######## design 1 ########
==> design_1/power_grid.png <==
Scale bar: 50 um. Pins as bars on the die edge.
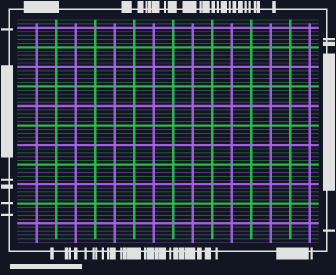
===== src/rtl/dep_rule_cfg_ctrl.sv =====
// Deparser type-lookup rule configuration controller: assembles header + payload
// config words into a staged rule and commits it to the rule table with a one-hot strobe.
//
// Ports:
//   i_clk, i_rst_n         clock, asynchronous active-low reset
//   i_cfg_valid/o_cfg_ready valid/ready handshake for config words
//   i_cfg_data, i_cfg_last  config word and end-of-packet marker
//   o_rule_wren            one-hot rule table write strobe (COMMIT only)
//   o_typeRule_valid       valid bit written with the rule
//   o_rule_data            staged rule payload
//   o_done                 one-cycle pulse per committed packet
//   o_err                  sticky error (overflow or bad index)
//   o_busy                 controller not idle
//   o_err_cnt              saturating error-packet count (DEP_CFG_ERR_CNT_EN only)
//
// Optional feature macro: DEP_CFG_ERR_CNT_EN

module dep_rule_cfg_ctrl #(
    parameter int RULE_NUM   = 8,
    parameter int RULE_WIDTH = 256,
    parameter int CFG_WIDTH  = 32
) (
    input  logic                  i_clk,
    input  logic                  i_rst_n,
    input  logic                  i_cfg_valid,
    output logic                  o_cfg_ready,
    input  logic [CFG_WIDTH-1:0]  i_cfg_data,
    input  logic                  i_cfg_last,
    output logic [RULE_NUM-1:0]   o_rule_wren,
    output logic                  o_typeRule_valid,
    output logic [RULE_WIDTH-1:0] o_rule_data,
    output logic                  o_done,
    output logic                  o_err,
    output logic                  o_busy
`ifdef DEP_CFG_ERR_CNT_EN
    ,
    output logic [7:0]            o_err_cnt
`endif
);

    localparam int PAYLOAD_WORDS = (RULE_WIDTH + CFG_WIDTH - 1) / CFG_WIDTH;
    localparam int STG_W         = PAYLOAD_WORDS * CFG_WIDTH;
    localparam int CNT_W         = $clog2(PAYLOAD_WORDS + 1);
    localparam logic [8:0] RULE_NUM_W = 9'(RULE_NUM);

    typedef enum logic [1:0] {
        S_IDLE,
        S_LOAD,
        S_DRAIN,
        S_COMMIT
    } state_t;

    state_t               state;
    logic [7:0]           idx;
    logic                 vld;
    logic [STG_W-1:0]     stage;
    logic [CNT_W-1:0]     cnt;
    logic                 err;
    logic                 done;
    logic [RULE_NUM-1:0]  wren;

    logic                 accept;
    logic                 commit_go;
    logic [7:0]           commit_idx;
    logic                 commit_bad;
    logic                 commit_err;

    function automatic logic [RULE_NUM-1:0] idx_onehot(input logic [7:0] ix);
        logic [RULE_NUM-1:0] oh;
        oh = '0;
        for (int i = 0; i < RULE_NUM; i++) begin
            oh[i] = (ix == 8'(i));
        end
        return oh;
    endfunction

    assign o_cfg_ready = (state != S_COMMIT);
    assign accept      = i_cfg_valid & o_cfg_ready;

    // Every non-COMMIT state moves to COMMIT on an accepted last word.
    // A header-with-last commits the index arriving on the bus this cycle.
    assign commit_go  = accept & i_cfg_last;
    assign commit_idx = (state == S_IDLE) ? i_cfg_data[7:0] : idx;
    assign commit_bad = ({1'b0, commit_idx} >= RULE_NUM_W);
    assign commit_err = commit_bad | (state == S_DRAIN);

    always_ff @(posedge i_clk or negedge i_rst_n) begin
        if (!i_rst_n) begin
            state <= S_IDLE;
            idx   <= '0;
            vld   <= 1'b0;
            stage <= '0;
            cnt   <= '0;
            err   <= 1'b0;
            done  <= 1'b0;
            wren  <= '0;
        end else begin
            done <= 1'b0;
            wren <= '0;
            unique case (state)
                S_IDLE: begin
                    if (accept) begin
                        idx   <= i_cfg_data[7:0];
                        vld   <= i_cfg_data[CFG_WIDTH-1];
                        stage <= '0;
                        cnt   <= '0;
                        state <= S_LOAD;
                    end
                end
                S_LOAD: begin
                    if (accept) begin
                        for (int w = 0; w < PAYLOAD_WORDS; w++) begin
                            if (cnt == CNT_W'(w)) begin
                                stage[w*CFG_WIDTH +: CFG_WIDTH] <= i_cfg_data;
                            end
                        end
                        cnt <= cnt + 1'b1;
                        // Full payload seen but packet continues: overflow.
                        if (!i_cfg_last &&
                            (cnt == CNT_W'(PAYLOAD_WORDS - 1))) begin
                            state <= S_DRAIN;
                            err   <= 1'b1;
                        end
                    end
                end
                S_DRAIN: begin
                    if (accept) begin
                        err <= 1'b1;
                    end
                end
                S_COMMIT: begin
                    state <= S_IDLE;
                end
                default: begin
                    state <= S_IDLE;
                end
            endcase

            if (commit_go) begin
                state <= S_COMMIT;
                done  <= 1'b1;
                wren  <= idx_onehot(commit_idx);
                if (commit_err) begin
                    err <= 1'b1;
                end
            end
        end
    end

    assign o_rule_wren      = wren;
    assign o_typeRule_valid = vld;
    assign o_rule_data      = stage[RULE_WIDTH-1:0];
    assign o_done           = done;
    assign o_err            = err;
    assign o_busy           = (state != S_IDLE);

`ifdef DEP_CFG_ERR_CNT_EN
    logic [7:0] err_cnt;

    // One increment per erroneous packet, counted at its commit.
    always_ff @(posedge i_clk or negedge i_rst_n) begin
        if (!i_rst_n) begin
            err_cnt <= '0;
        end else if (commit_go && commit_err && (err_cnt != 8'hFF)) begin
            err_cnt <= err_cnt + 8'd1;
        end
    end

    assign o_err_cnt = err_cnt;
`endif

endmodule


===== config.mk =====
export PLATFORM = sky130hd
export DESIGN_NAME = dep_rule_cfg_ctrl
export DESIGN_NICKNAME = d
export VERILOG_FILES = /design/src/rtl/dep_rule_cfg_ctrl.sv
export SDC_FILE = /design/constraint.sdc
export NUM_CORES = 1
export LEC_CHECK = 0
export CELL_PAD_IN_SITES_DETAIL_PLACEMENT = 1
export CELL_PAD_IN_SITES_GLOBAL_PLACEMENT = 1
export CORE_ASPECT_RATIO = 0.75
export CORE_MARGIN = 5
export CORE_UTILIZATION = 33
export DETAILED_ROUTE_END_ITERATION = 8
export PLACE_DENSITY_LB_ADDON = 0.08
export SLEW_MARGIN = 20
export SYNTH_ARGS = -nofsm -noshare
export SYNTH_HDL_FRONTEND = slang
export SYNTH_SLANG_ARGS = --single-unit
export TNS_END_PERCENT = 20

===== constraint.sdc =====
create_clock -name i_clk -period 1.9 [get_ports i_clk]
set_clock_uncertainty 0.1 [all_clocks]
set_input_delay 0.38 -clock i_clk [delete_from_list [all_inputs] [get_ports i_clk]]
set_output_delay 0.38 -clock i_clk [all_outputs]
set_load 0.02 [all_outputs]

==> results.tsv <==
stage	metric	value	unit
route	met2 WL	20500	um
grt	largest net degree at the start of global routing	91	
flow_run	maxcap violations	0	
outcome	failing checks	setup timing	
outcome	outcome	finished with violations	
final_timing	Least-Margin Pin Slew	0.511	ns
final_timing	setup ws final	-0.0674	ns
final_timing	final setup fails	118	
synthesis	count leader, synth	dfrtp_1	
floorplan	tap cells	442	
synthesis	Seq share, synth	64.5	%
final_timing	min Tclk post-route	1.97	ns
finish	FFs & Latches	281	
finish	Flop area	7030	sq um
synthesis	yosys adder share	0.918	%
grt	Most Crowded Layer GR	met2	
clock_network	Latency at later pin	0.57	ns
clock_network	Clock Sinks	281	
About design_1/power_grid.png:
[purple] VSS
[green] VDD
met4 straps: 15
rows: 57
signal pins: 305
met1 rails: 58
core area: 32500 sq um
Die H: 167 um
VDD IR max: 0.660 mV

## sequential cells by signal, indices dropped and copies added, names as in the netlist
signal	cells
o_rule_data	256
cnt	4
idx	8
o_rule_wren	8
o_done	1
o_typeRule_valid	1
o_err	1
state	2
## worst max-delay path: stages, from the launching register on
cell,delay [ns]
dfrtp_2,0.45
buf_6,0.14
ha_4,0.15
or2_4,0.27
buf_12,0.15
nand4_4,0.13
buf_12,0.16
clkbuf_16,0.16
nand3_2,0.07
o21ai_1,0.10

######## design 2 ########
$ cat config.mk
export PLATFORM = sky130hd
export DESIGN_NAME = oh_hs_src
export DESIGN_NICKNAME = d
export VERILOG_FILES = /design/src/rtl/oh_hs_src.sv
export SDC_FILE = /design/constraint.sdc
export NUM_CORES = 1
export LEC_CHECK = 0
export CORE_MARGIN = 1
export CORE_UTILIZATION = 40
export CTS_CLUSTER_DIAMETER = 200
export DETAILED_ROUTE_END_ITERATION = 8
export PLACE_DENSITY = 0.76
export SLEW_MARGIN = 20
export SYNTH_ARGS = -nofsm -noshare
export SYNTH_HDL_FRONTEND = slang
export SYNTH_SLANG_ARGS = --single-unit
$ cat constraint.sdc
create_clock -name clk -period 3.95 [get_ports clk]
set_input_delay 0.79 -clock clk [delete_from_list [all_inputs] [get_ports clk]]
set_output_delay 0.79 -clock clk [all_outputs]
set_load 0.05 [all_outputs]
$ cat src/rtl/oh_hs_src.sv
// ---------------------------------------------------------------------------
// oh_hs_src -- source side of a 4-phase req/ack clock-crossing handshake.
//
// Takes one word at a time from a valid/ready producer. The word is held
// on data_out and req_out is raised toward the destination domain. The
// remote acknowledge comes back as ack_in, already synchronized into clk.
// The transfer completes once the full req/ack cycle has returned to zero.
//
// Optional build macro: OH_HS_SRC_TIMEOUT_EN
//   When defined, a transfer that sits in REQ for TIMEOUT cycles without
//   an acknowledge is aborted. Such an abort raises the sticky err flag.
//   When undefined, REQ waits forever, err reads 0 and err_clr is ignored.
//
// Ports
//   clk        clock
//   reset      asynchronous active-high reset
//   in_valid   producer has a word
//   in_data    producer word (DW bits)
//   in_ready   block can accept a word this cycle
//   req_out    handshake request, straight from a flop
//   data_out   captured word, stable while req_out=1
//   ack_in     remote acknowledge, synchronized to clk
//   done       one-cycle pulse on transfer completion
//   busy       handshake in progress (state != IDLE)
//   xfer_count completed transfers, wraps modulo 2^CW
//   err        sticky timeout flag
//   err_clr    clears err (a simultaneous timeout wins)
// ---------------------------------------------------------------------------
module oh_hs_src #(
  parameter int DW      = 32,
  parameter int CW      = 16,
  parameter int TIMEOUT = 1024
) (
  input  logic          clk,
  input  logic          reset,
  input  logic          in_valid,
  input  logic [DW-1:0] in_data,
  output logic          in_ready,
  output logic          req_out,
  output logic [DW-1:0] data_out,
  input  logic          ack_in,
  output logic          done,
  output logic          busy,
  output logic [CW-1:0] xfer_count,
  output logic          err,
  input  logic          err_clr
);

  typedef enum logic [1:0] {
    IDLE = 2'd0,
    REQ  = 2'd1,
    REL  = 2'd2
  } state_t;

  state_t          state_reg, state_next;
  logic            req_reg, req_next;
  logic [DW-1:0]   data_reg, data_next;
  logic            done_reg, done_next;
  logic [CW-1:0]   count_reg, count_next;
  logic            accept;

  // A stale ack left over from the previous handshake must fall before a
  // new word may go out, otherwise the destination could miss a req edge.
  assign in_ready = (state_reg == IDLE) & ~ack_in;
  assign accept   = in_valid & in_ready;
  assign busy     = (state_reg != IDLE);
  assign req_out  = req_reg;
  assign data_out = data_reg;
  assign done     = done_reg;
  assign xfer_count = count_reg;

`ifdef OH_HS_SRC_TIMEOUT_EN
  logic [19:0] tmo_reg, tmo_next;
  logic        err_reg, err_next;
  logic        abort_reg, abort_next;   // current transfer was aborted
  logic        tmo_hit;

  assign tmo_hit = (tmo_reg == 20'(TIMEOUT - 1)) & ~ack_in;
  assign err     = err_reg;
`else
  // err_clr and TIMEOUT have no function in this build.
  logic unused_cfg;
  assign unused_cfg = err_clr ^ (TIMEOUT != 0);
  assign err        = 1'b0;
`endif

  always_comb begin
    state_next = state_reg;
    req_next   = req_reg;
    data_next  = data_reg;
    done_next  = 1'b0;
    count_next = count_reg;
`ifdef OH_HS_SRC_TIMEOUT_EN
    tmo_next   = tmo_reg;
    abort_next = abort_reg;
    // Clear first so that a timeout in the same cycle overrides it.
    err_next   = err_reg & ~err_clr;
`endif

    case (state_reg)
      IDLE: begin
        if (accept) begin
          data_next  = in_data;
          req_next   = 1'b1;
          state_next = REQ;
`ifdef OH_HS_SRC_TIMEOUT_EN
          tmo_next   = 20'd0;
          abort_next = 1'b0;
`endif
        end
      end

      REQ: begin
        // Even an ack already high on entry is only acted on one cycle
        // later, so REQ always lasts at least one cycle.
        if (ack_in) begin
          req_next   = 1'b0;
          state_next = REL;
`ifdef OH_HS_SRC_TIMEOUT_EN
        end else if (tmo_hit) begin
          req_next   = 1'b0;
          state_next = REL;
          err_next   = 1'b1;
          abort_next = 1'b1;
        end else begin
          tmo_next   = tmo_reg + 20'd1;
`endif
        end
      end

      REL: begin
        if (!ack_in) begin
          state_next = IDLE;
`ifdef OH_HS_SRC_TIMEOUT_EN
          abort_next = 1'b0;
          if (!abort_reg) begin
            done_next  = 1'b1;
            count_next = count_reg + 1'b1;
          end
`else
          done_next  = 1'b1;
          count_next = count_reg + 1'b1;
`endif
        end
      end

      default: begin
        state_next = IDLE;
        req_next   = 1'b0;
      end
    endcase
  end

  always_ff @(posedge clk or posedge reset) begin
    if (reset) begin
      state_reg <= IDLE;
      req_reg   <= 1'b0;
      data_reg  <= '0;
      done_reg  <= 1'b0;
      count_reg <= '0;
    end else begin
      state_reg <= state_next;
      req_reg   <= req_next;
      data_reg  <= data_next;
      done_reg  <= done_next;
      count_reg <= count_next;
    end
  end

`ifdef OH_HS_SRC_TIMEOUT_EN
  always_ff @(posedge clk or posedge reset) begin
    if (reset) begin
      tmo_reg   <= 20'd0;
      err_reg   <= 1'b0;
      abort_reg <= 1'b0;
    end else begin
      tmo_reg   <= tmo_next;
      err_reg   <= err_next;
      abort_reg <= abort_next;
    end
  end
`endif

endmodule
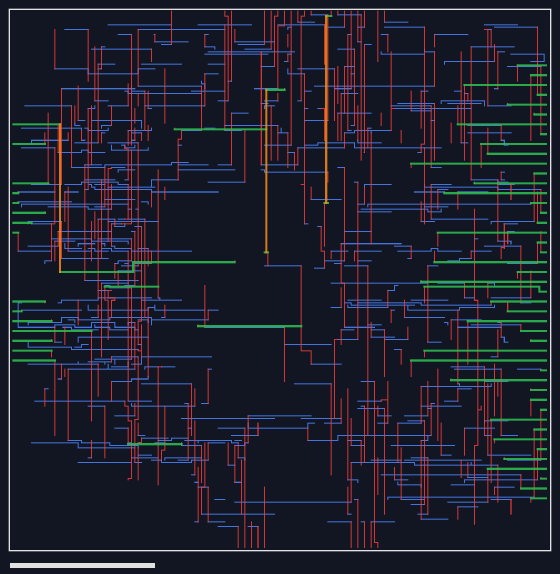
(design_2/wires.png)
Scale bar: 20 um.
[orange] metal 4 | wire length: 68.7 um
[green] metal 3 | wire length: 428 um
[red] metal 2 | wire length: 1870 um
[blue] metal 1 | wire length: 1760 um
DR vias: 1445
post-DR wirelength/cell: 13.5 um
Tot GR Track Use: 15.3%

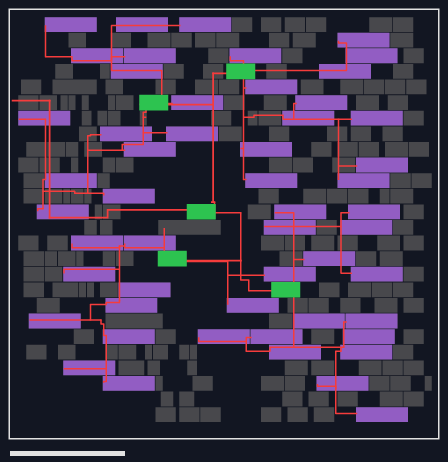
(design_2/clk_routes.png)
Scale bar: 20 um.
[green] clock drivers | count: 5
[purple] flip-flops | count: 52
[red] clock wires | length: 565 um
routed clock nets: 6
flops lie: widely spread
Clock group: 350 uW
Clock Skew: 0.00561 ns
Latency at later pin: 0.30 ns
Clk pwr share: 17.9%

==> results.tsv <==
stage	metric	value	unit
outcome	outcome	finished, final reports clean	
route	WL met1	1760	um
finish	Comb area share	24.0	%
finish	nets	273	
clock_network	Reg clk slew, reported paths	0.09	ns
pwr	PD cells	623	nW/um^2
floorplan	Die X	74.6	um
final_timing	Least-Margin Pin Slew	0.873	ns
synthesis	Seq share, synth	61.7	%
finish	multi-input gates	86	
synthesis	Yosys warning count	0	
route	met2 WL	1870	um
floorplan	tap cells	70	
worst_setup_path	kind of critical path	in2out	
grt	initial antenna violation count	0	
-- metal layers --
layer / track usage [%] / up-vias
met5: 0 / -
met4: 6.71 / 0
met3: 5.09 / 7
met2: 25.4 / 71
met1: 18.1 / 690
li1: - / 677
-- path summary, 6_finish.rpt --
kind                                start              to  slack, ns  cells after the start
setup / recovery                   ack_in        in_ready       0.90                      3
hold / removal             xfer_count[15]  xfer_count[15]       0.47                      1
setup reg to reg             state_reg[0]    data_out[23]       2.10                      5
hold reg to reg            xfer_count[15]  xfer_count[15]       0.47                      1
max in group asynchronous           reset     data_out[0]       2.44                      2
min in group asynchronous           reset    data_out[29]       0.98                      2

######## design 3 ########
==> design_3/power_grid.png <==
Scale bar: 20 um. Pins as bars on the die edge.
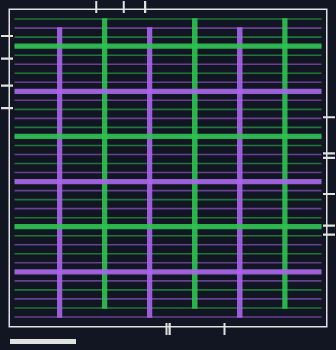
==> design_3/placement_by_type.png <==
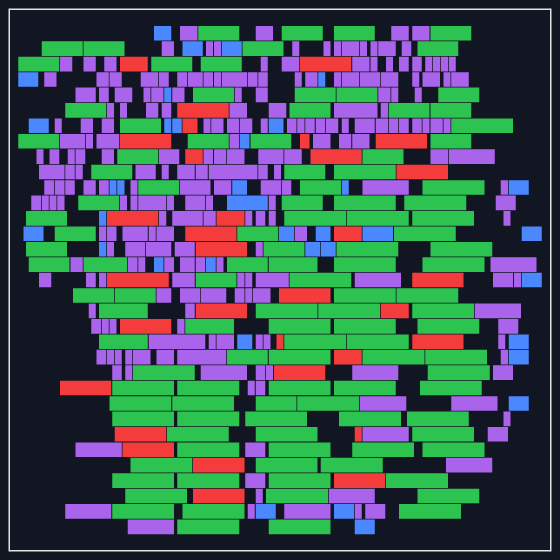
### config.mk
export PLATFORM = sky130hd
export DESIGN_NAME = ps2_kbd_rx
export DESIGN_NICKNAME = d
export VERILOG_FILES = /design/src/rtl/ps2_kbd_rx.sv
export SDC_FILE = /design/constraint.sdc
export NUM_CORES = 1
export LEC_CHECK = 0
export ABC_CLOCK_PERIOD_IN_PS = 3000
export CORE_UTILIZATION = 54
export CTS_CLUSTER_DIAMETER = 150
export DETAILED_ROUTE_END_ITERATION = 8
export GPL_TIMING_DRIVEN = 0
export PLACE_DENSITY = 0.78
export SETUP_SLACK_MARGIN = 0.02
export SLEW_MARGIN = 20
export SYNTH_ARGS = -nofsm -noshare
export SYNTH_HDL_FRONTEND = slang
export SYNTH_SLANG_ARGS = --single-unit
### constraint.sdc
create_clock -name clk -period 3 [get_ports clk]
set_input_delay 0.3 -clock clk [delete_from_list [all_inputs] [get_ports clk]]
set_output_delay 0.3 -clock clk [all_outputs]
set_load 0.01 [all_outputs]
### src/rtl/ps2_kbd_rx.sv
// PS/2 keyboard receiver: synchronizes the raw PS/2 lines, deframes
// 11-bit scan-code frames and queues valid bytes in a small FIFO that
// the CPU drains through a ready/pop handshake.
module ps2_kbd_rx #(
  parameter int          DEPTH_LOG2 = 3,
  parameter logic [15:0] TIMEOUT    = 16'd50000
) (
  input  logic       clk,
  input  logic       rst,
  input  logic       ps2_clk,
  input  logic       ps2_data,
  input  logic       read_enable,
  output logic       ready,
  output logic       overflow,
  output logic [7:0] data,
  output logic       frame_err
);

  localparam int DEPTH = 1 << DEPTH_LOG2;

  localparam logic [1:0] IDLE  = 2'd0;
  localparam logic [1:0] SHIFT = 2'd1;
  localparam logic [1:0] CHECK = 2'd2;

  logic                  clk_s1, clk_s2, clk_prev;
  logic                  dat_s1, dat_s2;
  logic                  fall;

  logic [1:0]            state;
  logic [3:0]            bit_cnt;
  logic [9:0]            shreg;
  logic [15:0]           to_cnt;
  logic                  frame_valid;
  logic                  timeout_hit;
  logic                  push;

  logic [7:0]            mem [DEPTH];
  logic [DEPTH_LOG2:0]   wptr, rptr;
  logic                  empty, full;
  logic                  pop, wr_en, drop;

  // Two-flop synchronizers for both PS/2 lines plus a history flop on the clock
  always_ff @(posedge clk) begin
    if (!rst) begin
      clk_s1   <= 1'b1;
      clk_s2   <= 1'b1;
      clk_prev <= 1'b1;
      dat_s1   <= 1'b1;
      dat_s2   <= 1'b1;
    end else begin
      clk_s1   <= ps2_clk;
      clk_s2   <= clk_s1;
      clk_prev <= clk_s2;
      dat_s1   <= ps2_data;
      dat_s2   <= dat_s1;
    end
  end

  assign fall = clk_prev & ~clk_s2;

  // shreg[7:0] = data bits, shreg[8] = parity, shreg[9] = stop
  assign frame_valid = (^shreg[8:0]) & shreg[9];
  assign timeout_hit = (state == SHIFT) && !fall && (to_cnt == TIMEOUT - 16'd1);
  assign push        = (state == CHECK) && frame_valid;
  assign frame_err   = ((state == CHECK) && !frame_valid) || timeout_hit;

  // Frame receive FSM: hunt for a start bit, shift in ten bits, then judge the frame
  always_ff @(posedge clk) begin
    if (!rst) begin
      state   <= IDLE;
      bit_cnt <= 4'd0;
      shreg   <= 10'd0;
      to_cnt  <= 16'd0;
    end else begin
      case (state)
        IDLE: begin
          to_cnt <= 16'd0;
          if (fall && !dat_s2) begin
            state   <= SHIFT;
            bit_cnt <= 4'd0;
          end
        end
        SHIFT: begin
          if (fall) begin
            shreg   <= {dat_s2, shreg[9:1]};
            bit_cnt <= bit_cnt + 4'd1;
            to_cnt  <= 16'd0;
            if (bit_cnt == 4'd9) begin
              state <= CHECK;
            end
          end else if (timeout_hit) begin
            state   <= IDLE;
            bit_cnt <= 4'd0;
            to_cnt  <= 16'd0;
          end else begin
            to_cnt <= to_cnt + 16'd1;
          end
        end
        CHECK: begin
          state   <= IDLE;
          bit_cnt <= 4'd0;
        end
        default: begin
          state   <= IDLE;
          bit_cnt <= 4'd0;
          to_cnt  <= 16'd0;
        end
      endcase
    end
  end

  assign empty = (wptr == rptr);
  assign full  = (wptr[DEPTH_LOG2] != rptr[DEPTH_LOG2]) &&
                 (wptr[DEPTH_LOG2-1:0] == rptr[DEPTH_LOG2-1:0]);
  assign pop   = read_enable & ~empty;
  // A simultaneous pop frees the head slot, so a push into a full FIFO still lands
  assign wr_en = push & (~full | pop);
  assign drop  = push & full & ~pop;

  assign ready = ~empty;
  assign data  = empty ? 8'h00 : mem[rptr[DEPTH_LOG2-1:0]];

  // FIFO storage: written at the tail whenever a byte is accepted
  always_ff @(posedge clk) begin
    if (wr_en) begin
      mem[wptr[DEPTH_LOG2-1:0]] <= shreg[7:0];
    end
  end

  // FIFO pointers and the sticky overflow flag, cleared by the first accepted pop
  always_ff @(posedge clk) begin
    if (!rst) begin
      wptr     <= '0;
      rptr     <= '0;
      overflow <= 1'b0;
    end else begin
      if (wr_en) begin
        wptr <= wptr + 1'b1;
      end
      if (pop) begin
        rptr <= rptr + 1'b1;
      end
      if (drop) begin
        overflow <= 1'b1;
      end else if (pop) begin
        overflow <= 1'b0;
      end
    end
  end

endmodule

==> results.tsv <==
stage	metric	value	unit
synthesis	XOR/XNOR Area Share	5.33	%
outcome	outcome	finished, final reports clean	
pwr	P_sw	679	uW
synthesis	yosys adder share	1.33	%
min_path	Hold Crit Class	in2reg	
floorplan	fp_density	56.5	%
place	Placed Area	5040	sq um
worst_setup_path	FF-to-FF Start	wptr[1]	
synthesis	Yosys warning count	0	
synthesis	ys flop type	edfxtp_1	
pwr	Clock group	2.10	mW
floorplan	I/O pin count	16	
worst_setup_path	slowest stage cell, crit path	nor3b_2	
synthesis	Post-synth area hogs	edfxtp_1, dfxtp_1, mux4_2	
grt	met2 GRT Util	35.7	%
worst_setup_path	CP max stage delay	0.70	ns
synthesis	count leader, synth	edfxtp_1	
final_timing	fmax	348	MHz
final_timing	RSZ-0062 raised after global routing	yes	
synthesis	post-synthesis chip area from yosys	4690	sq um
synthesis	Syn Area/Cell	12.9	sq um
worst_setup_path	crit-path max FO	10	
worst_setup_path	Critical Path End	mem[2][6]	
route	post-DR wirelength/cell	17.3	um
flow_run	maxcap violations	0	
## Picture notes: design_3/power_grid.png
[green] VDD
[purple] VSS
signal pins: 16
met4 straps: 6
met5 straps: 6
met1 rails: 34
rows: 33
VDD IR max: 0.445 mV
Die H: 95.2 um
core area: 8300 sq um
Die X: 95.2 um

## Picture notes: design_3/placement_by_type.png
[purple] combinational and other logic | cells: 236 | share of their area: 32%
[blue] remaining buffers and delay cells | cells: 36 | share of their area: 5.1%
[green] sequential cells | cells: 113 | share of their area: 52%
[red] clock drivers and dummy loads | cells: 32 | share of their area: 12%
cell row count: 33
final instance area: 5770 sq um
Finished Core Util: 69.5%
flop share of the area: 50.6%

[final cells by class]
class | instances | area (sq um)
Clock inverter | 4 | 51.3
Fill cell | 542 | 2530
Clock buffer | 28 | 602
Tap cell | 105 | 131
Sequential cell | 113 | 2920
Timing Repair Buffer | 21 | 204
Buffer | 15 | 82.6
Inverter | 13 | 48.8
Multi-Input combinational cell | 223 | 1730

######## design 4 ########
==> design_4/power_grid.png <==
Scale bar: 20 um. Pins as bars on the die edge.
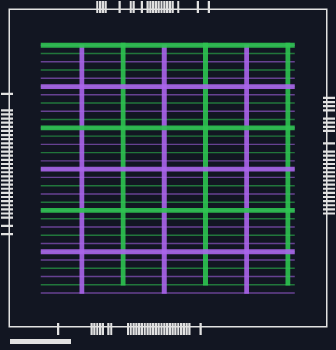
--- config.mk ---
export PLATFORM = sky130hd
export DESIGN_NAME = sub_sequencer
export DESIGN_NICKNAME = d
export VERILOG_FILES = /design/src/rtl/sub_sequencer.sv
export SDC_FILE = /design/constraint.sdc
export NUM_CORES = 1
export LEC_CHECK = 0
export ABC_AREA = 1
export ABC_CLOCK_PERIOD_IN_PS = 2600
export CAP_MARGIN = 0
export CORE_MARGIN = 10
export CORE_UTILIZATION = 48
export CTS_BUF_LIST = sky130_fd_sc_hd__clkbuf_4 sky130_fd_sc_hd__clkbuf_8
export DETAILED_ROUTE_END_ITERATION = 6
export GPL_TIMING_DRIVEN = 0
export PLACE_DENSITY = 0.91
export SLEW_MARGIN = 15
export SYNTH_ARGS = -nofsm -noshare
export SYNTH_HDL_FRONTEND = slang
export SYNTH_SLANG_ARGS = --single-unit
export TNS_END_PERCENT = 1
--- constraint.sdc ---
create_clock -name clk -period 2.6 [get_ports clk]
set_input_delay 0.78 -clock clk [delete_from_list [all_inputs] [get_ports clk]]
set_output_delay 0.78 -clock clk [all_outputs]
set_load 0.05 [all_outputs]
--- src/rtl/sub_sequencer.sv ---
// Nibble-serial add/subtract controller sharing one external 4-bit adder between two requesters.
// Latency: accept in cycle T, RUN for NIBBLES cycles, resp_valid from T+NIBBLES+1; optional SUBSEQ_OVERFLOW_EN adds resp_ovf.
// Backpressure: ready only in IDLE; result held in DONE until resp_ready, pending requests simply wait.
module sub_sequencer #(
    parameter int NIBBLES = 4
) (
    input  logic                   clk,
    input  logic                   rst,
    input  logic                   req0_valid,
    output logic                   req0_ready,
    input  logic [4*NIBBLES-1:0]   req0_a,
    input  logic [4*NIBBLES-1:0]   req0_b,
    input  logic                   req0_op,
    input  logic                   req1_valid,
    output logic                   req1_ready,
    input  logic [4*NIBBLES-1:0]   req1_a,
    input  logic [4*NIBBLES-1:0]   req1_b,
    input  logic                   req1_op,
    output logic                   resp_valid,
    input  logic                   resp_ready,
    output logic                   resp_id,
    output logic [4*NIBBLES-1:0]   resp_result,
    output logic                   resp_cout,
    output logic                   resp_borrow,
    output logic                   resp_ovf,
    output logic [3:0]             dp_a,
    output logic [3:0]             dp_b,
    output logic                   dp_cin,
    input  logic [3:0]             dp_sum,
    input  logic                   dp_cout
);

    localparam int W  = 4 * NIBBLES;
    localparam int KW = (NIBBLES > 1) ? $clog2(NIBBLES) : 1;
    localparam logic [KW-1:0] K_LAST = KW'(NIBBLES - 1);

    typedef enum logic [1:0] {IDLE, RUN, DONE} state_t;

    state_t         state;
    state_t         state_nxt;
    logic           grant;
    logic           accept;
    logic           last_nib;
    logic [W-1:0]   a_q;
    logic [W-1:0]   b_q;
    logic [W-1:0]   res_q;
    logic           op_q;
    logic           id_q;
    logic           carry_q;
    logic           last_served;
    logic [KW-1:0]  k;
    logic [3:0]     a_nib;
    logic [3:0]     b_nib;

    assign a_nib    = a_q[{k, 2'b00} +: 4];
    assign b_nib    = b_q[{k, 2'b00} +: 4];
    assign last_nib = (k == K_LAST);
    assign accept   = (state == IDLE) && (grant ? req1_valid : req0_valid);

    // Arbiter: a lone requester wins; on a tie the one not served last wins.
    always_comb begin
        grant = 1'b0;
        if (req0_valid && req1_valid) begin
            grant = ~last_served;
        end else if (req1_valid) begin
            grant = 1'b1;
        end
    end

    // State register.
    always_ff @(posedge clk) begin
        if (rst) begin
            state <= IDLE;
        end else begin
            state <= state_nxt;
        end
    end

    // Next-state: accept -> walk all nibbles -> hold result until taken.
    always_comb begin
        state_nxt = state;
        case (state)
            IDLE:    if (accept)     state_nxt = RUN;
            RUN:     if (last_nib)   state_nxt = DONE;
            DONE:    if (resp_ready) state_nxt = IDLE;
            default:                 state_nxt = IDLE;
        endcase
    end

    // Outputs: handshakes in IDLE, datapath drive in RUN, registered result in DONE, zeros elsewhere.
    always_comb begin
        req0_ready  = 1'b0;
        req1_ready  = 1'b0;
        dp_a        = 4'h0;
        dp_b        = 4'h0;
        dp_cin      = 1'b0;
        resp_valid  = 1'b0;
        resp_id     = 1'b0;
        resp_result = '0;
        resp_cout   = 1'b0;
        resp_borrow = 1'b0;
        case (state)
            IDLE: begin
                req0_ready = req0_valid && !grant;
                req1_ready = req1_valid && grant;
            end
            RUN: begin
                dp_a   = a_nib;
                dp_b   = op_q ? b_nib : ~b_nib;
                dp_cin = (k == '0) ? ~op_q : carry_q;
            end
            DONE: begin
                resp_valid  = 1'b1;
                resp_id     = id_q;
                resp_result = res_q;
                resp_cout   = carry_q;
                resp_borrow = ~op_q & ~carry_q;
            end
            default: ;
        endcase
    end

    // Operand capture on accept, then one result nibble and carry per RUN cycle.
    always_ff @(posedge clk) begin
        if (rst) begin
            k           <= '0;
            carry_q     <= 1'b0;
            last_served <= 1'b1;
            a_q         <= '0;
            b_q         <= '0;
            op_q        <= 1'b0;
            id_q        <= 1'b0;
            res_q       <= '0;
        end else begin
            case (state)
                IDLE: begin
                    if (accept) begin
                        a_q         <= grant ? req1_a  : req0_a;
                        b_q         <= grant ? req1_b  : req0_b;
                        op_q        <= grant ? req1_op : req0_op;
                        id_q        <= grant;
                        last_served <= grant;
                        k           <= '0;
                    end
                end
                RUN: begin
                    res_q[{k, 2'b00} +: 4] <= dp_sum;
                    carry_q                <= dp_cout;
                    k                      <= last_nib ? '0 : k + 1'b1;
                end
                default: ;
            endcase
        end
    end

`ifdef SUBSEQ_OVERFLOW_EN
    logic sign_a_q;
    logic sign_b_q;

    // Sign of A and of the effective (possibly inverted) B, taken on the final nibble.
    always_ff @(posedge clk) begin
        if (rst) begin
            sign_a_q <= 1'b0;
            sign_b_q <= 1'b0;
        end else if (state == RUN && last_nib) begin
            sign_a_q <= a_q[W-1];
            sign_b_q <= dp_b[3];
        end
    end

    assign resp_ovf = (state == DONE) && (sign_a_q == sign_b_q) && (res_q[W-1] != sign_a_q);
`else
    assign resp_ovf = 1'b0;
`endif

endmodule

==> results.tsv <==
stage	metric	value	unit
outcome	outcome	finished, final reports clean	
worst_setup_path	slowest stage cell, crit path	dlygate4sd2_1	
worst_setup_path	Critical Path RT	1.82	ns
final_timing	setup ws final	0.0184	ns
clock_network	Clock Sinks	56	
finish	comb. cell area	1720	sq um
finish	nets	790	
finish	fin cells	806	
final_timing	Setup TNS	0	ns
route	DR vias	3797	
route	post-DR vias/cell	4.71	
finish	Comb area share	37.2	%
finish	NonClk Buf Share	25.4	%
place	buffers added on ports	105	
finish	largest class	logic gates	
route	top routing layer used	met4	
## Picture notes: design_4/power_grid.png
[green] VDD
[purple] VSS
rows: 30
met5 straps: 6
met1 rails: 31
signal pins: 108
met4 straps: 6
core area: 6830 sq um
Die X: 104 um
Die H: 104 um
VDD IR max: 0.230 mV

synthesized netlist by cell type:
library cell	number	share of area (%)
nand2_1	185	20
nor2_1	134	15
inv_1	95	11
dfxtp_1	56	33
a21oi_1	38	5.6
nand3_1	22	3.2
o21ai_0	15	2.2
buf_2	13	1.9
buf_4	10	2.2
buf_6	5	1.7
ha_1	5	1.8
nor3_1	5	0.74
clkbuf_1	2	0.22
clkinv_1	2	0.22
inv_2	2	0.22
or2_2	2	0.37
conb_1	1	0.11
nor2_2	1	0.18
o21a_1	1	0.22
o21ai_2	1	0.26

######## design 5 ########
==> design_5/power_grid.png <==
Scale bar: 50 um. Pins as bars on the die edge.
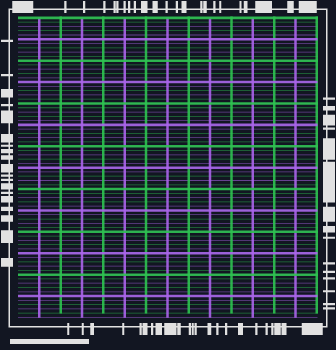
### config.mk
export PLATFORM = sky130hd
export DESIGN_NAME = store_buffer
export DESIGN_NICKNAME = d
export VERILOG_FILES = /design/src/rtl/store_buffer.sv
export SDC_FILE = /design/constraint.sdc
export NUM_CORES = 1
export LEC_CHECK = 0
export ABC_AREA = 1
export CORE_MARGIN = 5
export CORE_UTILIZATION = 42
export CTS_CLUSTER_SIZE = 16
export DETAILED_ROUTE_END_ITERATION = 12
export SYNTH_ARGS = -nofsm -noshare
export SYNTH_HDL_FRONTEND = slang
export SYNTH_SLANG_ARGS = --single-unit
### constraint.sdc
create_clock -name clk -period 5.35 [get_ports clk]
set_input_delay 1.07 -clock clk [delete_from_list [all_inputs] [get_ports clk]]
set_output_delay 1.07 -clock clk [all_outputs]
set_load 0.01 [all_outputs]
### src/rtl/store_buffer.sv
// store_buffer: posted-write FIFO draining core stores to data memory around loads.
// Define STORE_BUFFER_FWD_EN to forward the youngest matching store instead of stalling the load.
module store_buffer #(
  parameter int unsigned DATA_WIDTH = 32,
  parameter int unsigned DEPTH      = 4
) (
  input  logic                  clk,
  input  logic                  rst,
  input  logic                  st_valid,
  input  logic [DATA_WIDTH-1:0] st_addr,
  input  logic [DATA_WIDTH-1:0] st_data,
  output logic                  st_ready,
  input  logic                  ld_req,
  input  logic [DATA_WIDTH-1:0] ld_addr,
  output logic [DATA_WIDTH-1:0] ld_data,
  output logic                  ld_stall,
  output logic                  mem_WE,
  output logic [DATA_WIDTH-1:0] mem_address,
  output logic [DATA_WIDTH-1:0] mem_WD,
  input  logic [DATA_WIDTH-1:0] mem_RD,
  output logic                  sb_empty
);

  localparam int unsigned PTR_W = (DEPTH > 1) ? $clog2(DEPTH) : 1;
  localparam int unsigned CNT_W = $clog2(DEPTH + 1);

  logic [DATA_WIDTH-1:0] addr_q [DEPTH];
  logic [DATA_WIDTH-1:0] data_q [DEPTH];
  logic [PTR_W-1:0]      head_q;
  logic [PTR_W-1:0]      tail_q;
  logic [CNT_W-1:0]      count_q;

  logic                  push;
  logic                  drain;
  logic                  load_owns;
  logic                  hit;
`ifdef STORE_BUFFER_FWD_EN
  logic [DATA_WIDTH-1:0] fwd_data;
`endif

  // Scan oldest to youngest so the last match left standing is the youngest store.
  always_comb begin
    hit = 1'b0;
`ifdef STORE_BUFFER_FWD_EN
    fwd_data = '0;
`endif
    for (int unsigned i = 0; i < DEPTH; i++) begin
      if ((CNT_W'(i) < count_q) && (addr_q[head_q + PTR_W'(i)] == ld_addr)) begin
        hit = ld_req;
`ifdef STORE_BUFFER_FWD_EN
        fwd_data = data_q[head_q + PTR_W'(i)];
`endif
      end
    end
  end

  assign st_ready = (count_q != CNT_W'(DEPTH));
  assign sb_empty = (count_q == '0);

`ifdef STORE_BUFFER_FWD_EN
  assign ld_stall = 1'b0;
  assign ld_data  = hit ? fwd_data : mem_RD;
`else
  assign ld_stall = hit;
  assign ld_data  = mem_RD;
`endif

  // Single memory port: an unstalled load wins, otherwise the head entry drains.
  assign load_owns   = ld_req && !ld_stall;
  assign drain       = !sb_empty && !load_owns;
  assign push        = st_valid && st_ready;
  assign mem_WE      = drain;
  assign mem_address = drain ? addr_q[head_q] : ld_addr;
  assign mem_WD      = data_q[head_q];

  always_ff @(posedge clk or posedge rst) begin
    if (rst) begin
      head_q  <= '0;
      tail_q  <= '0;
      count_q <= '0;
    end else begin
      if (push) begin
        tail_q <= tail_q + PTR_W'(1);
      end
      if (drain) begin
        head_q <= head_q + PTR_W'(1);
      end
      case ({push, drain})
        2'b10:   count_q <= count_q + CNT_W'(1);
        2'b01:   count_q <= count_q - CNT_W'(1);
        default: count_q <= count_q;
      endcase
    end
  end

  // Payload storage carries no reset; validity is tracked by the pointers and count.
  always_ff @(posedge clk) begin
    if (push) begin
      addr_q[tail_q] <= st_addr;
      data_q[tail_q] <= st_data;
    end
  end

endmodule
==> results.tsv <==
stage	metric	value	unit
grt	initial antenna violation count	2	
finish	clk tree area frac	5.33	%
synthesis	ys async rst share	2.66	%
outcome	outcome	finished, final reports clean	
clock_network	Latency at later pin	0.58	ns
synthesis	post-synthesis net count	2056	
pwr	Total Power	11.2	mW
final_timing	Clock Skew	0.0201	ns
final_timing	Setup TNS	0	ns
finish	Top Layout Cells	nand2_1, nand3_1, edfxtp_1	
route	post-DR wirelength/cell	19.9	um
worst_setup_path	CP bufs+invs	4	
final_timing	worst relative slew slack	57.5	%
place	Placement Setup Slack	0.277	ns
place	buffers added on ports	167	
clock_network	total CTS buffers	28	
synthesis	Yosys warning count	0	
worst_setup_path	cell count along the critical path	18	
route	WL final	49800	um
synthesis	Post-synth area hogs	edfxtp_1, nand2_1, nand3_1	
synthesis	Syn Inst Count	1915	
clock_network	Clock Sinks	263	
finish	FFs & Latches	263	
floorplan	die area	40300	sq um
worst_setup_path	Most common cell on crit path	nand2_1	
finish	Finished Core Util	50.6	%
final_timing	setup ws final	0.259	ns
About design_5/power_grid.png:
[purple] VSS
[green] VDD
signal pins: 232
met5 straps: 14
met1 rails: 71
rows: 70
met4 straps: 14
VDD IR max: 0.347 mV
Die X: 201 um
Die H: 201 um

==> registers in the layout (all words and copies together) (netlist names) <==
name and count:
data_q 128, count_q 3, addr_q 128, tail_q 2, head_q 2
==> power groups by stage <==
| stage | Sequential (mW) | Combinational [mW] | Clock [mW] |
|---|---|---|---|
| after global routing | 2.94 | 6.95 | 2.15 |
| final | 2.90 | 6.29 | 2.02 |
| after detailed placement | 2.96 | 6.05 | 0 |
| after global placement | 2.94 | 6.03 | 0 |
| after floorplan | 2.90 | 3.89 | 0 |
| after CTS | 2.92 | 6.10 | 2.06 |

######## design 6 ########
==> design_6/placement_by_type.png <==
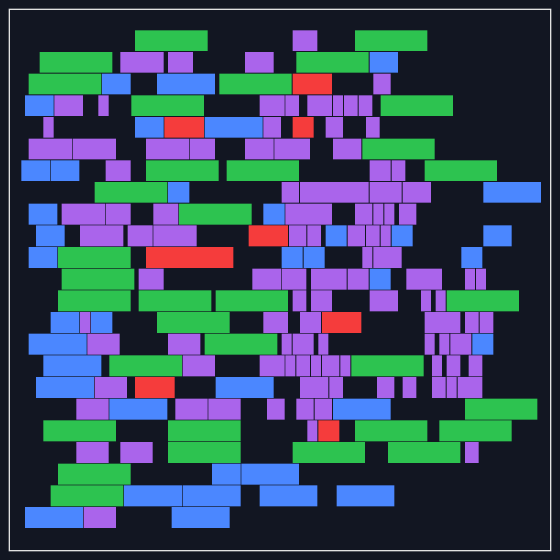
==> design_6/power_grid.png <==
Scale bar: 20 um. Pins as bars on the die edge.
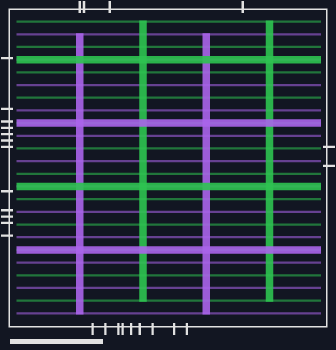
$ cat src/rtl/spi_slave_pkg.sv
// Shared state encoding, command codes and frame-width helper for the SPI slave.
package spi_slave_pkg;

  typedef enum logic [2:0] {
    IDLE,
    CHK_CMD,
    WRITE,
    READ_ADD,
    READ_DATA_RX,
    READ_DATA_TX,
    WAIT_SS
  } state_e;

  localparam logic [1:0] CMD_WR_ADDR = 2'b00;
  localparam logic [1:0] CMD_WR_DATA = 2'b01;
  localparam logic [1:0] CMD_RD_ADDR = 2'b10;
  localparam logic [1:0] CMD_RD_DATA = 2'b11;

  function automatic int frame_w(input int cmd_w, input int data_w);
    return cmd_w + data_w;
  endfunction

endpackage

$ cat src/rtl/spi_shift_ctr.sv
// MSB-first shift register with a bit counter; done flags the final bit of a W-bit word.
module spi_shift_ctr #(
  parameter int W     = 8,
  parameter int CNT_W = $clog2(W + 1)
) (
  input  logic         clk,
  input  logic         rst,
  input  logic         clr,
  input  logic         load,
  input  logic [W-1:0] load_val,
  input  logic         shift,
  input  logic         sin,
  output logic [W-1:0] q,
  output logic         done
);

  logic [CNT_W-1:0] cnt;

  assign done = (cnt == CNT_W'(W - 1));

  // counter wraps to zero on the last shift so it never overflows
  always_ff @(posedge clk or posedge rst) begin
    if (rst) begin
      q   <= '0;
      cnt <= '0;
    end else if (clr) begin
      cnt <= '0;
    end else if (load) begin
      q   <= load_val;
      cnt <= '0;
    end else if (shift) begin
      q   <= {q[W-2:0], sin};
      cnt <= done ? '0 : cnt + 1'b1;
    end
  end

endmodule

$ cat src/rtl/spi_slave_burst.sv
// SPI slave front-end: deserialises {cmd,data} frames, serialises RAM read words
// on MISO (optionally as a burst), and flags frames cut short by SS_n.
module spi_slave_burst
  import spi_slave_pkg::*;
#(
  parameter int DATA_W   = 8,
  parameter int CMD_W    = 2,
  parameter int BURST_EN = 1
) (
  input  logic                    clk,
  input  logic                    rst,
  input  logic                    SS_n,
  input  logic                    MOSI,
  output logic                    MISO,
  output logic [CMD_W+DATA_W-1:0] rx_data,
  output logic                    rx_valid,
  input  logic [DATA_W-1:0]       tx_data,
  input  logic                    tx_valid,
  output logic                    frame_err,
  output logic                    rd_addr_pending
);

  localparam int FRAME_W = frame_w(CMD_W, DATA_W);

  state_e state, state_nxt;

  logic rx_shift, rx_clr, rx_done;
  logic tx_load, tx_abort, tx_shift, tx_done;
  logic [DATA_W-1:0] tx_q, tx_load_val;
  logic [DATA_W-2:0] unused_tx_low;
  logic tx_busy, tx_busy_nxt, word_seen, word_seen_nxt;
  logic rx_valid_nxt, frame_err_nxt, pend_nxt;

  spi_shift_ctr #(.W(FRAME_W)) u_rx (
    .clk      (clk),
    .rst      (rst),
    .clr      (rx_clr),
    .load     (1'b0),
    .load_val ('0),
    .shift    (rx_shift),
    .sin      (MOSI),
    .q        (rx_data),
    .done     (rx_done)
  );

  // zeros shift in behind the word, so the MSB flop doubles as the registered MISO
  assign tx_load_val = tx_abort ? '0 : tx_data;

  spi_shift_ctr #(.W(DATA_W)) u_tx (
    .clk      (clk),
    .rst      (rst),
    .clr      (1'b0),
    .load     (tx_load),
    .load_val (tx_load_val),
    .shift    (tx_shift),
    .sin      (1'b0),
    .q        (tx_q),
    .done     (tx_done)
  );

  assign MISO          = tx_q[DATA_W-1];
  assign unused_tx_low = tx_q[DATA_W-2:0];

  always_ff @(posedge clk or posedge rst) begin
    if (rst) begin
      state           <= IDLE;
      tx_busy         <= 1'b0;
      word_seen       <= 1'b0;
      rx_valid        <= 1'b0;
      frame_err       <= 1'b0;
      rd_addr_pending <= 1'b0;
    end else begin
      state           <= state_nxt;
      tx_busy         <= tx_busy_nxt;
      word_seen       <= word_seen_nxt;
      rx_valid        <= rx_valid_nxt;
      frame_err       <= frame_err_nxt;
      rd_addr_pending <= pend_nxt;
    end
  end

  always_comb begin
    state_nxt     = state;
    rx_shift      = 1'b0;
    rx_clr        = 1'b0;
    tx_load       = 1'b0;
    tx_abort      = 1'b0;
    tx_shift      = 1'b0;
    tx_busy_nxt   = tx_busy;
    word_seen_nxt = word_seen;
    rx_valid_nxt  = 1'b0;
    frame_err_nxt = 1'b0;
    pend_nxt      = rd_addr_pending;
    unique case (state)
      IDLE: begin
        word_seen_nxt = 1'b0;
        if (!SS_n) state_nxt = CHK_CMD;
      end
      CHK_CMD: begin
        if (SS_n) begin
          state_nxt     = IDLE;
          frame_err_nxt = 1'b1;
        end else if (!MOSI) begin
          state_nxt = WRITE;
        end else begin
          state_nxt = rd_addr_pending ? READ_DATA_RX : READ_ADD;
        end
      end
      WRITE, READ_ADD, READ_DATA_RX: begin
        if (SS_n) begin
          state_nxt     = IDLE;
          frame_err_nxt = 1'b1;
          rx_clr        = 1'b1;
        end else begin
          rx_shift = 1'b1;
          if (rx_done) begin
            rx_valid_nxt = 1'b1;
            if (state == READ_DATA_RX) begin
              state_nxt = READ_DATA_TX;
            end else begin
              state_nxt = WAIT_SS;
              if (state == READ_ADD) pend_nxt = 1'b1;
            end
          end
        end
      end
      READ_DATA_TX: begin
        if (tx_busy) begin
          if (!tx_done && SS_n) begin
            tx_load       = 1'b1;
            tx_abort      = 1'b1;
            tx_busy_nxt   = 1'b0;
            state_nxt     = IDLE;
            frame_err_nxt = 1'b1;
          end else begin
            tx_shift = 1'b1;
            if (tx_done) begin
              tx_busy_nxt   = 1'b0;
              word_seen_nxt = 1'b1;
              if (SS_n || BURST_EN == 0) state_nxt = WAIT_SS;
            end
          end
        end else if (SS_n) begin
          // deselect between burst words is a clean end; before any word it is an abort
          state_nxt     = IDLE;
          frame_err_nxt = !word_seen;
        end else if (tx_valid) begin
          tx_load     = 1'b1;
          tx_busy_nxt = 1'b1;
          pend_nxt    = 1'b0;
        end
      end
      WAIT_SS: begin
        if (SS_n) state_nxt = IDLE;
      end
      default: state_nxt = IDLE;
    endcase
  end

endmodule
$ cat config.mk
export PLATFORM = sky130hd
export DESIGN_NAME = spi_slave_burst
export DESIGN_NICKNAME = d
export VERILOG_FILES = /design/src/rtl/spi_slave_pkg.sv /design/src/rtl/spi_shift_ctr.sv /design/src/rtl/spi_slave_burst.sv
export SDC_FILE = /design/constraint.sdc
export NUM_CORES = 1
export LEC_CHECK = 0
export CAP_MARGIN = 15
export CORE_UTILIZATION = 40
export DETAILED_ROUTE_END_ITERATION = 6
export PLACE_DENSITY_LB_ADDON = 0.2
export SLEW_MARGIN = 20
export SYNTH_ARGS = -nofsm -noshare
export SYNTH_HDL_FRONTEND = slang
export SYNTH_SLANG_ARGS = --single-unit
$ cat constraint.sdc
create_clock -name clk -period 1.95 [get_ports clk]
set_clock_uncertainty 0.1 [all_clocks]
set_input_delay 0.39 -clock clk [delete_from_list [all_inputs] [get_ports clk]]
set_output_delay 0.39 -clock clk [all_outputs]
set_load 0.1 [all_outputs]
==> results.tsv <==
stage	metric	value	unit
route	DR vias	1298	
route	post-DR vias/cell	5.52	
flow_run	Log Warnings	27	
finish	Top Layout Cells	dfrtp_1, buf_12, clkdlybuf4s50_1	
final_timing	Max Slew Vio Count	0	
worst_setup_path	Critical Path End	u_tx.cnt[3]	
clock_network	post-CTS resize count	0	
worst_setup_path	critical path capture point type	flip-flop	
clock_network	postcts setup bufs	0	
final_timing	final tally of hold violations	0	
synthesis	yosys cell count	147	
final_timing	RSZ-0062 raised after global routing	no	
synthesis	Synth flops	34	
outcome	outcome	finished, final reports clean	
finish	ant diodes	0	
route	DRC	0	
finish	Area growth syn-to-layout	36.9	%
final_timing	fmax	537	MHz
pwr	cell-internal power	2.30	mW
route	DR WL met3	134	um
worst_setup_path	CP Launch Type	flip-flop	
synthesis	Syn Area/Cell	11.8	sq um
worst_setup_path	R2R cell count	5	
## Picture notes: design_6/placement_by_type.png
[green] sequential cells | cells: 34 | share of their area: 37%
[purple] combinational and other logic | cells: 105 | share of their area: 36%
[blue] remaining buffers and delay cells | cells: 38 | share of their area: 22%
[red] clock drivers and dummy loads | cells: 8 | share of their area: 4.9%
cell row count: 23
final instance area: 2370 sq um
flop share of the area: 35.9%
Finished Core Util: 58.0%
core area: 4090 sq um

## Picture notes: design_6/power_grid.png
[green] VDD
[purple] VSS
met1 rails: 24
signal pins: 27
met5 straps: 4
Die X: 67.8 um
Die H: 67.8 um

## power by group through the flow
stage | Sequential (mW) | Combinational (mW) | Clock (mW)
after floorplan | 1.97 | 0.721 | 0
after global placement | 1.28 | 2.14 | 0
after detailed placement | 1.31 | 2.19 | 0
after CTS | 1.30 | 2.20 | 0.667
after global routing | 1.34 | 2.30 | 0.698
final | 1.29 | 2.18 | 0.657
## cell type report
class,count,area [sq um]
tap,50,62.6
multi-input combinational,100,807
clock inverter,3,45.0
inverter,5,18.8
sequential,34,851
timing repair buffer,38,515
fill,342,1720
clock buffer,5,68.8

######## design 7 ########
==> design_7/power_grid.png <==
Scale bar: 20 um. Pins as bars on the die edge.
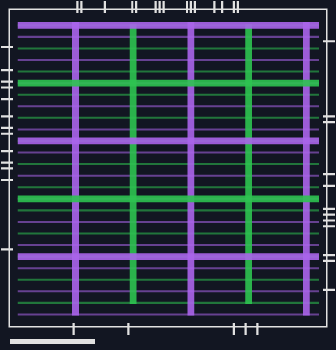
==> design_7/placement_by_type.png <==
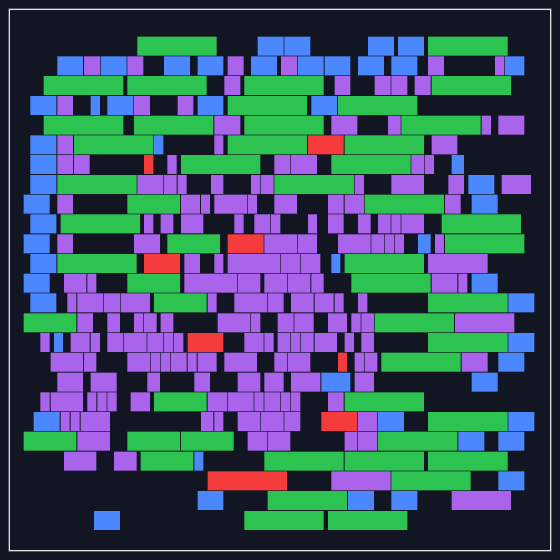
==> src/rtl/calc_pkg.sv <==
// Shared definitions for the BCD arithmetic stage: opcodes, digit width,
// FSM state encoding and the nines-complement helper.
package calc_pkg;

    localparam int DIG_W = 4;
    localparam logic [DIG_W-1:0] DIG_MAX = 4'd9;

    localparam logic OP_ADD = 1'b0;
    localparam logic OP_SUB = 1'b1;

    typedef enum logic [1:0] {
        ST_IDLE = 2'd0,
        ST_ADD  = 2'd1,
        ST_NEG  = 2'd2,
        ST_DONE = 2'd3
    } state_t;

    function automatic logic [DIG_W-1:0] nines(input logic [DIG_W-1:0] d);
        return DIG_MAX - d;
    endfunction

endpackage

==> src/rtl/bcd_digit_add.sv <==
// Single-digit BCD adder: two digits plus carry-in give a decimal digit and
// carry-out. Purely combinational; shared by the add and negate passes.
module bcd_digit_add
    import calc_pkg::*;
(
    input  logic [DIG_W-1:0] x,
    input  logic [DIG_W-1:0] y,
    input  logic             cin,
    output logic [DIG_W-1:0] s,
    output logic             cout
);

    logic [DIG_W:0] raw;
    logic [DIG_W:0] adj;

    // NOTE: every output of a combinational block gets a default first, so no
    // path through the block can leave a value unassigned and infer a latch.
    always_comb begin
        raw  = {1'b0, x} + {1'b0, y} + {{DIG_W{1'b0}}, cin};
        adj  = raw - 5'd10;
        s    = raw[DIG_W-1:0];
        cout = 1'b0;
        if (raw > {1'b0, DIG_MAX}) begin
            s    = adj[DIG_W-1:0];
            cout = 1'b1;
        end
    end

endmodule

==> src/rtl/bcd_alu.sv <==
// Digit-serial 3-digit BCD add/subtract stage with start/busy/done handshake.
// Optional operand digit validation is enabled with the BCD_CHECK_EN macro.
module bcd_alu
    import calc_pkg::*;
#(
    parameter int NDIG = 3
) (
    input  logic             clock,
    input  logic             reset,
    input  logic             start,
    input  logic             op,
    input  logic [DIG_W-1:0] a1,
    input  logic [DIG_W-1:0] a10,
    input  logic [DIG_W-1:0] a100,
    input  logic [DIG_W-1:0] b1,
    input  logic [DIG_W-1:0] b10,
    input  logic [DIG_W-1:0] b100,
    output logic             busy,
    output logic             done,
    output logic [DIG_W-1:0] r1,
    output logic [DIG_W-1:0] r10,
    output logic [DIG_W-1:0] r100,
    output logic             neg,
    output logic             ovf,
    output logic             err
);

    localparam int KW = (NDIG > 1) ? $clog2(NDIG) : 1;

    state_t state_q, state_d;

    logic [KW-1:0]    k_q;
    logic             carry_q;
    logic             op_q;
    logic             neg_q;
    logic             ovf_q;
    logic [DIG_W-1:0] a_in [NDIG];
    logic [DIG_W-1:0] b_in [NDIG];
    logic [DIG_W-1:0] a_q  [NDIG];
    logic [DIG_W-1:0] b_q  [NDIG];
    logic [DIG_W-1:0] r_q  [NDIG];

    logic             last_digit;
    logic             bad_operand;
    logic [DIG_W-1:0] add_x;
    logic [DIG_W-1:0] add_y;
    logic [DIG_W-1:0] add_s;
    logic             add_cout;

    assign a_in[0] = a1;
    assign a_in[1] = a10;
    assign a_in[2] = a100;
    assign b_in[0] = b1;
    assign b_in[1] = b10;
    assign b_in[2] = b100;

    assign last_digit = (k_q == KW'(NDIG - 1));

`ifdef BCD_CHECK_EN
    logic err_q;
    assign bad_operand = (a1 > DIG_MAX) | (a10 > DIG_MAX) | (a100 > DIG_MAX)
                       | (b1 > DIG_MAX) | (b10 > DIG_MAX) | (b100 > DIG_MAX);
    assign err = err_q;
`else
    assign bad_operand = 1'b0;
    assign err         = 1'b0;
`endif

    // The one digit adder serves both passes: ADD feeds operand digits, NEG
    // feeds the nines complement of the stored result plus the carry chain.
    always_comb begin
        add_x = a_q[k_q];
        add_y = (op_q == OP_SUB) ? nines(b_q[k_q]) : b_q[k_q];
        if (state_q == ST_NEG) begin
            add_x = nines(r_q[k_q]);
            add_y = '0;
        end
    end

    bcd_digit_add u_digit_add (
        .x    (add_x),
        .y    (add_y),
        .cin  (carry_q),
        .s    (add_s),
        .cout (add_cout)
    );

    // NOTE: sequential state uses non-blocking assignments only, so every
    // flop samples the pre-edge values regardless of statement order.
    always_ff @(posedge clock) begin
        if (reset) state_q <= ST_IDLE;
        else       state_q <= state_d;
    end

    always_comb begin
        state_d = state_q;
        case (state_q)
            ST_IDLE: if (start) state_d = bad_operand ? ST_DONE : ST_ADD;
            ST_ADD: begin
                if (last_digit) begin
                    // Subtract without a final carry means A < B: fix up the sign.
                    state_d = (op_q == OP_SUB && !add_cout) ? ST_NEG : ST_DONE;
                end
            end
            ST_NEG:  if (last_digit) state_d = ST_DONE;
            ST_DONE: state_d = ST_IDLE;
            default: state_d = ST_IDLE;
        endcase
    end

    // NOTE: the operand and result arrays are plain flop banks, not RAM, so
    // they are reset explicitly along with the rest of the datapath.
    always_ff @(posedge clock) begin
        if (reset) begin
            k_q     <= '0;
            carry_q <= 1'b0;
            op_q    <= OP_ADD;
            neg_q   <= 1'b0;
            ovf_q   <= 1'b0;
            for (int i = 0; i < NDIG; i++) begin
                a_q[i] <= '0;
                b_q[i] <= '0;
                r_q[i] <= '0;
            end
`ifdef BCD_CHECK_EN
            err_q <= 1'b0;
`endif
        end else begin
            case (state_q)
                ST_IDLE: begin
                    if (start) begin
                        k_q     <= '0;
                        carry_q <= op;
                        op_q    <= op;
                        for (int i = 0; i < NDIG; i++) begin
                            a_q[i] <= a_in[i];
                            b_q[i] <= b_in[i];
                        end
`ifdef BCD_CHECK_EN
                        err_q <= bad_operand;
                        if (bad_operand) begin
                            neg_q <= 1'b0;
                            ovf_q <= 1'b0;
                            for (int i = 0; i < NDIG; i++) r_q[i] <= '0;
                        end
`endif
                    end
                end
                ST_ADD: begin
                    r_q[k_q] <= add_s;
                    carry_q  <= add_cout;
                    k_q      <= k_q + KW'(1);
                    if (last_digit) begin
                        k_q     <= '0;
                        carry_q <= 1'b1;
                        neg_q   <= 1'b0;
                        ovf_q   <= (op_q == OP_ADD) && add_cout;
                    end
                end
                ST_NEG: begin
                    r_q[k_q] <= add_s;
                    carry_q  <= add_cout;
                    k_q      <= k_q + KW'(1);
                    if (last_digit) begin
                        k_q   <= '0;
                        neg_q <= 1'b1;
                    end
                end
                default: ;
            endcase
        end
    end

    assign busy = (state_q != ST_IDLE);
    assign done = (state_q == ST_DONE);
    assign r1   = r_q[0];
    assign r10  = r_q[1];
    assign r100 = r_q[2];
    assign neg  = neg_q;
    assign ovf  = ovf_q;

endmodule

==> config.mk <==
export PLATFORM = sky130hd
export DESIGN_NAME = bcd_alu
export DESIGN_NICKNAME = d
export VERILOG_FILES = /design/src/rtl/calc_pkg.sv /design/src/rtl/bcd_digit_add.sv /design/src/rtl/bcd_alu.sv
export SDC_FILE = /design/constraint.sdc
export NUM_CORES = 1
export LEC_CHECK = 0
export ABC_CLOCK_PERIOD_IN_PS = 4800
export CAP_MARGIN = 20
export CORE_MARGIN = 1.5
export CORE_UTILIZATION = 53
export DETAILED_ROUTE_END_ITERATION = 10
export GPL_TIMING_DRIVEN = 0
export PLACE_DENSITY_LB_ADDON = 0.3
export SLEW_MARGIN = 20
export SYNTH_ARGS = -nofsm -noshare
export SYNTH_HDL_FRONTEND = slang
export SYNTH_SLANG_ARGS = --single-unit
==> constraint.sdc <==
create_clock -name clock -period 4.8 [get_ports clock]
set_input_delay 0.96 -clock clock [delete_from_list [all_inputs] [get_ports clock]]
set_output_delay 0.96 -clock clock [all_outputs]
set_load 0.01 [all_outputs]
==> results.tsv <==
stage	metric	value	unit
outcome	outcome	finished, final reports clean	
synthesis	Synth cell types	51	
route	Pre-Repair DR Iteration Count	4	
synthesis	Syn Inst Count	236	
synthesis	Syn Area/Cell	11.4	sq um
grt	Most Crowded Layer GR	met2	
synthesis	Seq share, synth	52.0	%
synthesis	count leader, synth	edfxtp_1	
worst_setup_path	CP max stage delay	0.58	ns
pwr	Comb power frac	58.2	%
synthesis	Main logic family	simple AND/OR/NAND/NOR gates	
finish	CLK BUF	7	
finish	max reg flops	16	
route	post-DR vias/cell	5.52	
worst_setup_path	R2R cell count	14	
place	dpl hpwl	4020	um
route	WL met1	2320	um
grt	vias in the first global route	1741	
final_timing	worst relative slew slack	52.3	%
finish	fin cells	354	
final_timing	Clock Skew	0.00442	ns
place	routability congestion estimate from global placement	0.857	
synthesis	Post-Synth Simple-Gate Area	16.1	%
finish	Flop area	1400	sq um
grt	Tot GR Track Use	20.9	%
Notes on design_7/power_grid.png above:
[green] VDD
[purple] VSS
met5 straps: 5
met4 straps: 5
met1 rails: 26
signal pins: 45
VDD IR max: 0.433 mV
core area: 4820 sq um
Die X: 74.3 um

Notes on design_7/placement_by_type.png above:
[blue] remaining buffers and delay cells | cells: 52 | share of their area: 15%
[green] sequential cells | cells: 50 | share of their area: 43%
[red] clock drivers and dummy loads | cells: 8 | share of their area: 3.3%
[purple] combinational and other logic | cells: 177 | share of their area: 39%
flop share of the area: 42.2%
Finished Core Util: 68.9%
final instance area: 3320 sq um
cell row count: 25

[worst max-delay path by stage]
| stage | from | to | slack, ns | depth (start not counted) |
|---|---|---|---|---|
| detailed placement | flip-flop | r_q[0][1] | 0.27 | 15 |
| global route | flip-flop | r_q[0][1] | 0.18 | 15 |
| global placement | flip-flop | r_q[0][1] | 0.37 | 15 |
| floorplan | flip-flop | r_q[0][1] | 1.05 | 14 |
| finish | flip-flop | r_q[2][1] | 0.43 | 14 |
| CTS | flip-flop | r_q[0][1] | 0.24 | 15 |

######## design 8 ########
==> design_8/power_grid.png <==
Scale bar: 50 um. Pins as bars on the die edge.
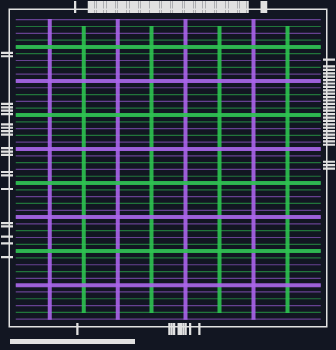
==> design_8/placement_by_type.png <==
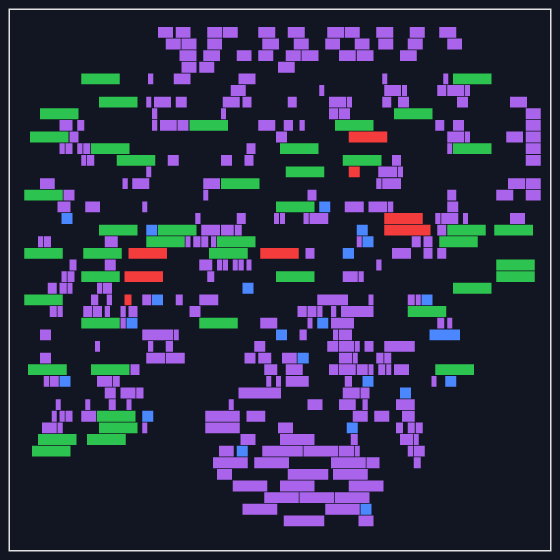
==> src/rtl/bullet_arbiter_if.sv <==
// Bullet arbiter bus: shoot requests in, spawn commands and occupancy out.
interface bullet_arbiter_if #(
  parameter int unsigned NUM_SLOTS  = 4,
  parameter int unsigned NUM_ALIENS = 8
);
  localparam int unsigned SW = (NUM_SLOTS > 1) ? $clog2(NUM_SLOTS) : 1;
  localparam int unsigned XW = 10;

  logic                       player_req;
  logic [XW-1:0]              player_X;
  logic [NUM_ALIENS-1:0]      alien_req;
  logic [XW*NUM_ALIENS-1:0]   alien_X;
  logic [NUM_SLOTS-1:0]       slot_done;
  logic                       spawn_valid;
  logic [SW-1:0]              spawn_slot;
  logic                       spawn_owner;
  logic [XW-1:0]              spawn_X;
  logic                       player_grant;
  logic [NUM_ALIENS-1:0]      alien_grant;
  logic [NUM_SLOTS-1:0]       slot_busy;
  logic                       player_live;

  // Requester / bullet datapath side
  modport master (
    output player_req, player_X, alien_req, alien_X, slot_done,
    input  spawn_valid, spawn_slot, spawn_owner, spawn_X,
    input  player_grant, alien_grant, slot_busy, player_live
  );

  // Arbiter side
  modport slave (
    input  player_req, player_X, alien_req, alien_X, slot_done,
    output spawn_valid, spawn_slot, spawn_owner, spawn_X,
    output player_grant, alien_grant, slot_busy, player_live
  );
endinterface

==> src/rtl/bullet_arbiter.sv <==
// Bullet slot arbiter: one spawn per frame, player priority, per-owner
// cooldowns, one live player bullet, and one slot always kept for the player.
module bullet_arbiter #(
  parameter int unsigned NUM_SLOTS  = 4,
  parameter int unsigned NUM_ALIENS = 8,
  parameter int unsigned PLAYER_CD  = 10,
  parameter int unsigned ALIEN_CD   = 30
) (
  input  logic           frame_clk,
  input  logic           Reset,
  bullet_arbiter_if.slave bus
);
  localparam int unsigned SW  = (NUM_SLOTS > 1) ? $clog2(NUM_SLOTS) : 1;
  localparam int unsigned AW  = (NUM_ALIENS > 1) ? $clog2(NUM_ALIENS) : 1;
  localparam int unsigned PCW = $clog2(PLAYER_CD + 1);
  localparam int unsigned ACW = $clog2(ALIEN_CD + 1);
  localparam int unsigned LW  = $clog2(NUM_SLOTS + 1);
  localparam int unsigned XW  = 10;

  logic [NUM_SLOTS-1:0]  slot_busy_q,   slot_busy_d;
  logic [NUM_SLOTS-1:0]  slot_owner_q,  slot_owner_d;
  logic [PCW-1:0]        player_cd_q,   player_cd_d;
  logic [ACW-1:0]        alien_cd_q,    alien_cd_d;
  logic [AW-1:0]         rr_ptr_q,      rr_ptr_d;
  logic                  player_live_q, player_live_d;
  logic                  spawn_valid_q, spawn_valid_d;
  logic [SW-1:0]         spawn_slot_q,  spawn_slot_d;
  logic                  spawn_owner_q, spawn_owner_d;
  logic [XW-1:0]         spawn_x_q,     spawn_x_d;
  logic                  player_grant_q, player_grant_d;
  logic [NUM_ALIENS-1:0] alien_grant_q, alien_grant_d;

  logic [LW-1:0]         alien_live_c;
  logic [SW-1:0]         free_slot_c;
  logic                  any_free_c;
  logic                  alien_found_c;
  logic [AW-1:0]         alien_win_c;
  logic                  player_ok_c;
  logic                  alien_ok_c;

  // Eligibility, slot pick and round-robin winner from registered state
  always_comb begin
    alien_live_c = '0;
    for (int k = 0; k < NUM_SLOTS; k++) begin
      alien_live_c = alien_live_c + LW'(slot_busy_q[k] & slot_owner_q[k]);
    end

    free_slot_c = '0;
    for (int k = NUM_SLOTS - 1; k >= 0; k--) begin
      if (!slot_busy_q[k]) free_slot_c = SW'(k);
    end
    any_free_c = ~(&slot_busy_q);

    alien_found_c = 1'b0;
    alien_win_c   = '0;
    for (int i = 0; i < NUM_ALIENS; i++) begin
      if (!alien_found_c && bus.alien_req[AW'((int'(rr_ptr_q) + i) % NUM_ALIENS)]) begin
        alien_found_c = 1'b1;
        alien_win_c   = AW'((int'(rr_ptr_q) + i) % NUM_ALIENS);
      end
    end

    player_ok_c = bus.player_req & ~player_live_q & (player_cd_q == '0) & any_free_c;
    // Aliens may never fill the last free slot, so the player always has one.
    alien_ok_c  = alien_found_c & (alien_cd_q == '0) & any_free_c &
                  (alien_live_c < LW'(NUM_SLOTS - 1)) & ~player_ok_c;
  end

  // Next-state: retires, cooldown countdown, then at most one grant
  always_comb begin
    slot_busy_d    = slot_busy_q & ~bus.slot_done;
    slot_owner_d   = slot_owner_q;
    player_live_d  = player_live_q;
    player_cd_d    = (player_cd_q != '0) ? player_cd_q - PCW'(1) : '0;
    alien_cd_d     = (alien_cd_q != '0) ? alien_cd_q - ACW'(1) : '0;
    rr_ptr_d       = rr_ptr_q;
    spawn_valid_d  = 1'b0;
    spawn_slot_d   = spawn_slot_q;
    spawn_owner_d  = spawn_owner_q;
    spawn_x_d      = spawn_x_q;
    player_grant_d = 1'b0;
    alien_grant_d  = '0;

    for (int k = 0; k < NUM_SLOTS; k++) begin
      if (bus.slot_done[k] && slot_busy_q[k] && !slot_owner_q[k]) player_live_d = 1'b0;
    end

    if (player_ok_c) begin
      slot_busy_d[free_slot_c]  = 1'b1;
      slot_owner_d[free_slot_c] = 1'b0;
      player_cd_d               = PCW'(PLAYER_CD);
      player_live_d             = 1'b1;
      spawn_valid_d             = 1'b1;
      spawn_slot_d              = free_slot_c;
      spawn_owner_d             = 1'b0;
      spawn_x_d                 = bus.player_X;
      player_grant_d            = 1'b1;
    end else if (alien_ok_c) begin
      slot_busy_d[free_slot_c]  = 1'b1;
      slot_owner_d[free_slot_c] = 1'b1;
      alien_cd_d                = ACW'(ALIEN_CD);
      rr_ptr_d                  = AW'((int'(alien_win_c) + 1) % NUM_ALIENS);
      spawn_valid_d             = 1'b1;
      spawn_slot_d              = free_slot_c;
      spawn_owner_d             = 1'b1;
      spawn_x_d                 = bus.alien_X[int'(alien_win_c)*XW +: XW];
      alien_grant_d             = NUM_ALIENS'(1) << alien_win_c;
    end
  end

  // State and output registers
  always_ff @(posedge frame_clk or negedge Reset) begin
    if (!Reset) begin
      slot_busy_q    <= '0;
      slot_owner_q   <= '0;
      player_cd_q    <= '0;
      alien_cd_q     <= '0;
      rr_ptr_q       <= '0;
      player_live_q  <= 1'b0;
      spawn_valid_q  <= 1'b0;
      spawn_slot_q   <= '0;
      spawn_owner_q  <= 1'b0;
      spawn_x_q      <= '0;
      player_grant_q <= 1'b0;
      alien_grant_q  <= '0;
    end else begin
      slot_busy_q    <= slot_busy_d;
      slot_owner_q   <= slot_owner_d;
      player_cd_q    <= player_cd_d;
      alien_cd_q     <= alien_cd_d;
      rr_ptr_q       <= rr_ptr_d;
      player_live_q  <= player_live_d;
      spawn_valid_q  <= spawn_valid_d;
      spawn_slot_q   <= spawn_slot_d;
      spawn_owner_q  <= spawn_owner_d;
      spawn_x_q      <= spawn_x_d;
      player_grant_q <= player_grant_d;
      alien_grant_q  <= alien_grant_d;
    end
  end

  assign bus.spawn_valid  = spawn_valid_q;
  assign bus.spawn_slot   = spawn_slot_q;
  assign bus.spawn_owner  = spawn_owner_q;
  assign bus.spawn_X      = spawn_x_q;
  assign bus.player_grant = player_grant_q;
  assign bus.alien_grant  = alien_grant_q;
  assign bus.slot_busy    = slot_busy_q;
  assign bus.player_live  = player_live_q;
endmodule

==> src/flat_wrapper.sv <==
// flat-port wrapper written by rule: the top's interface ports become plain ports
module bullet_arbiter_flat 
#(
  parameter int unsigned NUM_SLOTS  = 4,
  parameter int unsigned NUM_ALIENS = 8,
  parameter int unsigned PLAYER_CD  = 10,
  parameter int unsigned ALIEN_CD   = 30
)
  (frame_clk, Reset, bus_player_req, bus_player_X, bus_alien_req, bus_alien_X, bus_slot_done, bus_spawn_valid, bus_spawn_slot, bus_spawn_owner, bus_spawn_X, bus_player_grant, bus_alien_grant, bus_slot_busy, bus_player_live);
  bullet_arbiter_if #(.NUM_SLOTS(NUM_SLOTS), .NUM_ALIENS(NUM_ALIENS)) bus_i ();
  input  logic frame_clk;
  input  logic Reset;
  input wire logic [$bits(bus_i.player_req)-1:0] bus_player_req;
  input wire logic [$bits(bus_i.player_X)-1:0] bus_player_X;
  input wire logic [$bits(bus_i.alien_req)-1:0] bus_alien_req;
  input wire logic [$bits(bus_i.alien_X)-1:0] bus_alien_X;
  input wire logic [$bits(bus_i.slot_done)-1:0] bus_slot_done;
  output wire logic [$bits(bus_i.spawn_valid)-1:0] bus_spawn_valid;
  output wire logic [$bits(bus_i.spawn_slot)-1:0] bus_spawn_slot;
  output wire logic [$bits(bus_i.spawn_owner)-1:0] bus_spawn_owner;
  output wire logic [$bits(bus_i.spawn_X)-1:0] bus_spawn_X;
  output wire logic [$bits(bus_i.player_grant)-1:0] bus_player_grant;
  output wire logic [$bits(bus_i.alien_grant)-1:0] bus_alien_grant;
  output wire logic [$bits(bus_i.slot_busy)-1:0] bus_slot_busy;
  output wire logic [$bits(bus_i.player_live)-1:0] bus_player_live;
  assign bus_i.player_req = bus_player_req;
  assign bus_i.player_X = bus_player_X;
  assign bus_i.alien_req = bus_alien_req;
  assign bus_i.alien_X = bus_alien_X;
  assign bus_i.slot_done = bus_slot_done;
  assign bus_spawn_valid = bus_i.spawn_valid;
  assign bus_spawn_slot = bus_i.spawn_slot;
  assign bus_spawn_owner = bus_i.spawn_owner;
  assign bus_spawn_X = bus_i.spawn_X;
  assign bus_player_grant = bus_i.player_grant;
  assign bus_alien_grant = bus_i.alien_grant;
  assign bus_slot_busy = bus_i.slot_busy;
  assign bus_player_live = bus_i.player_live;
  bullet_arbiter #(.NUM_SLOTS(NUM_SLOTS), .NUM_ALIENS(NUM_ALIENS), .PLAYER_CD(PLAYER_CD), .ALIEN_CD(ALIEN_CD)) u_core (.frame_clk(frame_clk), .Reset(Reset), .bus(bus_i));
endmodule
==> config.mk <==
export PLATFORM = sky130hd
export DESIGN_NAME = bullet_arbiter_flat
export DESIGN_NICKNAME = d
export VERILOG_FILES = /design/src/rtl/bullet_arbiter_if.sv /design/src/rtl/bullet_arbiter.sv /design/src/flat_wrapper.sv
export SDC_FILE = /design/constraint.sdc
export NUM_CORES = 1
export LEC_CHECK = 0
export ABC_CLOCK_PERIOD_IN_PS = 3900
export CAP_MARGIN = 10
export CORE_MARGIN = 2
export CORE_UTILIZATION = 25
export CTS_CLUSTER_DIAMETER = 200
export DETAILED_ROUTE_END_ITERATION = 8
export DONT_BUFFER_PORTS = 1
export HOLD_SLACK_MARGIN = 0.12
export PLACE_DENSITY_LB_ADDON = 0.05
export SYNTH_ARGS = -nofsm -noshare
export SYNTH_HDL_FRONTEND = slang
export SYNTH_SLANG_ARGS = --single-unit
==> constraint.sdc <==
create_clock -name frame_clk -period 3.9 [get_ports frame_clk]
set_input_delay 1.17 -clock frame_clk [delete_from_list [all_inputs] [get_ports frame_clk]]
set_output_delay 1.17 -clock frame_clk [all_outputs]
set_load 0.005 [all_outputs]
==> results.tsv <==
stage	metric	value	unit
outcome	outcome	finished, final reports clean	
synthesis	ys async rst share	100	%
route	met2 WL	5200	um
worst_setup_path	CP Launch Type	flip-flop	
pwr	Clk pwr share	9.9	%
worst_setup_path	Critical Path End	u_core.bus.spawn_X[5]	
synthesis	mux share	30.3	%
worst_setup_path	crit path cell chain	inv_1 > ha_1 > mux4_1 > buf_4 > mux2i_1 > a41oi_1 > nor4b_2 > a211oi_4 > or4b_1 > buf_4 > o221a_1 > o211ai_1	
flow_run	maxcap violations	0	
route	Pre-Repair DR Iteration Count	4	
grt	Most Crowded Layer GR	met2	
clock_network	Max clock buf depth	2	
floorplan	die area	15900	sq um
synthesis	Top cell area share	29.5	%
min_path	Hold Crit Class	reg2reg	
route	DR vias	2960	
Notes on design_8/power_grid.png above:
[purple] VSS
[green] VDD
signal pins: 133
met5 straps: 8
core area: 14600 sq um
VDD IR max: 0.725 mV

Notes on design_8/placement_by_type.png above:
[purple] combinational and other logic | cells: 298 | share of their area: 64%
[blue] remaining buffers and delay cells | cells: 22 | share of their area: 4.5%
[red] clock drivers and dummy loads | cells: 8 | share of their area: 4.2%
[green] sequential cells | cells: 44 | share of their area: 28%
Finished Core Util: 28.8%
cell row count: 44
final instance area: 4210 sq um
flop share of the area: 26.2%

worst register-to-register path, delay by kind of cell (launching register included):
family | cells | cell delay (ns)
compound gates | 4 | 0.58
fa+ha+maj | 1 | 0.49
buf+inv | 3 | 0.45
flops | 1 | 0.34
mux | 2 | 0.88
simple gates | 2 | 0.83
area by class of cell:
cell class / count / share of cell area (%)
Sequential cell: 44 / 26.2
Multi-Input combinational cell: 279 / 58.4
Inverter: 19 / 1.70
Clock inverter: 3 / 1.01
Tap cell: 184 / 5.47
Timing Repair Buffer: 22 / 4.22
Clock buffer: 5 / 2.98

######## design 9 ########
==> design_9/power_grid.png <==
Scale bar: 20 um. Pins as bars on the die edge.
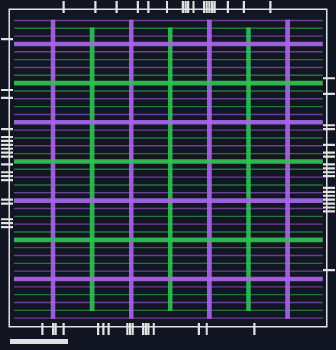
==> design_9/placement_by_type.png <==
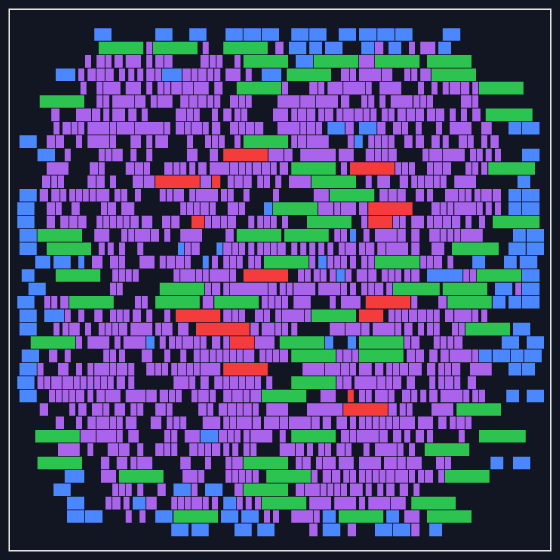
$ cat config.mk
export PLATFORM = sky130hd
export DESIGN_NAME = ball_motion_flat
export DESIGN_NICKNAME = d
export VERILOG_FILES = /design/src/rtl/ball_motion_if.sv /design/src/rtl/ball_motion.sv /design/src/flat_wrapper.sv
export SDC_FILE = /design/constraint.sdc
export NUM_CORES = 1
export LEC_CHECK = 0
export ABC_AREA = 1
export CORE_UTILIZATION = 55
export DETAILED_ROUTE_END_ITERATION = 6
export GPL_TIMING_DRIVEN = 0
export PLACE_DENSITY = 0.9
export SYNTH_ARGS = -nofsm -noshare
export SYNTH_HDL_FRONTEND = slang
export SYNTH_SLANG_ARGS = --single-unit
$ cat constraint.sdc
create_clock -name clk -period 3.86 [get_ports clk]
set_input_delay 0.579 -clock clk [delete_from_list [all_inputs] [get_ports clk]]
set_output_delay 0.579 -clock clk [all_outputs]
set_load 0.1 [all_outputs]
$ cat src/rtl/ball_motion_if.sv
// -----------------------------------------------------------------------------
// ball_motion_if
// Purpose : bundles the velocity-write request and the ball motion status into
//           one interface.
//           - master modport: frame pulse and velocity write are driven, the
//             ball state is observed (producer / testbench side).
//           - slave modport : the ball_motion block consumes the writes and
//             drives the ball state.
// Signals :
//   startOfFrame        one-cycle pulse per video frame
//   velocityWriteEnable load inVelocityX/inVelocityY this cycle
//   inVelocityX/Y       new signed velocity, 1/64 pixel per frame
//   topLeftX/Y          integer top-left pixel of the ball
//   velocityX/Y         current signed velocity
//   moving              velocity non-zero
//   stoppedPulse        friction brought the ball to rest
//   borderHitPulse      a cushion reflection happened
// Optional : POSITION_LOAD_EN adds positionWriteEnable, inPositionX and
//            inPositionY for the cue-ball respawn.
// -----------------------------------------------------------------------------
interface ball_motion_if;
    logic               startOfFrame;
    logic               velocityWriteEnable;
    logic signed [10:0] inVelocityX;
    logic signed [10:0] inVelocityY;
    logic signed [10:0] topLeftX;
    logic signed [10:0] topLeftY;
    logic signed [10:0] velocityX;
    logic signed [10:0] velocityY;
    logic               moving;
    logic               stoppedPulse;
    logic               borderHitPulse;
`ifdef POSITION_LOAD_EN
    logic               positionWriteEnable;
    logic signed [10:0] inPositionX;
    logic signed [10:0] inPositionY;

    modport master (
        output startOfFrame, velocityWriteEnable, inVelocityX, inVelocityY,
               positionWriteEnable, inPositionX, inPositionY,
        input  topLeftX, topLeftY, velocityX, velocityY, moving,
               stoppedPulse, borderHitPulse
    );
    modport slave (
        input  startOfFrame, velocityWriteEnable, inVelocityX, inVelocityY,
               positionWriteEnable, inPositionX, inPositionY,
        output topLeftX, topLeftY, velocityX, velocityY, moving,
               stoppedPulse, borderHitPulse
    );
`else
    modport master (
        output startOfFrame, velocityWriteEnable, inVelocityX, inVelocityY,
        input  topLeftX, topLeftY, velocityX, velocityY, moving,
               stoppedPulse, borderHitPulse
    );
    modport slave (
        input  startOfFrame, velocityWriteEnable, inVelocityX, inVelocityY,
        output topLeftX, topLeftY, velocityX, velocityY, moving,
               stoppedPulse, borderHitPulse
    );
`endif
endinterface

$ cat src/rtl/ball_motion.sv
// -----------------------------------------------------------------------------
// ball_motion
// Purpose : owns the ball's motion state. Once per video frame it integrates
//           velocity into a fixed-point position, reflects off the table
//           cushions and applies friction decay. Velocity writes may arrive in
//           any cycle and abort the frame in progress.
// Ports   :
//   clk    system clock
//   reset  asynchronous, active-high reset
//   bus    ball_motion_if.slave (frame pulse, velocity write, ball state)
// Frame sequence : WAIT -> INTEGRATE -> BORDER -> FRICTION -> WAIT, one cycle
//                  each; the final position is visible 3 cycles after
//                  startOfFrame.
// Optional : define POSITION_LOAD_EN to enable the cue-ball respawn port
//            (position load clears velocity and the frame counter).
// -----------------------------------------------------------------------------
module ball_motion #(
    parameter int FIXED_SHIFT     = 6,
    parameter int INIT_X          = 320,
    parameter int INIT_Y          = 240,
    parameter int X_MIN           = 32,
    parameter int X_MAX           = 576,
    parameter int Y_MIN           = 32,
    parameter int Y_MAX           = 416,
    parameter int FRICTION_PERIOD = 4,
    parameter int FRICTION_STEP   = 2
) (
    input  logic         clk,
    input  logic         reset,
    ball_motion_if.slave bus
);

    localparam int PW = 11 + FIXED_SHIFT;
    localparam int CW = (FRICTION_PERIOD > 1) ? $clog2(FRICTION_PERIOD) : 1;

    localparam logic signed [10:0]   C_X_MIN    = 11'(X_MIN);
    localparam logic signed [10:0]   C_X_MAX    = 11'(X_MAX);
    localparam logic signed [10:0]   C_Y_MIN    = 11'(Y_MIN);
    localparam logic signed [10:0]   C_Y_MAX    = 11'(Y_MAX);
    localparam logic signed [10:0]   C_STEP     = 11'(FRICTION_STEP);
    localparam logic [CW-1:0]        C_CNT_LAST = CW'(FRICTION_PERIOD - 1);
    localparam logic signed [PW-1:0] C_POS_X_INIT = PW'(INIT_X) <<< FIXED_SHIFT;
    localparam logic signed [PW-1:0] C_POS_Y_INIT = PW'(INIT_Y) <<< FIXED_SHIFT;
    localparam logic signed [PW-1:0] C_POS_X_MIN  = PW'(X_MIN) <<< FIXED_SHIFT;
    localparam logic signed [PW-1:0] C_POS_X_MAX  = PW'(X_MAX) <<< FIXED_SHIFT;
    localparam logic signed [PW-1:0] C_POS_Y_MIN  = PW'(Y_MIN) <<< FIXED_SHIFT;
    localparam logic signed [PW-1:0] C_POS_Y_MAX  = PW'(Y_MAX) <<< FIXED_SHIFT;

    typedef enum logic [1:0] {
        S_WAIT      = 2'd0,
        S_INTEGRATE = 2'd1,
        S_BORDER    = 2'd2,
        S_FRICTION  = 2'd3
    } state_t;

    // Sign-extend a velocity to position width so it adds in fractional units.
    function automatic logic signed [PW-1:0] ext_vel(input logic signed [10:0] v);
        ext_vel = {{FIXED_SHIFT{v[10]}}, v};
    endfunction

    // |v|, with -1024 saturating to +1023 because +1024 is not representable.
    function automatic logic signed [10:0] abs_sat(input logic signed [10:0] v);
        if (v == 11'sh400) begin
            abs_sat = 11'sh3FF;
        end else if (v[10]) begin
            abs_sat = -v;
        end else begin
            abs_sat = v;
        end
    endfunction

    // -|v|; a negative input is already the answer, so -1024 needs no clamp.
    function automatic logic signed [10:0] neg_abs(input logic signed [10:0] v);
        if (v[10]) begin
            neg_abs = v;
        end else begin
            neg_abs = -v;
        end
    endfunction

    // Move v toward zero by C_STEP without crossing the sign.
    function automatic logic signed [10:0] friction(input logic signed [10:0] v);
        if (v[10]) begin
            if (v < -C_STEP) begin
                friction = v + C_STEP;
            end else begin
                friction = 11'sd0;
            end
        end else if (v > C_STEP) begin
            friction = v - C_STEP;
        end else begin
            friction = 11'sd0;
        end
    endfunction

    state_t               r_state;
    state_t               w_state_nxt;
    logic signed [PW-1:0] r_pos_x, r_pos_y;
    logic signed [PW-1:0] w_pos_x_nxt, w_pos_y_nxt;
    logic signed [10:0]   r_vel_x, r_vel_y;
    logic signed [10:0]   w_vel_x_nxt, w_vel_y_nxt;
    logic [CW-1:0]        r_cnt, w_cnt_nxt;
    logic                 r_border_hit, w_border_hit_nxt;
    logic                 r_stopped, w_stopped_nxt;

    logic signed [10:0]   w_int_x, w_int_y;
    logic                 w_low_x, w_high_x, w_low_y, w_high_y;
    logic signed [10:0]   w_fric_x, w_fric_y;
    logic                 w_pos_load;
    logic signed [PW-1:0] w_load_x, w_load_y;

`ifdef POSITION_LOAD_EN
    assign w_pos_load = bus.positionWriteEnable;
    assign w_load_x   = {bus.inPositionX, {FIXED_SHIFT{1'b0}}};
    assign w_load_y   = {bus.inPositionY, {FIXED_SHIFT{1'b0}}};
`else
    assign w_pos_load = 1'b0;
    assign w_load_x   = C_POS_X_INIT;
    assign w_load_y   = C_POS_Y_INIT;
`endif

    // Integer pixel part of the position (arithmetic shift by FIXED_SHIFT).
    assign w_int_x  = r_pos_x[PW-1:FIXED_SHIFT];
    assign w_int_y  = r_pos_y[PW-1:FIXED_SHIFT];
    assign w_low_x  = (w_int_x < C_X_MIN);
    assign w_high_x = (w_int_x > C_X_MAX);
    assign w_low_y  = (w_int_y < C_Y_MIN);
    assign w_high_y = (w_int_y > C_Y_MAX);
    assign w_fric_x = friction(r_vel_x);
    assign w_fric_y = friction(r_vel_y);

    // State register.
    always_ff @(posedge clk or posedge reset) begin
        if (reset) begin
            r_state <= S_WAIT;
        end else begin
            r_state <= w_state_nxt;
        end
    end

    // Next-state logic; any write aborts the frame back to WAIT.
    always_comb begin
        w_state_nxt = r_state;
        if (w_pos_load || bus.velocityWriteEnable) begin
            w_state_nxt = S_WAIT;
        end else begin
            case (r_state)
                S_WAIT: begin
                    if (bus.startOfFrame) begin
                        w_state_nxt = S_INTEGRATE;
                    end else begin
                        w_state_nxt = S_WAIT;
                    end
                end
                S_INTEGRATE: w_state_nxt = S_BORDER;
                S_BORDER:    w_state_nxt = S_FRICTION;
                S_FRICTION:  w_state_nxt = S_WAIT;
                default:     w_state_nxt = S_WAIT;
            endcase
        end
    end

    // Per-state datapath updates and pulse requests for the next cycle.
    always_comb begin
        w_pos_x_nxt      = r_pos_x;
        w_pos_y_nxt      = r_pos_y;
        w_vel_x_nxt      = r_vel_x;
        w_vel_y_nxt      = r_vel_y;
        w_cnt_nxt        = r_cnt;
        w_border_hit_nxt = 1'b0;
        w_stopped_nxt    = 1'b0;
        if (w_pos_load) begin
            w_pos_x_nxt = w_load_x;
            w_pos_y_nxt = w_load_y;
            w_vel_x_nxt = 11'sd0;
            w_vel_y_nxt = 11'sd0;
            w_cnt_nxt   = {CW{1'b0}};
        end else if (bus.velocityWriteEnable) begin
            // The write replaces whatever this cycle's step would have done.
            w_vel_x_nxt = bus.inVelocityX;
            w_vel_y_nxt = bus.inVelocityY;
            w_cnt_nxt   = {CW{1'b0}};
        end else begin
            case (r_state)
                S_INTEGRATE: begin
                    w_pos_x_nxt = r_pos_x + ext_vel(r_vel_x);
                    w_pos_y_nxt = r_pos_y + ext_vel(r_vel_y);
                end
                S_BORDER: begin
                    if (w_low_x) begin
                        w_pos_x_nxt = C_POS_X_MIN;
                        w_vel_x_nxt = abs_sat(r_vel_x);
                    end else if (w_high_x) begin
                        w_pos_x_nxt = C_POS_X_MAX;
                        w_vel_x_nxt = neg_abs(r_vel_x);
                    end else begin
                        w_pos_x_nxt = r_pos_x;
                        w_vel_x_nxt = r_vel_x;
                    end
                    if (w_low_y) begin
                        w_pos_y_nxt = C_POS_Y_MIN;
                        w_vel_y_nxt = abs_sat(r_vel_y);
                    end else if (w_high_y) begin
                        w_pos_y_nxt = C_POS_Y_MAX;
                        w_vel_y_nxt = neg_abs(r_vel_y);
                    end else begin
                        w_pos_y_nxt = r_pos_y;
                        w_vel_y_nxt = r_vel_y;
                    end
                    w_border_hit_nxt = w_low_x | w_high_x | w_low_y | w_high_y;
                end
                S_FRICTION: begin
                    if (r_cnt == C_CNT_LAST) begin
                        w_cnt_nxt     = {CW{1'b0}};
                        w_vel_x_nxt   = w_fric_x;
                        w_vel_y_nxt   = w_fric_y;
                        w_stopped_nxt = ((r_vel_x != 11'sd0) || (r_vel_y != 11'sd0)) &&
                                        (w_fric_x == 11'sd0) && (w_fric_y == 11'sd0);
                    end else begin
                        w_cnt_nxt     = r_cnt + {{(CW-1){1'b0}}, 1'b1};
                    end
                end
                default: begin
                    w_cnt_nxt = r_cnt;
                end
            endcase
        end
    end

    // Motion state and pulse registers.
    always_ff @(posedge clk or posedge reset) begin
        if (reset) begin
            r_pos_x      <= C_POS_X_INIT;
            r_pos_y      <= C_POS_Y_INIT;
            r_vel_x      <= 11'sd0;
            r_vel_y      <= 11'sd0;
            r_cnt        <= {CW{1'b0}};
            r_border_hit <= 1'b0;
            r_stopped    <= 1'b0;
        end else begin
            r_pos_x      <= w_pos_x_nxt;
            r_pos_y      <= w_pos_y_nxt;
            r_vel_x      <= w_vel_x_nxt;
            r_vel_y      <= w_vel_y_nxt;
            r_cnt        <= w_cnt_nxt;
            r_border_hit <= w_border_hit_nxt;
            r_stopped    <= w_stopped_nxt;
        end
    end

    assign bus.topLeftX       = w_int_x;
    assign bus.topLeftY       = w_int_y;
    assign bus.velocityX      = r_vel_x;
    assign bus.velocityY      = r_vel_y;
    assign bus.moving         = (r_vel_x != 11'sd0) || (r_vel_y != 11'sd0);
    assign bus.stoppedPulse   = r_stopped;
    assign bus.borderHitPulse = r_border_hit;

endmodule

$ cat src/flat_wrapper.sv
// flat-port wrapper written by rule: the top's interface ports become plain ports
module ball_motion_flat 
#(
    parameter int FIXED_SHIFT     = 6,
    parameter int INIT_X          = 320,
    parameter int INIT_Y          = 240,
    parameter int X_MIN           = 32,
    parameter int X_MAX           = 576,
    parameter int Y_MIN           = 32,
    parameter int Y_MAX           = 416,
    parameter int FRICTION_PERIOD = 4,
    parameter int FRICTION_STEP   = 2
)
  (clk, reset, bus_startOfFrame, bus_velocityWriteEnable, bus_inVelocityX, bus_inVelocityY, bus_topLeftX, bus_topLeftY, bus_velocityX, bus_velocityY, bus_moving, bus_stoppedPulse, bus_borderHitPulse);
  ball_motion_if bus_i ();
  input  logic clk;
  input  logic reset;
  input wire logic [$bits(bus_i.startOfFrame)-1:0] bus_startOfFrame;
  input wire logic [$bits(bus_i.velocityWriteEnable)-1:0] bus_velocityWriteEnable;
  input wire logic [$bits(bus_i.inVelocityX)-1:0] bus_inVelocityX;
  input wire logic [$bits(bus_i.inVelocityY)-1:0] bus_inVelocityY;
  output wire logic [$bits(bus_i.topLeftX)-1:0] bus_topLeftX;
  output wire logic [$bits(bus_i.topLeftY)-1:0] bus_topLeftY;
  output wire logic [$bits(bus_i.velocityX)-1:0] bus_velocityX;
  output wire logic [$bits(bus_i.velocityY)-1:0] bus_velocityY;
  output wire logic [$bits(bus_i.moving)-1:0] bus_moving;
  output wire logic [$bits(bus_i.stoppedPulse)-1:0] bus_stoppedPulse;
  output wire logic [$bits(bus_i.borderHitPulse)-1:0] bus_borderHitPulse;
  assign bus_i.startOfFrame = bus_startOfFrame;
  assign bus_i.velocityWriteEnable = bus_velocityWriteEnable;
  assign bus_i.inVelocityX = bus_inVelocityX;
  assign bus_i.inVelocityY = bus_inVelocityY;
  assign bus_topLeftX = bus_i.topLeftX;
  assign bus_topLeftY = bus_i.topLeftY;
  assign bus_velocityX = bus_i.velocityX;
  assign bus_velocityY = bus_i.velocityY;
  assign bus_moving = bus_i.moving;
  assign bus_stoppedPulse = bus_i.stoppedPulse;
  assign bus_borderHitPulse = bus_i.borderHitPulse;
  ball_motion #(.FIXED_SHIFT(FIXED_SHIFT), .INIT_X(INIT_X), .INIT_Y(INIT_Y), .X_MIN(X_MIN), .X_MAX(X_MAX), .Y_MIN(Y_MIN), .Y_MAX(Y_MAX), .FRICTION_PERIOD(FRICTION_PERIOD), .FRICTION_STEP(FRICTION_STEP)) u_core (.clk(clk), .reset(reset), .bus(bus_i));
endmodule
==> results.tsv <==
stage	metric	value	unit
outcome	outcome	finished, final reports clean	
clock_network	Max clock buf depth	2	
synthesis	synth cell count leaders	nand2_1, nand3_1, nor2_1, inv_1, dfrtp_1	
clock_network	Reg clk slew, reported paths	0.05	ns
worst_setup_path	CP bufs+invs	3	
place	Placed Area	7290	sq um
synthesis	Post-Synth Simple-Gate Area	39.2	%
worst_setup_path	reg2reg setup slack	1.30	ns
min_path	hold path depth	2	
place	Placement Setup Slack	0.318	ns
grt	GR met1 Demand/Resource	44.5	%
clock_network	CTS tree	yes	
final_timing	final tally of hold violations	0	
floorplan	I/O pin count	73	
synthesis	Post-synth EDFFs	0	
clock_network	total CTS buffers	9	
finish	# fillers	937	
clock_network	H-tree depth	3	
synthesis	post-synthesis net count	1055	
worst_setup_path	FF-to-FF Start	u_core.bus.velocityX[1]	
Notes on design_9/power_grid.png above:
[purple] VSS
[green] VDD
met1 rails: 39
met5 straps: 7
signal pins: 73
core area: 11100 sq um
Die X: 110 um

Notes on design_9/placement_by_type.png above:
[blue] remaining buffers and delay cells | cells: 114 | share of their area: 14%
[red] clock drivers and dummy loads | cells: 16 | share of their area: 4.2%
[purple] combinational and other logic | cells: 879 | share of their area: 61%
[green] sequential cells | cells: 62 | share of their area: 21%
cell row count: 38
flop share of the area: 20.5%

[per-layer routing]
metal,part of all wire [%],up-vias
li1,-,3355
met1,44,3167
met2,46,329
met3,8.1,46
met4,2.1,0
met5,0,-
[final cells by class]
cell class / count / area [sq um] / area share, %
Inverter: 105 / 397 / 5.22
Multi-Input combinational cell: 774 / 4130 / 54.3
Clock inverter: 3 / 42.5 / 0.560
Tap cell: 140 / 175 / 2.31
Sequential cell: 62 / 1560 / 20.5
Timing Repair Buffer: 72 / 729 / 9.60
Clock buffer: 13 / 270 / 3.56
Buffer: 42 / 298 / 3.92

######## design 10 ########
==> src/rtl/dmem_ctrl.sv <==
// dmem_ctrl: byte/halfword load-store sequencer driving an 8-bit-write data memory port.
module dmem_ctrl #(
  parameter int ADDR_W        = 16,
  parameter bit LITTLE_ENDIAN = 1'b1
) (
  input  logic              clk,
  input  logic              rst,
  input  logic              req_valid,
  output logic              req_ready,
  input  logic              req_we,
  input  logic              req_size,
  input  logic              req_signed,
  input  logic [ADDR_W-1:0] req_addr,
  input  logic [15:0]       req_wdata,
  output logic              resp_valid,
  output logic [15:0]       resp_rdata,
  output logic [ADDR_W-1:0] mem_addr,
  output logic [7:0]        mem_wdata,
  output logic              mem_we,
  output logic              mem_re,
  input  logic [15:0]       mem_rdata
);
  typedef enum logic [2:0] {IDLE, ST0, ST1, LD0, LD1, LD2, RESP} state_t;
  state_t            state_q, state_d;
  logic              size_q, size_d, signed_q, signed_d;
  logic [ADDR_W-1:0] addr_q, addr_d, addr1;
  logic [15:0]       wdata_q, wdata_d, resp_rdata_q, resp_rdata_d;
  logic [7:0]        b0_q, b0_d, hi_byte;
  logic [ADDR_W-1:0] mem_addr_q, mem_addr_d;
  logic [7:0]        mem_wdata_q, mem_wdata_d;
  logic              mem_we_q, mem_we_d, mem_re_q, mem_re_d;
  assign addr1      = addr_q + 1'b1;
  assign hi_byte    = LITTLE_ENDIAN ? wdata_q[15:8] : wdata_q[7:0];
  assign req_ready  = state_q == IDLE;
  assign resp_valid = state_q == RESP;
  assign resp_rdata = resp_rdata_q;
  assign mem_addr   = mem_addr_q;
  assign mem_wdata  = mem_wdata_q;
  assign mem_we     = mem_we_q;
  assign mem_re     = mem_re_q;
  // Memory-port signals are computed for the state being entered so they are flop outputs.
  always_comb begin
    state_d      = state_q;
    size_d       = size_q;
    signed_d     = signed_q;
    addr_d       = addr_q;
    wdata_d      = wdata_q;
    b0_d         = b0_q;
    resp_rdata_d = resp_rdata_q;
    mem_addr_d   = mem_addr_q;
    mem_wdata_d  = mem_wdata_q;
    mem_we_d     = 1'b0;
    mem_re_d     = 1'b0;
    case (state_q)
      IDLE: if (req_valid) begin
        size_d      = req_size;
        signed_d    = req_signed;
        addr_d      = req_addr;
        wdata_d     = req_wdata;
        state_d     = req_we ? ST0 : LD0;
        mem_we_d    = req_we;
        mem_re_d    = !req_we;
        mem_addr_d  = req_addr;
        mem_wdata_d = req_we ? (LITTLE_ENDIAN ? req_wdata[7:0] : req_wdata[15:8]) : mem_wdata_q;
      end
      ST0: begin
        state_d     = size_q ? ST1 : RESP;
        mem_we_d    = size_q;
        mem_addr_d  = size_q ? addr1 : mem_addr_q;
        mem_wdata_d = size_q ? hi_byte : mem_wdata_q;
      end
      ST1: state_d = RESP;
      LD0: begin
        state_d    = LD1;
        mem_re_d   = size_q;
        mem_addr_d = size_q ? addr1 : mem_addr_q;
      end
      LD1: begin
        b0_d         = mem_rdata[7:0];
        state_d      = size_q ? LD2 : RESP;
        resp_rdata_d = size_q ? resp_rdata_q : {{8{mem_rdata[7] & signed_q}}, mem_rdata[7:0]};
      end
      LD2: begin
        state_d      = RESP;
        resp_rdata_d = LITTLE_ENDIAN ? {mem_rdata[7:0], b0_q} : {b0_q, mem_rdata[7:0]};
      end
      default: state_d = IDLE;
    endcase
  end
  always_ff @(posedge clk or posedge rst) begin
    if (rst) begin
      state_q      <= IDLE;
      size_q       <= 1'b0;
      signed_q     <= 1'b0;
      addr_q       <= '0;
      wdata_q      <= '0;
      b0_q         <= '0;
      resp_rdata_q <= '0;
      mem_addr_q   <= '0;
      mem_wdata_q  <= '0;
      mem_we_q     <= 1'b0;
      mem_re_q     <= 1'b0;
    end else begin
      state_q      <= state_d;
      size_q       <= size_d;
      signed_q     <= signed_d;
      addr_q       <= addr_d;
      wdata_q      <= wdata_d;
      b0_q         <= b0_d;
      resp_rdata_q <= resp_rdata_d;
      mem_addr_q   <= mem_addr_d;
      mem_wdata_q  <= mem_wdata_d;
      mem_we_q     <= mem_we_d;
      mem_re_q     <= mem_re_d;
    end
  end
endmodule

==> config.mk <==
export PLATFORM = sky130hd
export DESIGN_NAME = dmem_ctrl
export DESIGN_NICKNAME = d
export VERILOG_FILES = /design/src/rtl/dmem_ctrl.sv
export SDC_FILE = /design/constraint.sdc
export NUM_CORES = 1
export LEC_CHECK = 0
export ABC_AREA = 0
export CELL_PAD_IN_SITES_DETAIL_PLACEMENT = 0
export CELL_PAD_IN_SITES_GLOBAL_PLACEMENT = 1
export CORE_ASPECT_RATIO = 0.5
export CORE_UTILIZATION = 36
export CTS_CLUSTER_SIZE = 30
export DETAILED_ROUTE_END_ITERATION = 16
export GPL_ROUTABILITY_DRIVEN = 0
export PLACE_DENSITY_LB_ADDON = 0.1
export RECOVER_POWER = 100
export SLEW_MARGIN = 5
export SYNTH_ARGS = -nofsm -noshare
export SYNTH_HDL_FRONTEND = slang
export SYNTH_SLANG_ARGS = --single-unit
==> constraint.sdc <==
create_clock -name clk -period 3.3 [get_ports clk]
set_clock_uncertainty 0.2 [all_clocks]
set_input_delay 0.495 -clock clk [delete_from_list [all_inputs] [get_ports clk]]
set_output_delay 0.495 -clock clk [all_outputs]
set_load 0.05 [all_outputs]
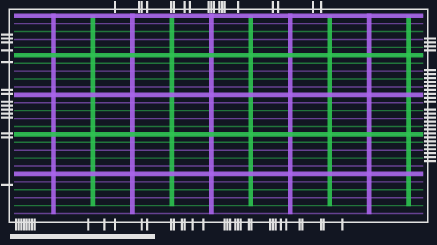
(design_10/power_grid.png)
Scale bar: 50 um. Pins as bars on the die edge.
[purple] VSS
[green] VDD
met1 rails: 26
rows: 25
met5 straps: 5
VDD IR max: 0.435 mV
core area: 9570 sq um
Die H: 72.7 um
Die X: 143 um

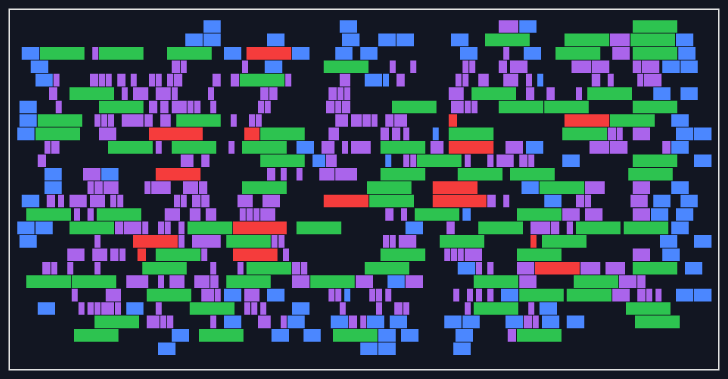
(design_10/placement_by_type.png)
[blue] remaining buffers and delay cells | cells: 96 | share of their area: 20%
[purple] combinational and other logic | cells: 261 | share of their area: 32%
[green] sequential cells | cells: 79 | share of their area: 42%
[red] clock drivers and dummy loads | cells: 16 | share of their area: 7.1%
flop share of the area: 40.4%
final instance area: 4900 sq um
Finished Core Util: 51.2%
cell row count: 25

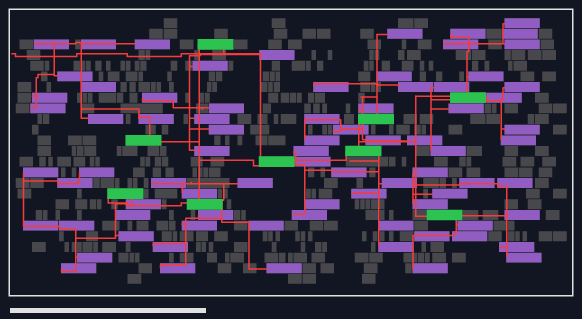
(design_10/clk_routes.png)
Scale bar: 50 um.
[red] clock wires | length: 1020 um
[purple] flip-flops | count: 79
[green] clock drivers | count: 9
flops lie: widely spread
routed clock nets: 10
Clock group: 1.12 mW
Clk pwr share: 21.4%
Latency at later pin: 0.33 ns

==> results.tsv <==
stage	metric	value	unit
final_timing	Hold WS	0.275	ns
finish	FFs & Latches	79	
grt	met3 Use GR	4.99	%
floorplan	tap cells	135	
clock_network	Root Buffer	clkbuf_16	
place	Placement Setup Slack	0.660	ns
grt	vias in the first global route	2775	
route	WL met1	3890	um
min_path	Min-Delay Endpoint	wdata_q[13]	
outcome	outcome	finished, final reports clean	
flow_run	Log Warnings	34	
worst_setup_path	crit-path max FO	13	
finish	clk tree area frac	6.90	%
worst_setup_path	R2R Path End	resp_rdata[12]	
route	initial drt markers	126	
[worst max-delay path: cells and delay by family (launching register included)]
family / cells / cell delay [ns]
buffers and inverters: 1 / 0.92
flip-flops: 1 / 0.51
AND/OR/NAND/NOR: 1 / 0.34
[logic make-up (layout without fill, tap and decap cells)]
logic type | after synthesis | count (layout) | synth area share (%)
buf+inv | 24 | 116 | 3.69
xor+xnor | 14 | 14 | 3.41
compound gates | 58 | 58 | 10.1
simple gates | 153 | 153 | 18.6
fa+ha+maj | 1 | 1 | 0.348
flops | 79 | 79 | 54.9
mux | 31 | 31 | 8.90

######## design 11 ########
==> design_11/power_grid.png <==
Scale bar: 20 um. Pins as bars on the die edge.
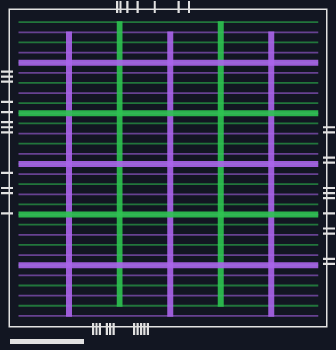
==> design_11/placement_by_type.png <==
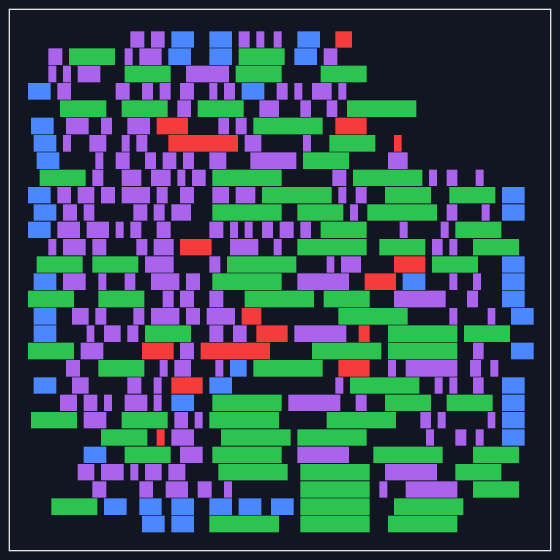
==> design_11/clk_routes.png <==
Scale bar: 20 um.
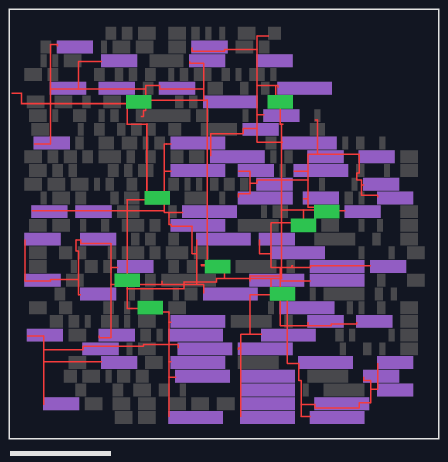
### config.mk
export PLATFORM = sky130hd
export DESIGN_NAME = instr_decode_stage
export DESIGN_NICKNAME = d
export VERILOG_FILES = /design/src/rtl/instr_pkg.sv /design/src/rtl/instr_fifo.sv /design/src/rtl/instr_decode_stage.sv
export SDC_FILE = /design/constraint.sdc
export NUM_CORES = 1
export LEC_CHECK = 0
export CELL_PAD_IN_SITES_DETAIL_PLACEMENT = 1
export CELL_PAD_IN_SITES_GLOBAL_PLACEMENT = 1
export CORE_MARGIN = 2
export CORE_UTILIZATION = 46
export DETAILED_ROUTE_END_ITERATION = 8
export HOLD_SLACK_MARGIN = 0.03
export PLACE_DENSITY = 0.93
export SYNTH_ARGS = -nofsm -noshare
export SYNTH_HDL_FRONTEND = slang
export SYNTH_SLANG_ARGS = --single-unit
### constraint.sdc
create_clock -name clk -period 5.2 [get_ports clk]
set_input_delay 1.04 -clock clk [delete_from_list [all_inputs] [get_ports clk]]
set_output_delay 1.04 -clock clk [all_outputs]
set_load 0.02 [all_outputs]
### src/rtl/instr_pkg.sv
// Shared definitions for the instruction decode stage: FSM encoding, class codes,
// default end-of-program byte and the byte -> field decode function.
// No ports; imported by instr_decode_stage.
package instr_pkg;

   typedef enum logic [1:0] {
      ST_IDLE  = 2'd0,
      ST_RUN   = 2'd1,
      ST_DRAIN = 2'd2,
      ST_DONE  = 2'd3
   } state_t;

   localparam logic [1:0] CLS_ALU    = 2'd0;
   localparam logic [1:0] CLS_LOAD   = 2'd1;
   localparam logic [1:0] CLS_STORE  = 2'd2;
   localparam logic [1:0] CLS_BRANCH = 2'd3;

   localparam logic [7:0] DEF_HALT_BYTE = 8'h00;

   typedef struct packed {
      logic [3:0] opcode;
      logic [3:0] operand;
      logic [1:0] op_class;
   } dec_t;

   // Class is selected by the top two opcode bits: 0-3, 4-7, 8-B, C-F.
   function automatic dec_t decode(input logic [7:0] b);
      dec_t d;
      d.opcode  = b[7:4];
      d.operand = b[3:0];
      case (b[7:6])
         2'b00:   d.op_class = CLS_ALU;
         2'b01:   d.op_class = CLS_LOAD;
         2'b10:   d.op_class = CLS_STORE;
         default: d.op_class = CLS_BRANCH;
      endcase
      return d;
   endfunction

endpackage

### src/rtl/instr_fifo.sv
// Synchronous DEPTH x WIDTH FIFO with a combinational head (show-ahead read).
// Latency: a push is visible at head/empty the cycle after; push and pop may coincide.
// Backpressure: push while full and pop while empty are ignored; the caller gates on full/empty.
// Ports: clk, rst (sync, active high), push/push_dat, pop, head, full, empty, count.
module instr_fifo #(
   parameter int DEPTH = 4,
   parameter int WIDTH = 8,
   localparam int AW = $clog2(DEPTH)
) (
   input  logic             clk,
   input  logic             rst,
   input  logic             push,
   input  logic [WIDTH-1:0] push_dat,
   input  logic             pop,
   output logic [WIDTH-1:0] head,
   output logic             full,
   output logic             empty,
   output logic [AW:0]      count
);

   localparam logic [AW:0] FULL_CNT = (AW+1)'(DEPTH);

   logic [WIDTH-1:0] mem [DEPTH];
   logic [AW-1:0]    wr_ptr;
   logic [AW-1:0]    rd_ptr;
   logic             do_push;
   logic             do_pop;

   assign full    = (count == FULL_CNT);
   assign empty   = (count == '0);
   assign do_push = push && !full;
   assign do_pop  = pop && !empty;
   assign head    = mem[rd_ptr];

   // Pointers are AW bits wide, so they wrap modulo DEPTH naturally.
   always_ff @(posedge clk) begin
      if (rst) begin
         wr_ptr <= '0;
         rd_ptr <= '0;
         count  <= '0;
      end else begin
         if (do_push) wr_ptr <= wr_ptr + 1'b1;
         if (do_pop)  rd_ptr <= rd_ptr + 1'b1;
         case ({do_push, do_pop})
            2'b10:   count <= count + 1'b1;
            2'b01:   count <= count - 1'b1;
            default: count <= count;
         endcase
      end
   end

   // Storage needs no reset: entries are only observed once written.
   always_ff @(posedge clk) begin
      if (do_push) mem[wr_ptr] <= push_dat;
   end

endmodule

### src/rtl/instr_decode_stage.sv
// Decode stage: buffers fetched bytes, splits them into opcode/operand/class and tracks
// per-program count/checksum. Latency: byte accepted in cycle N is on op_valid in N+2.
// Backpressure: op_ready low holds the output register; instr_ready drops when the FIFO fills.
// Ports: clk, rst | instr_in/instr_valid/instr_ready, prog_done | op_valid/op_ready,
//        opcode, operand, op_class | instr_count, checksum, block_done.
module instr_decode_stage
   import instr_pkg::*;
#(
   parameter int         DEPTH     = 4,
   parameter logic [7:0] HALT_BYTE = DEF_HALT_BYTE
) (
   input  logic       clk,
   input  logic       rst,
   input  logic [7:0] instr_in,
   input  logic       instr_valid,
   input  logic       prog_done,
   output logic       instr_ready,
   output logic       op_valid,
   input  logic       op_ready,
   output logic [3:0] opcode,
   output logic [3:0] operand,
   output logic [1:0] op_class,
   output logic [7:0] instr_count,
   output logic [7:0] checksum,
   output logic       block_done
);

   localparam int AW = $clog2(DEPTH);

   state_t     state;
   state_t     state_nxt;
   logic       fifo_full;
   logic       fifo_empty;
   logic [AW:0] fifo_count;
   logic [7:0] fifo_head;
   logic       accept;
   logic       is_halt;
   logic       push;
   logic       load;
   logic       drained;
   dec_t       head_dec;

   assign accept   = instr_valid && instr_ready;
   assign is_halt  = (instr_in == HALT_BYTE);
   // HALT is consumed as a marker only; it never reaches the execute stage.
   assign push     = accept && !is_halt;
   assign load     = !fifo_empty && (!op_valid || op_ready);
   assign drained  = (fifo_count == '0) && !op_valid;
   assign head_dec = decode(fifo_head);

   instr_fifo #(
      .DEPTH (DEPTH),
      .WIDTH (8)
   ) u_fifo (
      .clk      (clk),
      .rst      (rst),
      .push     (push),
      .push_dat (instr_in),
      .pop      (load),
      .head     (fifo_head),
      .full     (fifo_full),
      .empty    (fifo_empty),
      .count    (fifo_count)
   );

   // FSM state register
   always_ff @(posedge clk) begin
      if (rst) state <= ST_IDLE;
      else     state <= state_nxt;
   end

   // FSM next state
   always_comb begin
      state_nxt = state;
      case (state)
         ST_IDLE, ST_RUN: begin
            if (prog_done || (accept && is_halt)) state_nxt = ST_DRAIN;
            else if (accept)                      state_nxt = ST_RUN;
         end
         ST_DRAIN: if (drained) state_nxt = ST_DONE;
         ST_DONE:  state_nxt = ST_IDLE;
         default:  state_nxt = ST_IDLE;
      endcase
   end

   // FSM outputs
   always_comb begin
      instr_ready = 1'b0;
      block_done  = 1'b0;
      case (state)
         ST_IDLE, ST_RUN: instr_ready = !fifo_full && !rst;
         ST_DONE:         block_done  = 1'b1;
         default:         ;
      endcase
   end

   // Program statistics. The first accept of a program restarts them, so the
   // previous program's totals stay readable while idle.
   always_ff @(posedge clk) begin
      if (rst) begin
         instr_count <= '0;
         checksum    <= '0;
      end else if (accept) begin
         if (state == ST_IDLE) begin
            instr_count <= is_halt ? 8'd0 : 8'd1;
            checksum    <= is_halt ? 8'h00 : instr_in;
         end else if (!is_halt) begin
            if (instr_count != 8'hFF) instr_count <= instr_count + 8'd1;
            checksum <= checksum ^ instr_in;
         end
      end
   end

   // Output register: refills from the FIFO head whenever it is empty or being taken.
   always_ff @(posedge clk) begin
      if (rst) begin
         op_valid <= 1'b0;
         opcode   <= '0;
         operand  <= '0;
         op_class <= '0;
      end else if (load) begin
         op_valid <= 1'b1;
         opcode   <= head_dec.opcode;
         operand  <= head_dec.operand;
         op_class <= head_dec.op_class;
      end else if (op_valid && op_ready) begin
         op_valid <= 1'b0;
      end
   end

endmodule
==> results.tsv <==
stage	metric	value	unit
outcome	outcome	finished, final reports clean	
synthesis	yosys cell count	261	
route	DR vias	2211	
synthesis	Yosys warning count	0	
worst_setup_path	slowest stage cell, crit path	nor4_1	
route	DRC	0	
flow_run	maxcap violations	0	
final_timing	Max Slew Vio Count	0	
worst_setup_path	cell count along the critical path	10	
worst_setup_path	Most common cell on crit path	nand2_1	
clock_network	post-CTS resize count	0	
route	top routing layer used	met4	
clock_network	Hold Buf Count CTS	0	
grt	initial antenna violation count	0	
finish	Comb area share	32.7	%
finish	CLK BUF	9	
pwr	P_sw	538	uW
min_path	Min-Delay Endpoint	opcode[1]	
finish	multi-input gates	171	
min_path	Hold Crit Class	reg2reg	
worst_setup_path	Critical Path RT	5.47	ns
synthesis	mux share	7.99	%
Notes on design_11/power_grid.png above:
[green] VDD
[purple] VSS
signal pins: 42
met4 straps: 5
Die H: 84.9 um
VDD IR max: 0.297 mV
core area: 6350 sq um
Die X: 84.9 um

Notes on design_11/placement_by_type.png above:
[green] sequential cells | cells: 70 | share of their area: 48%
[purple] combinational and other logic | cells: 177 | share of their area: 34%
[red] clock drivers and dummy loads | cells: 16 | share of their area: 6.0%
[blue] remaining buffers and delay cells | cells: 42 | share of their area: 12%
flop share of the area: 46.9%
Finished Core Util: 57.8%
cell row count: 29
final instance area: 3670 sq um

Notes on design_11/clk_routes.png above:
[green] clock drivers | count: 9
[purple] flip-flops | count: 70
[red] clock wires | length: 858 um
flops lie: widely spread
Clk pwr share: 28.2%
Latency at later pin: 0.34 ns
Clock Skew: 0.00737 ns
Clock group: 473 uW

==> power groups by stage <==
stage,combinational (mW),clock (mW),sequential [mW]
final,0.484,0.473,0.717
after detailed placement,0.486,0,0.731
after global placement,0.460,0,0.724
after CTS,0.488,0.477,0.719
after global routing,0.524,0.492,0.732
after floorplan,0.273,0,0.759
==> sequential cells by signal (all words and copies together) (netlist names), named ones only <==
name	cells
checksum	8
instr_count	8
op_class	2
op_valid	1
opcode	4
operand	4
state	2
u_fifo.count	3
u_fifo.mem	32
u_fifo.rd_ptr	2
u_fifo.wr_ptr	2

######## design 12 ########
File: config.mk
export PLATFORM = sky130hd
export DESIGN_NAME = ov7670_capture_dec
export DESIGN_NICKNAME = d
export VERILOG_FILES = /design/src/rtl/ov7670_capture_dec.sv
export SDC_FILE = /design/constraint.sdc
export NUM_CORES = 1
export LEC_CHECK = 0
export CAP_MARGIN = 20
export CORE_AREA = 2 2 89 91
export CTS_BUF_LIST = sky130_fd_sc_hd__clkbuf_4
export DETAILED_ROUTE_END_ITERATION = 16
export DIE_AREA = 0 0 91 93
export DONT_BUFFER_PORTS = 1
export MAX_ROUTING_LAYER = met4
export PLACE_DENSITY = 0.66
export SLEW_MARGIN = 20
export SYNTH_ARGS = -nofsm -noshare
export SYNTH_HDL_FRONTEND = slang
export SYNTH_SLANG_ARGS = --single-unit
File: constraint.sdc
create_clock -name clk -period 1.6 [get_ports clk]
set_input_delay 0.16 -clock clk [delete_from_list [all_inputs] [get_ports clk]]
set_output_delay 0.16 -clock clk [all_outputs]
set_load 0.05 [all_outputs]
File: src/rtl/ov7670_capture_dec.sv
// ov7670_capture_dec: OV7670 byte stream capture with integer decimation.
// Camera pins are oversampled in the clk domain and written to a frame buffer.
module ov7670_capture_dec #(
  parameter int c_img_cols     = 80,
  parameter int c_img_rows     = 60,
  parameter int c_nb_img_pxls  = 13,
  parameter int c_nb_buf_red   = 4,
  parameter int c_nb_buf_green = 4,
  parameter int c_nb_buf_blue  = 4,
  parameter int c_nb_buf       = c_nb_buf_red + c_nb_buf_green + c_nb_buf_blue,
  parameter int c_dec          = 8
) (
  input  logic                     clk,
  input  logic                     rst,
  input  logic                     pclk,
  input  logic                     vsync,
  input  logic                     href,
  input  logic [7:0]               data,
  input  logic                     rgbmode,
  input  logic                     swap_r_b,
  input  logic                     capture_en,
  output logic [c_nb_img_pxls-1:0] addr,
  output logic [c_nb_buf-1:0]      dout,
  output logic                     we,
  output logic                     frame_done
);

  localparam int c_ph_w  = (c_dec > 1) ? $clog2(c_dec) : 1;
  localparam int c_col_w = $clog2(c_img_cols + 1);
  localparam int c_row_w = $clog2(c_img_rows + 1);
  localparam int c_last  = c_img_cols * c_img_rows - 1;

  localparam logic [c_ph_w-1:0]        c_ph_max  = c_ph_w'(c_dec - 1);
  localparam logic [c_col_w-1:0]       c_col_lim = c_col_w'(c_img_cols);
  localparam logic [c_row_w-1:0]       c_row_lim = c_row_w'(c_img_rows);
  localparam logic [c_nb_img_pxls-1:0] c_addr_max = c_nb_img_pxls'(c_last);

  logic [2:0]               pclk_s;
  logic [2:0]               vsync_s;
  logic [2:0]               href_s;
  logic [7:0]               data_s1;
  logic [7:0]               data_s2;

  logic                     pclk_rise;
  logic                     vsync_rise;
  logic                     href_fall;
  logic                     take;

  logic                     phase;
  logic [7:0]               first_byte;
  logic [c_ph_w-1:0]        col_ph;
  logic [c_ph_w-1:0]        row_ph;
  logic [c_col_w-1:0]       out_col;
  logic [c_row_w-1:0]       out_row;
  logic [c_nb_img_pxls-1:0] next_addr;
  logic                     active;
  logic                     mode_rgb;
  logic                     mode_swap;

  logic [4:0]               r5;
  logic [5:0]               g6;
  logic [4:0]               b5;
  logic [4:0]               rs;
  logic [4:0]               bs;
  logic [c_nb_buf-1:0]      pix;
  logic                     keep;

  // two-stage synchronisers plus a third pclk/href/vsync stage for edges
  always_ff @(posedge clk) begin
    if (rst) begin
      pclk_s  <= '0;
      vsync_s <= '0;
      href_s  <= '0;
      data_s1 <= '0;
      data_s2 <= '0;
    end else begin
      pclk_s  <= {pclk_s[1:0], pclk};
      vsync_s <= {vsync_s[1:0], vsync};
      href_s  <= {href_s[1:0], href};
      data_s1 <= data;
      data_s2 <= data_s1;
    end
  end

  assign pclk_rise  = pclk_s[1] & ~pclk_s[2];
  assign vsync_rise = vsync_s[1] & ~vsync_s[2];
  assign href_fall  = href_s[2] & ~href_s[1];
  assign take       = pclk_rise & href_s[1] & ~vsync_s[1];

  assign keep = take & phase & active
              & (col_ph == '0) & (row_ph == '0)
              & (out_col < c_col_lim) & (out_row < c_row_lim);

  // assemble the stored word from the held first byte and the current byte
  always_comb begin
    r5 = first_byte[7:3];
    g6 = {first_byte[2:0], data_s2[7:5]};
    b5 = data_s2[4:0];
    rs = r5;
    bs = b5;
    if (mode_swap) begin
      rs = b5;
      bs = r5;
    end
    if (mode_rgb) begin
      pix = {c_nb_buf_red'(rs >> (5 - c_nb_buf_red)),
             c_nb_buf_green'(g6 >> (6 - c_nb_buf_green)),
             c_nb_buf_blue'(bs >> (5 - c_nb_buf_blue))};
    end else begin
      pix = {c_nb_buf_red'(first_byte >> (8 - c_nb_buf_red)),
             c_nb_buf_green'(first_byte >> (8 - c_nb_buf_green)),
             c_nb_buf_blue'(first_byte >> (8 - c_nb_buf_blue))};
    end
  end

  // frame/line bookkeeping, decimation and buffer writes
  always_ff @(posedge clk) begin
    if (rst) begin
      addr       <= '0;
      dout       <= '0;
      we         <= 1'b0;
      frame_done <= 1'b0;
      phase      <= 1'b0;
      first_byte <= '0;
      col_ph     <= '0;
      row_ph     <= '0;
      out_col    <= '0;
      out_row    <= '0;
      next_addr  <= '0;
      active     <= 1'b0;
      mode_rgb   <= 1'b1;
      mode_swap  <= 1'b0;
    end else begin
      we         <= 1'b0;
      frame_done <= 1'b0;
      if (vsync_rise) begin
        phase      <= 1'b0;
        col_ph     <= '0;
        row_ph     <= '0;
        out_col    <= '0;
        out_row    <= '0;
        addr       <= '0;
        next_addr  <= '0;
        frame_done <= active;
        active     <= capture_en;
        mode_rgb   <= rgbmode;
        mode_swap  <= swap_r_b;
      end else if (href_fall) begin
        phase   <= 1'b0;
        col_ph  <= '0;
        out_col <= '0;
        row_ph  <= (row_ph == c_ph_max) ? '0 : row_ph + 1'b1;
        if (row_ph == '0 && out_row < c_row_lim) begin
          out_row <= out_row + 1'b1;
        end
      end else if (take) begin
        phase <= ~phase;
        if (!phase) begin
          first_byte <= data_s2;
        end else begin
          col_ph <= (col_ph == c_ph_max) ? '0 : col_ph + 1'b1;
          if (col_ph == '0 && row_ph == '0 && out_col < c_col_lim) begin
            out_col <= out_col + 1'b1;
          end
          if (keep) begin
            we   <= 1'b1;
            dout <= pix;
            addr <= next_addr;
            if (next_addr != c_addr_max) begin
              next_addr <= next_addr + 1'b1;
            end
          end
        end
      end
    end
  end

endmodule

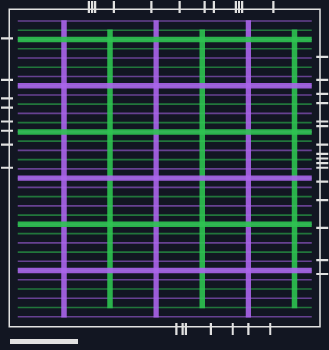
(design_12/power_grid.png)
Scale bar: 20 um. Pins as bars on the die edge.
[purple] VSS
[green] VDD
signal pins: 43
met1 rails: 33
Die H: 93 um
VDD IR max: 0.444 mV
core area: 7530 sq um
Die X: 91 um

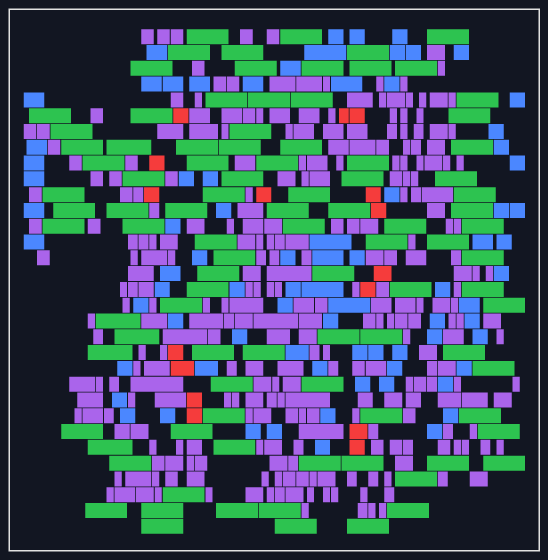
(design_12/placement_by_type.png)
[purple] combinational and other logic | cells: 283 | share of their area: 41%
[red] clock drivers and dummy loads | cells: 16 | share of their area: 2.7%
[blue] remaining buffers and delay cells | cells: 78 | share of their area: 15%
[green] sequential cells | cells: 95 | share of their area: 41%
cell row count: 32
final instance area: 4750 sq um
flop share of the area: 40.1%
Finished Core Util: 63.2%

==> results.tsv <==
stage	metric	value	unit
synthesis	post-synthesis cell area	3670	sq um
worst_setup_path	kind of critical path	reg2reg	
synthesis	post-synthesis chip area from yosys	3670	sq um
worst_setup_path	reg2reg setup slack	-0.14	ns
route	initial drt markers	132	
worst_setup_path	Top Family by Delay on Critical Path	simple AND/OR/NAND/NOR gates	
floorplan	I/O pin count	43	
min_path	hold path depth	3	
outcome	failing checks	setup timing	
outcome	outcome	finished with violations	
route	DRC	0	
synthesis	Yosys warning count	0	
clock_network	postcts setup bufs	3	
clock_network	H-tree depth	3	
finish	clk tree area frac	2.61	%
final_timing	setup ws final	-0.135	ns
clock_network	CTS tree	yes	
worst_setup_path	FF-to-FF Start	row_ph[0]	
clock_network	Latency at later pin	0.45	ns
final_timing	final setup fails	38	
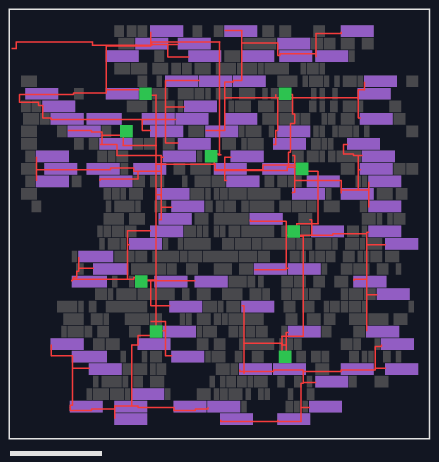
(design_12/clk_routes.png)
Scale bar: 20 um.
[purple] flip-flops | count: 95
[red] clock wires | length: 1010 um
[green] clock drivers | count: 9
flops lie: widely spread
routed clock nets: 10
Clk pwr share: 31.0%
Clock group: 1.16 mW
Clock Skew: 0.0208 ns

-- routing by layer --
metal | GRT usage, % | part of all wire (%) | up-vias
li1 | - | - | 1489
met1 | 22.8 | 46 | 1388
met2 | 30.1 | 49 | 53
met3 | 3.63 | 3.4 | 7
met4 | 7.95 | 1.0 | 0
met5 | - | 0 | -
-- tightest hold or removal path, cell delays in order --
cell     delay (ns)
or2_2          0.12
buf_4          0.18
a21oi_2        0.04
-- per-stage QoR --
stage	cell area, sq um	setup slack [ns]
floorplan	3690	-0.127
global route	4750	-0.213
detailed placement	4160	-0.199
CTS	4590	-0.139
finish	4750	-0.135
global placement	4160	-0.169


==> layout pictures side by side <==
Metal layers overlaid.
(a)
Scale bar: 50 um.
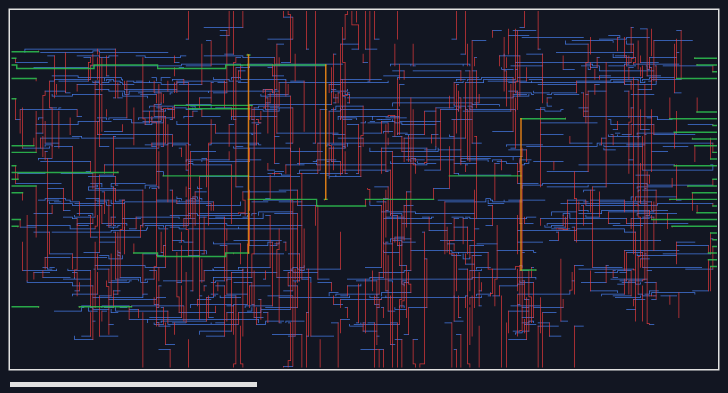
(b)
Scale bar: 20 um.
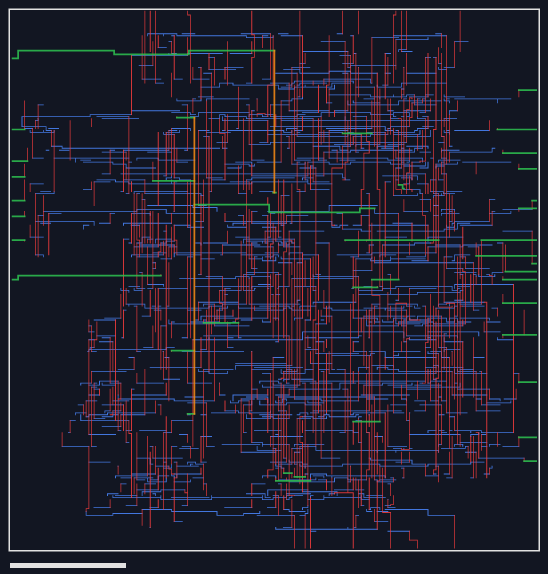
(c)
Scale bar: 20 um.
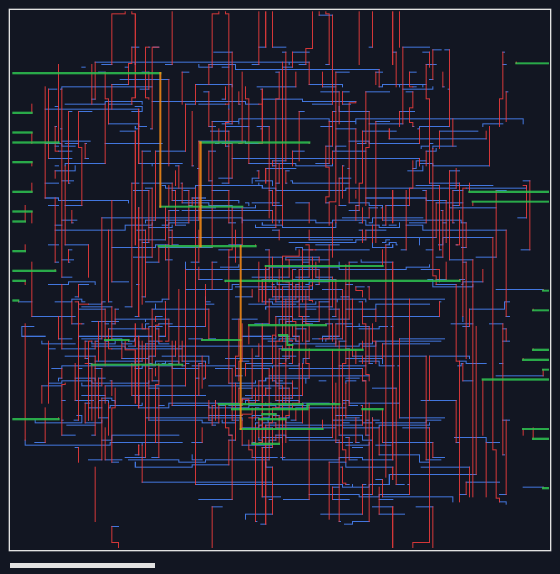
(d)
Scale bar: 50 um.
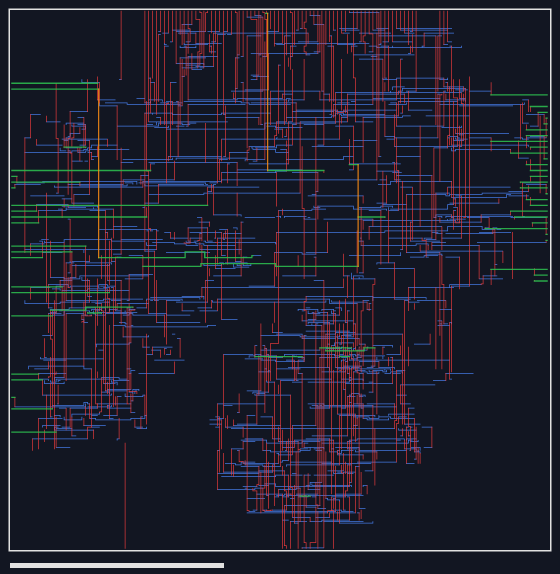
(e)
Scale bar: 50 um.
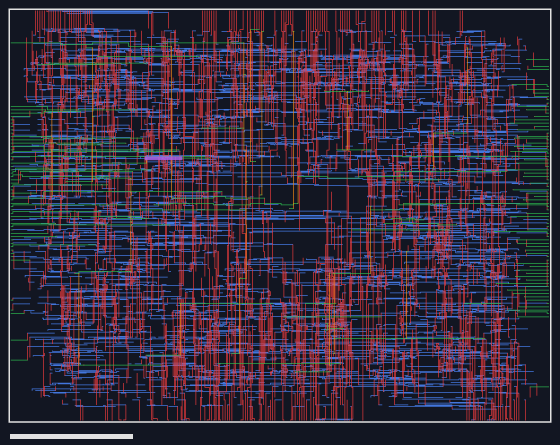
(f)
Scale bar: 20 um.
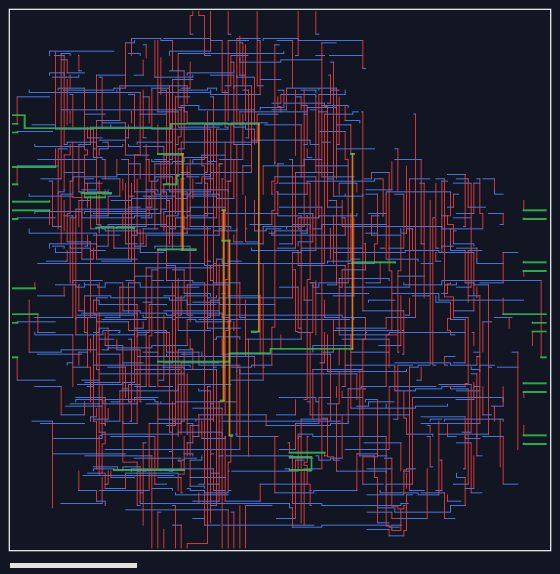
(f) comes from design 11.
(a) comes from design 10.
(b) comes from design 12.
(d) comes from design 8.
(e) comes from design 1.
(c) comes from design 7.
The one with the least wire is (c).
The one with the smallest die is (c).

Key to (b):
[blue] metal 1 | wire length: 3460 um
[green] metal 3 | wire length: 260 um
[red] metal 2 | wire length: 3720 um
[orange] metal 4 | wire length: 75.5 um


==> gallery <==
The clock network.
picture 1
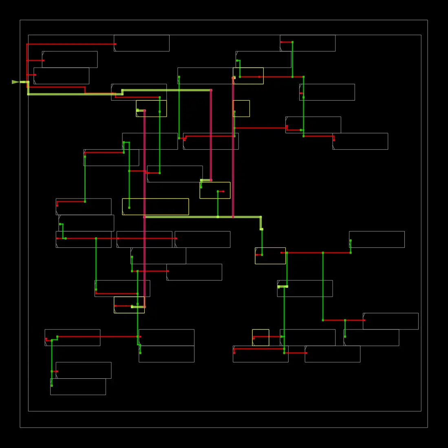
picture 2
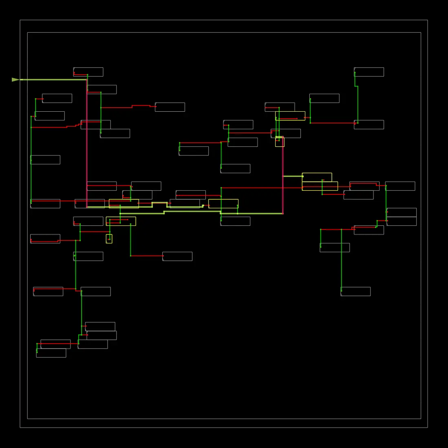
picture 3
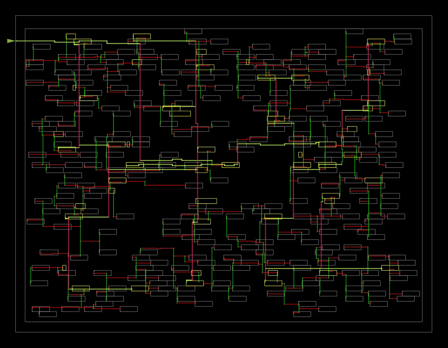
picture 4
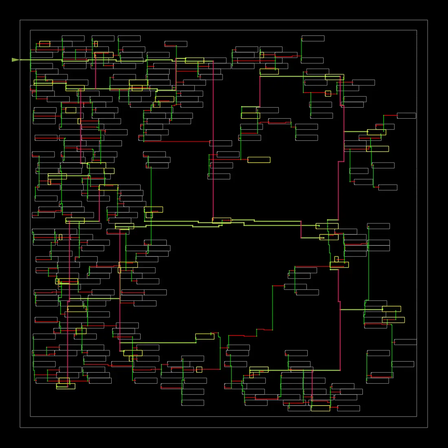
picture 5
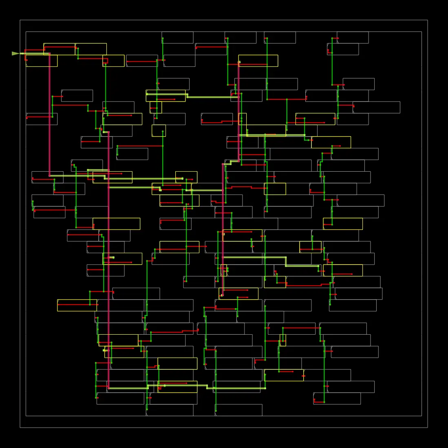
For design 5, see picture 4.
For design 6, see picture 1.
For design 8, see picture 2.
For design 3, see picture 5.
For design 1, see picture 3.
- fewest sequential cells: picture 1

Power and IR drop assume default switching activity.
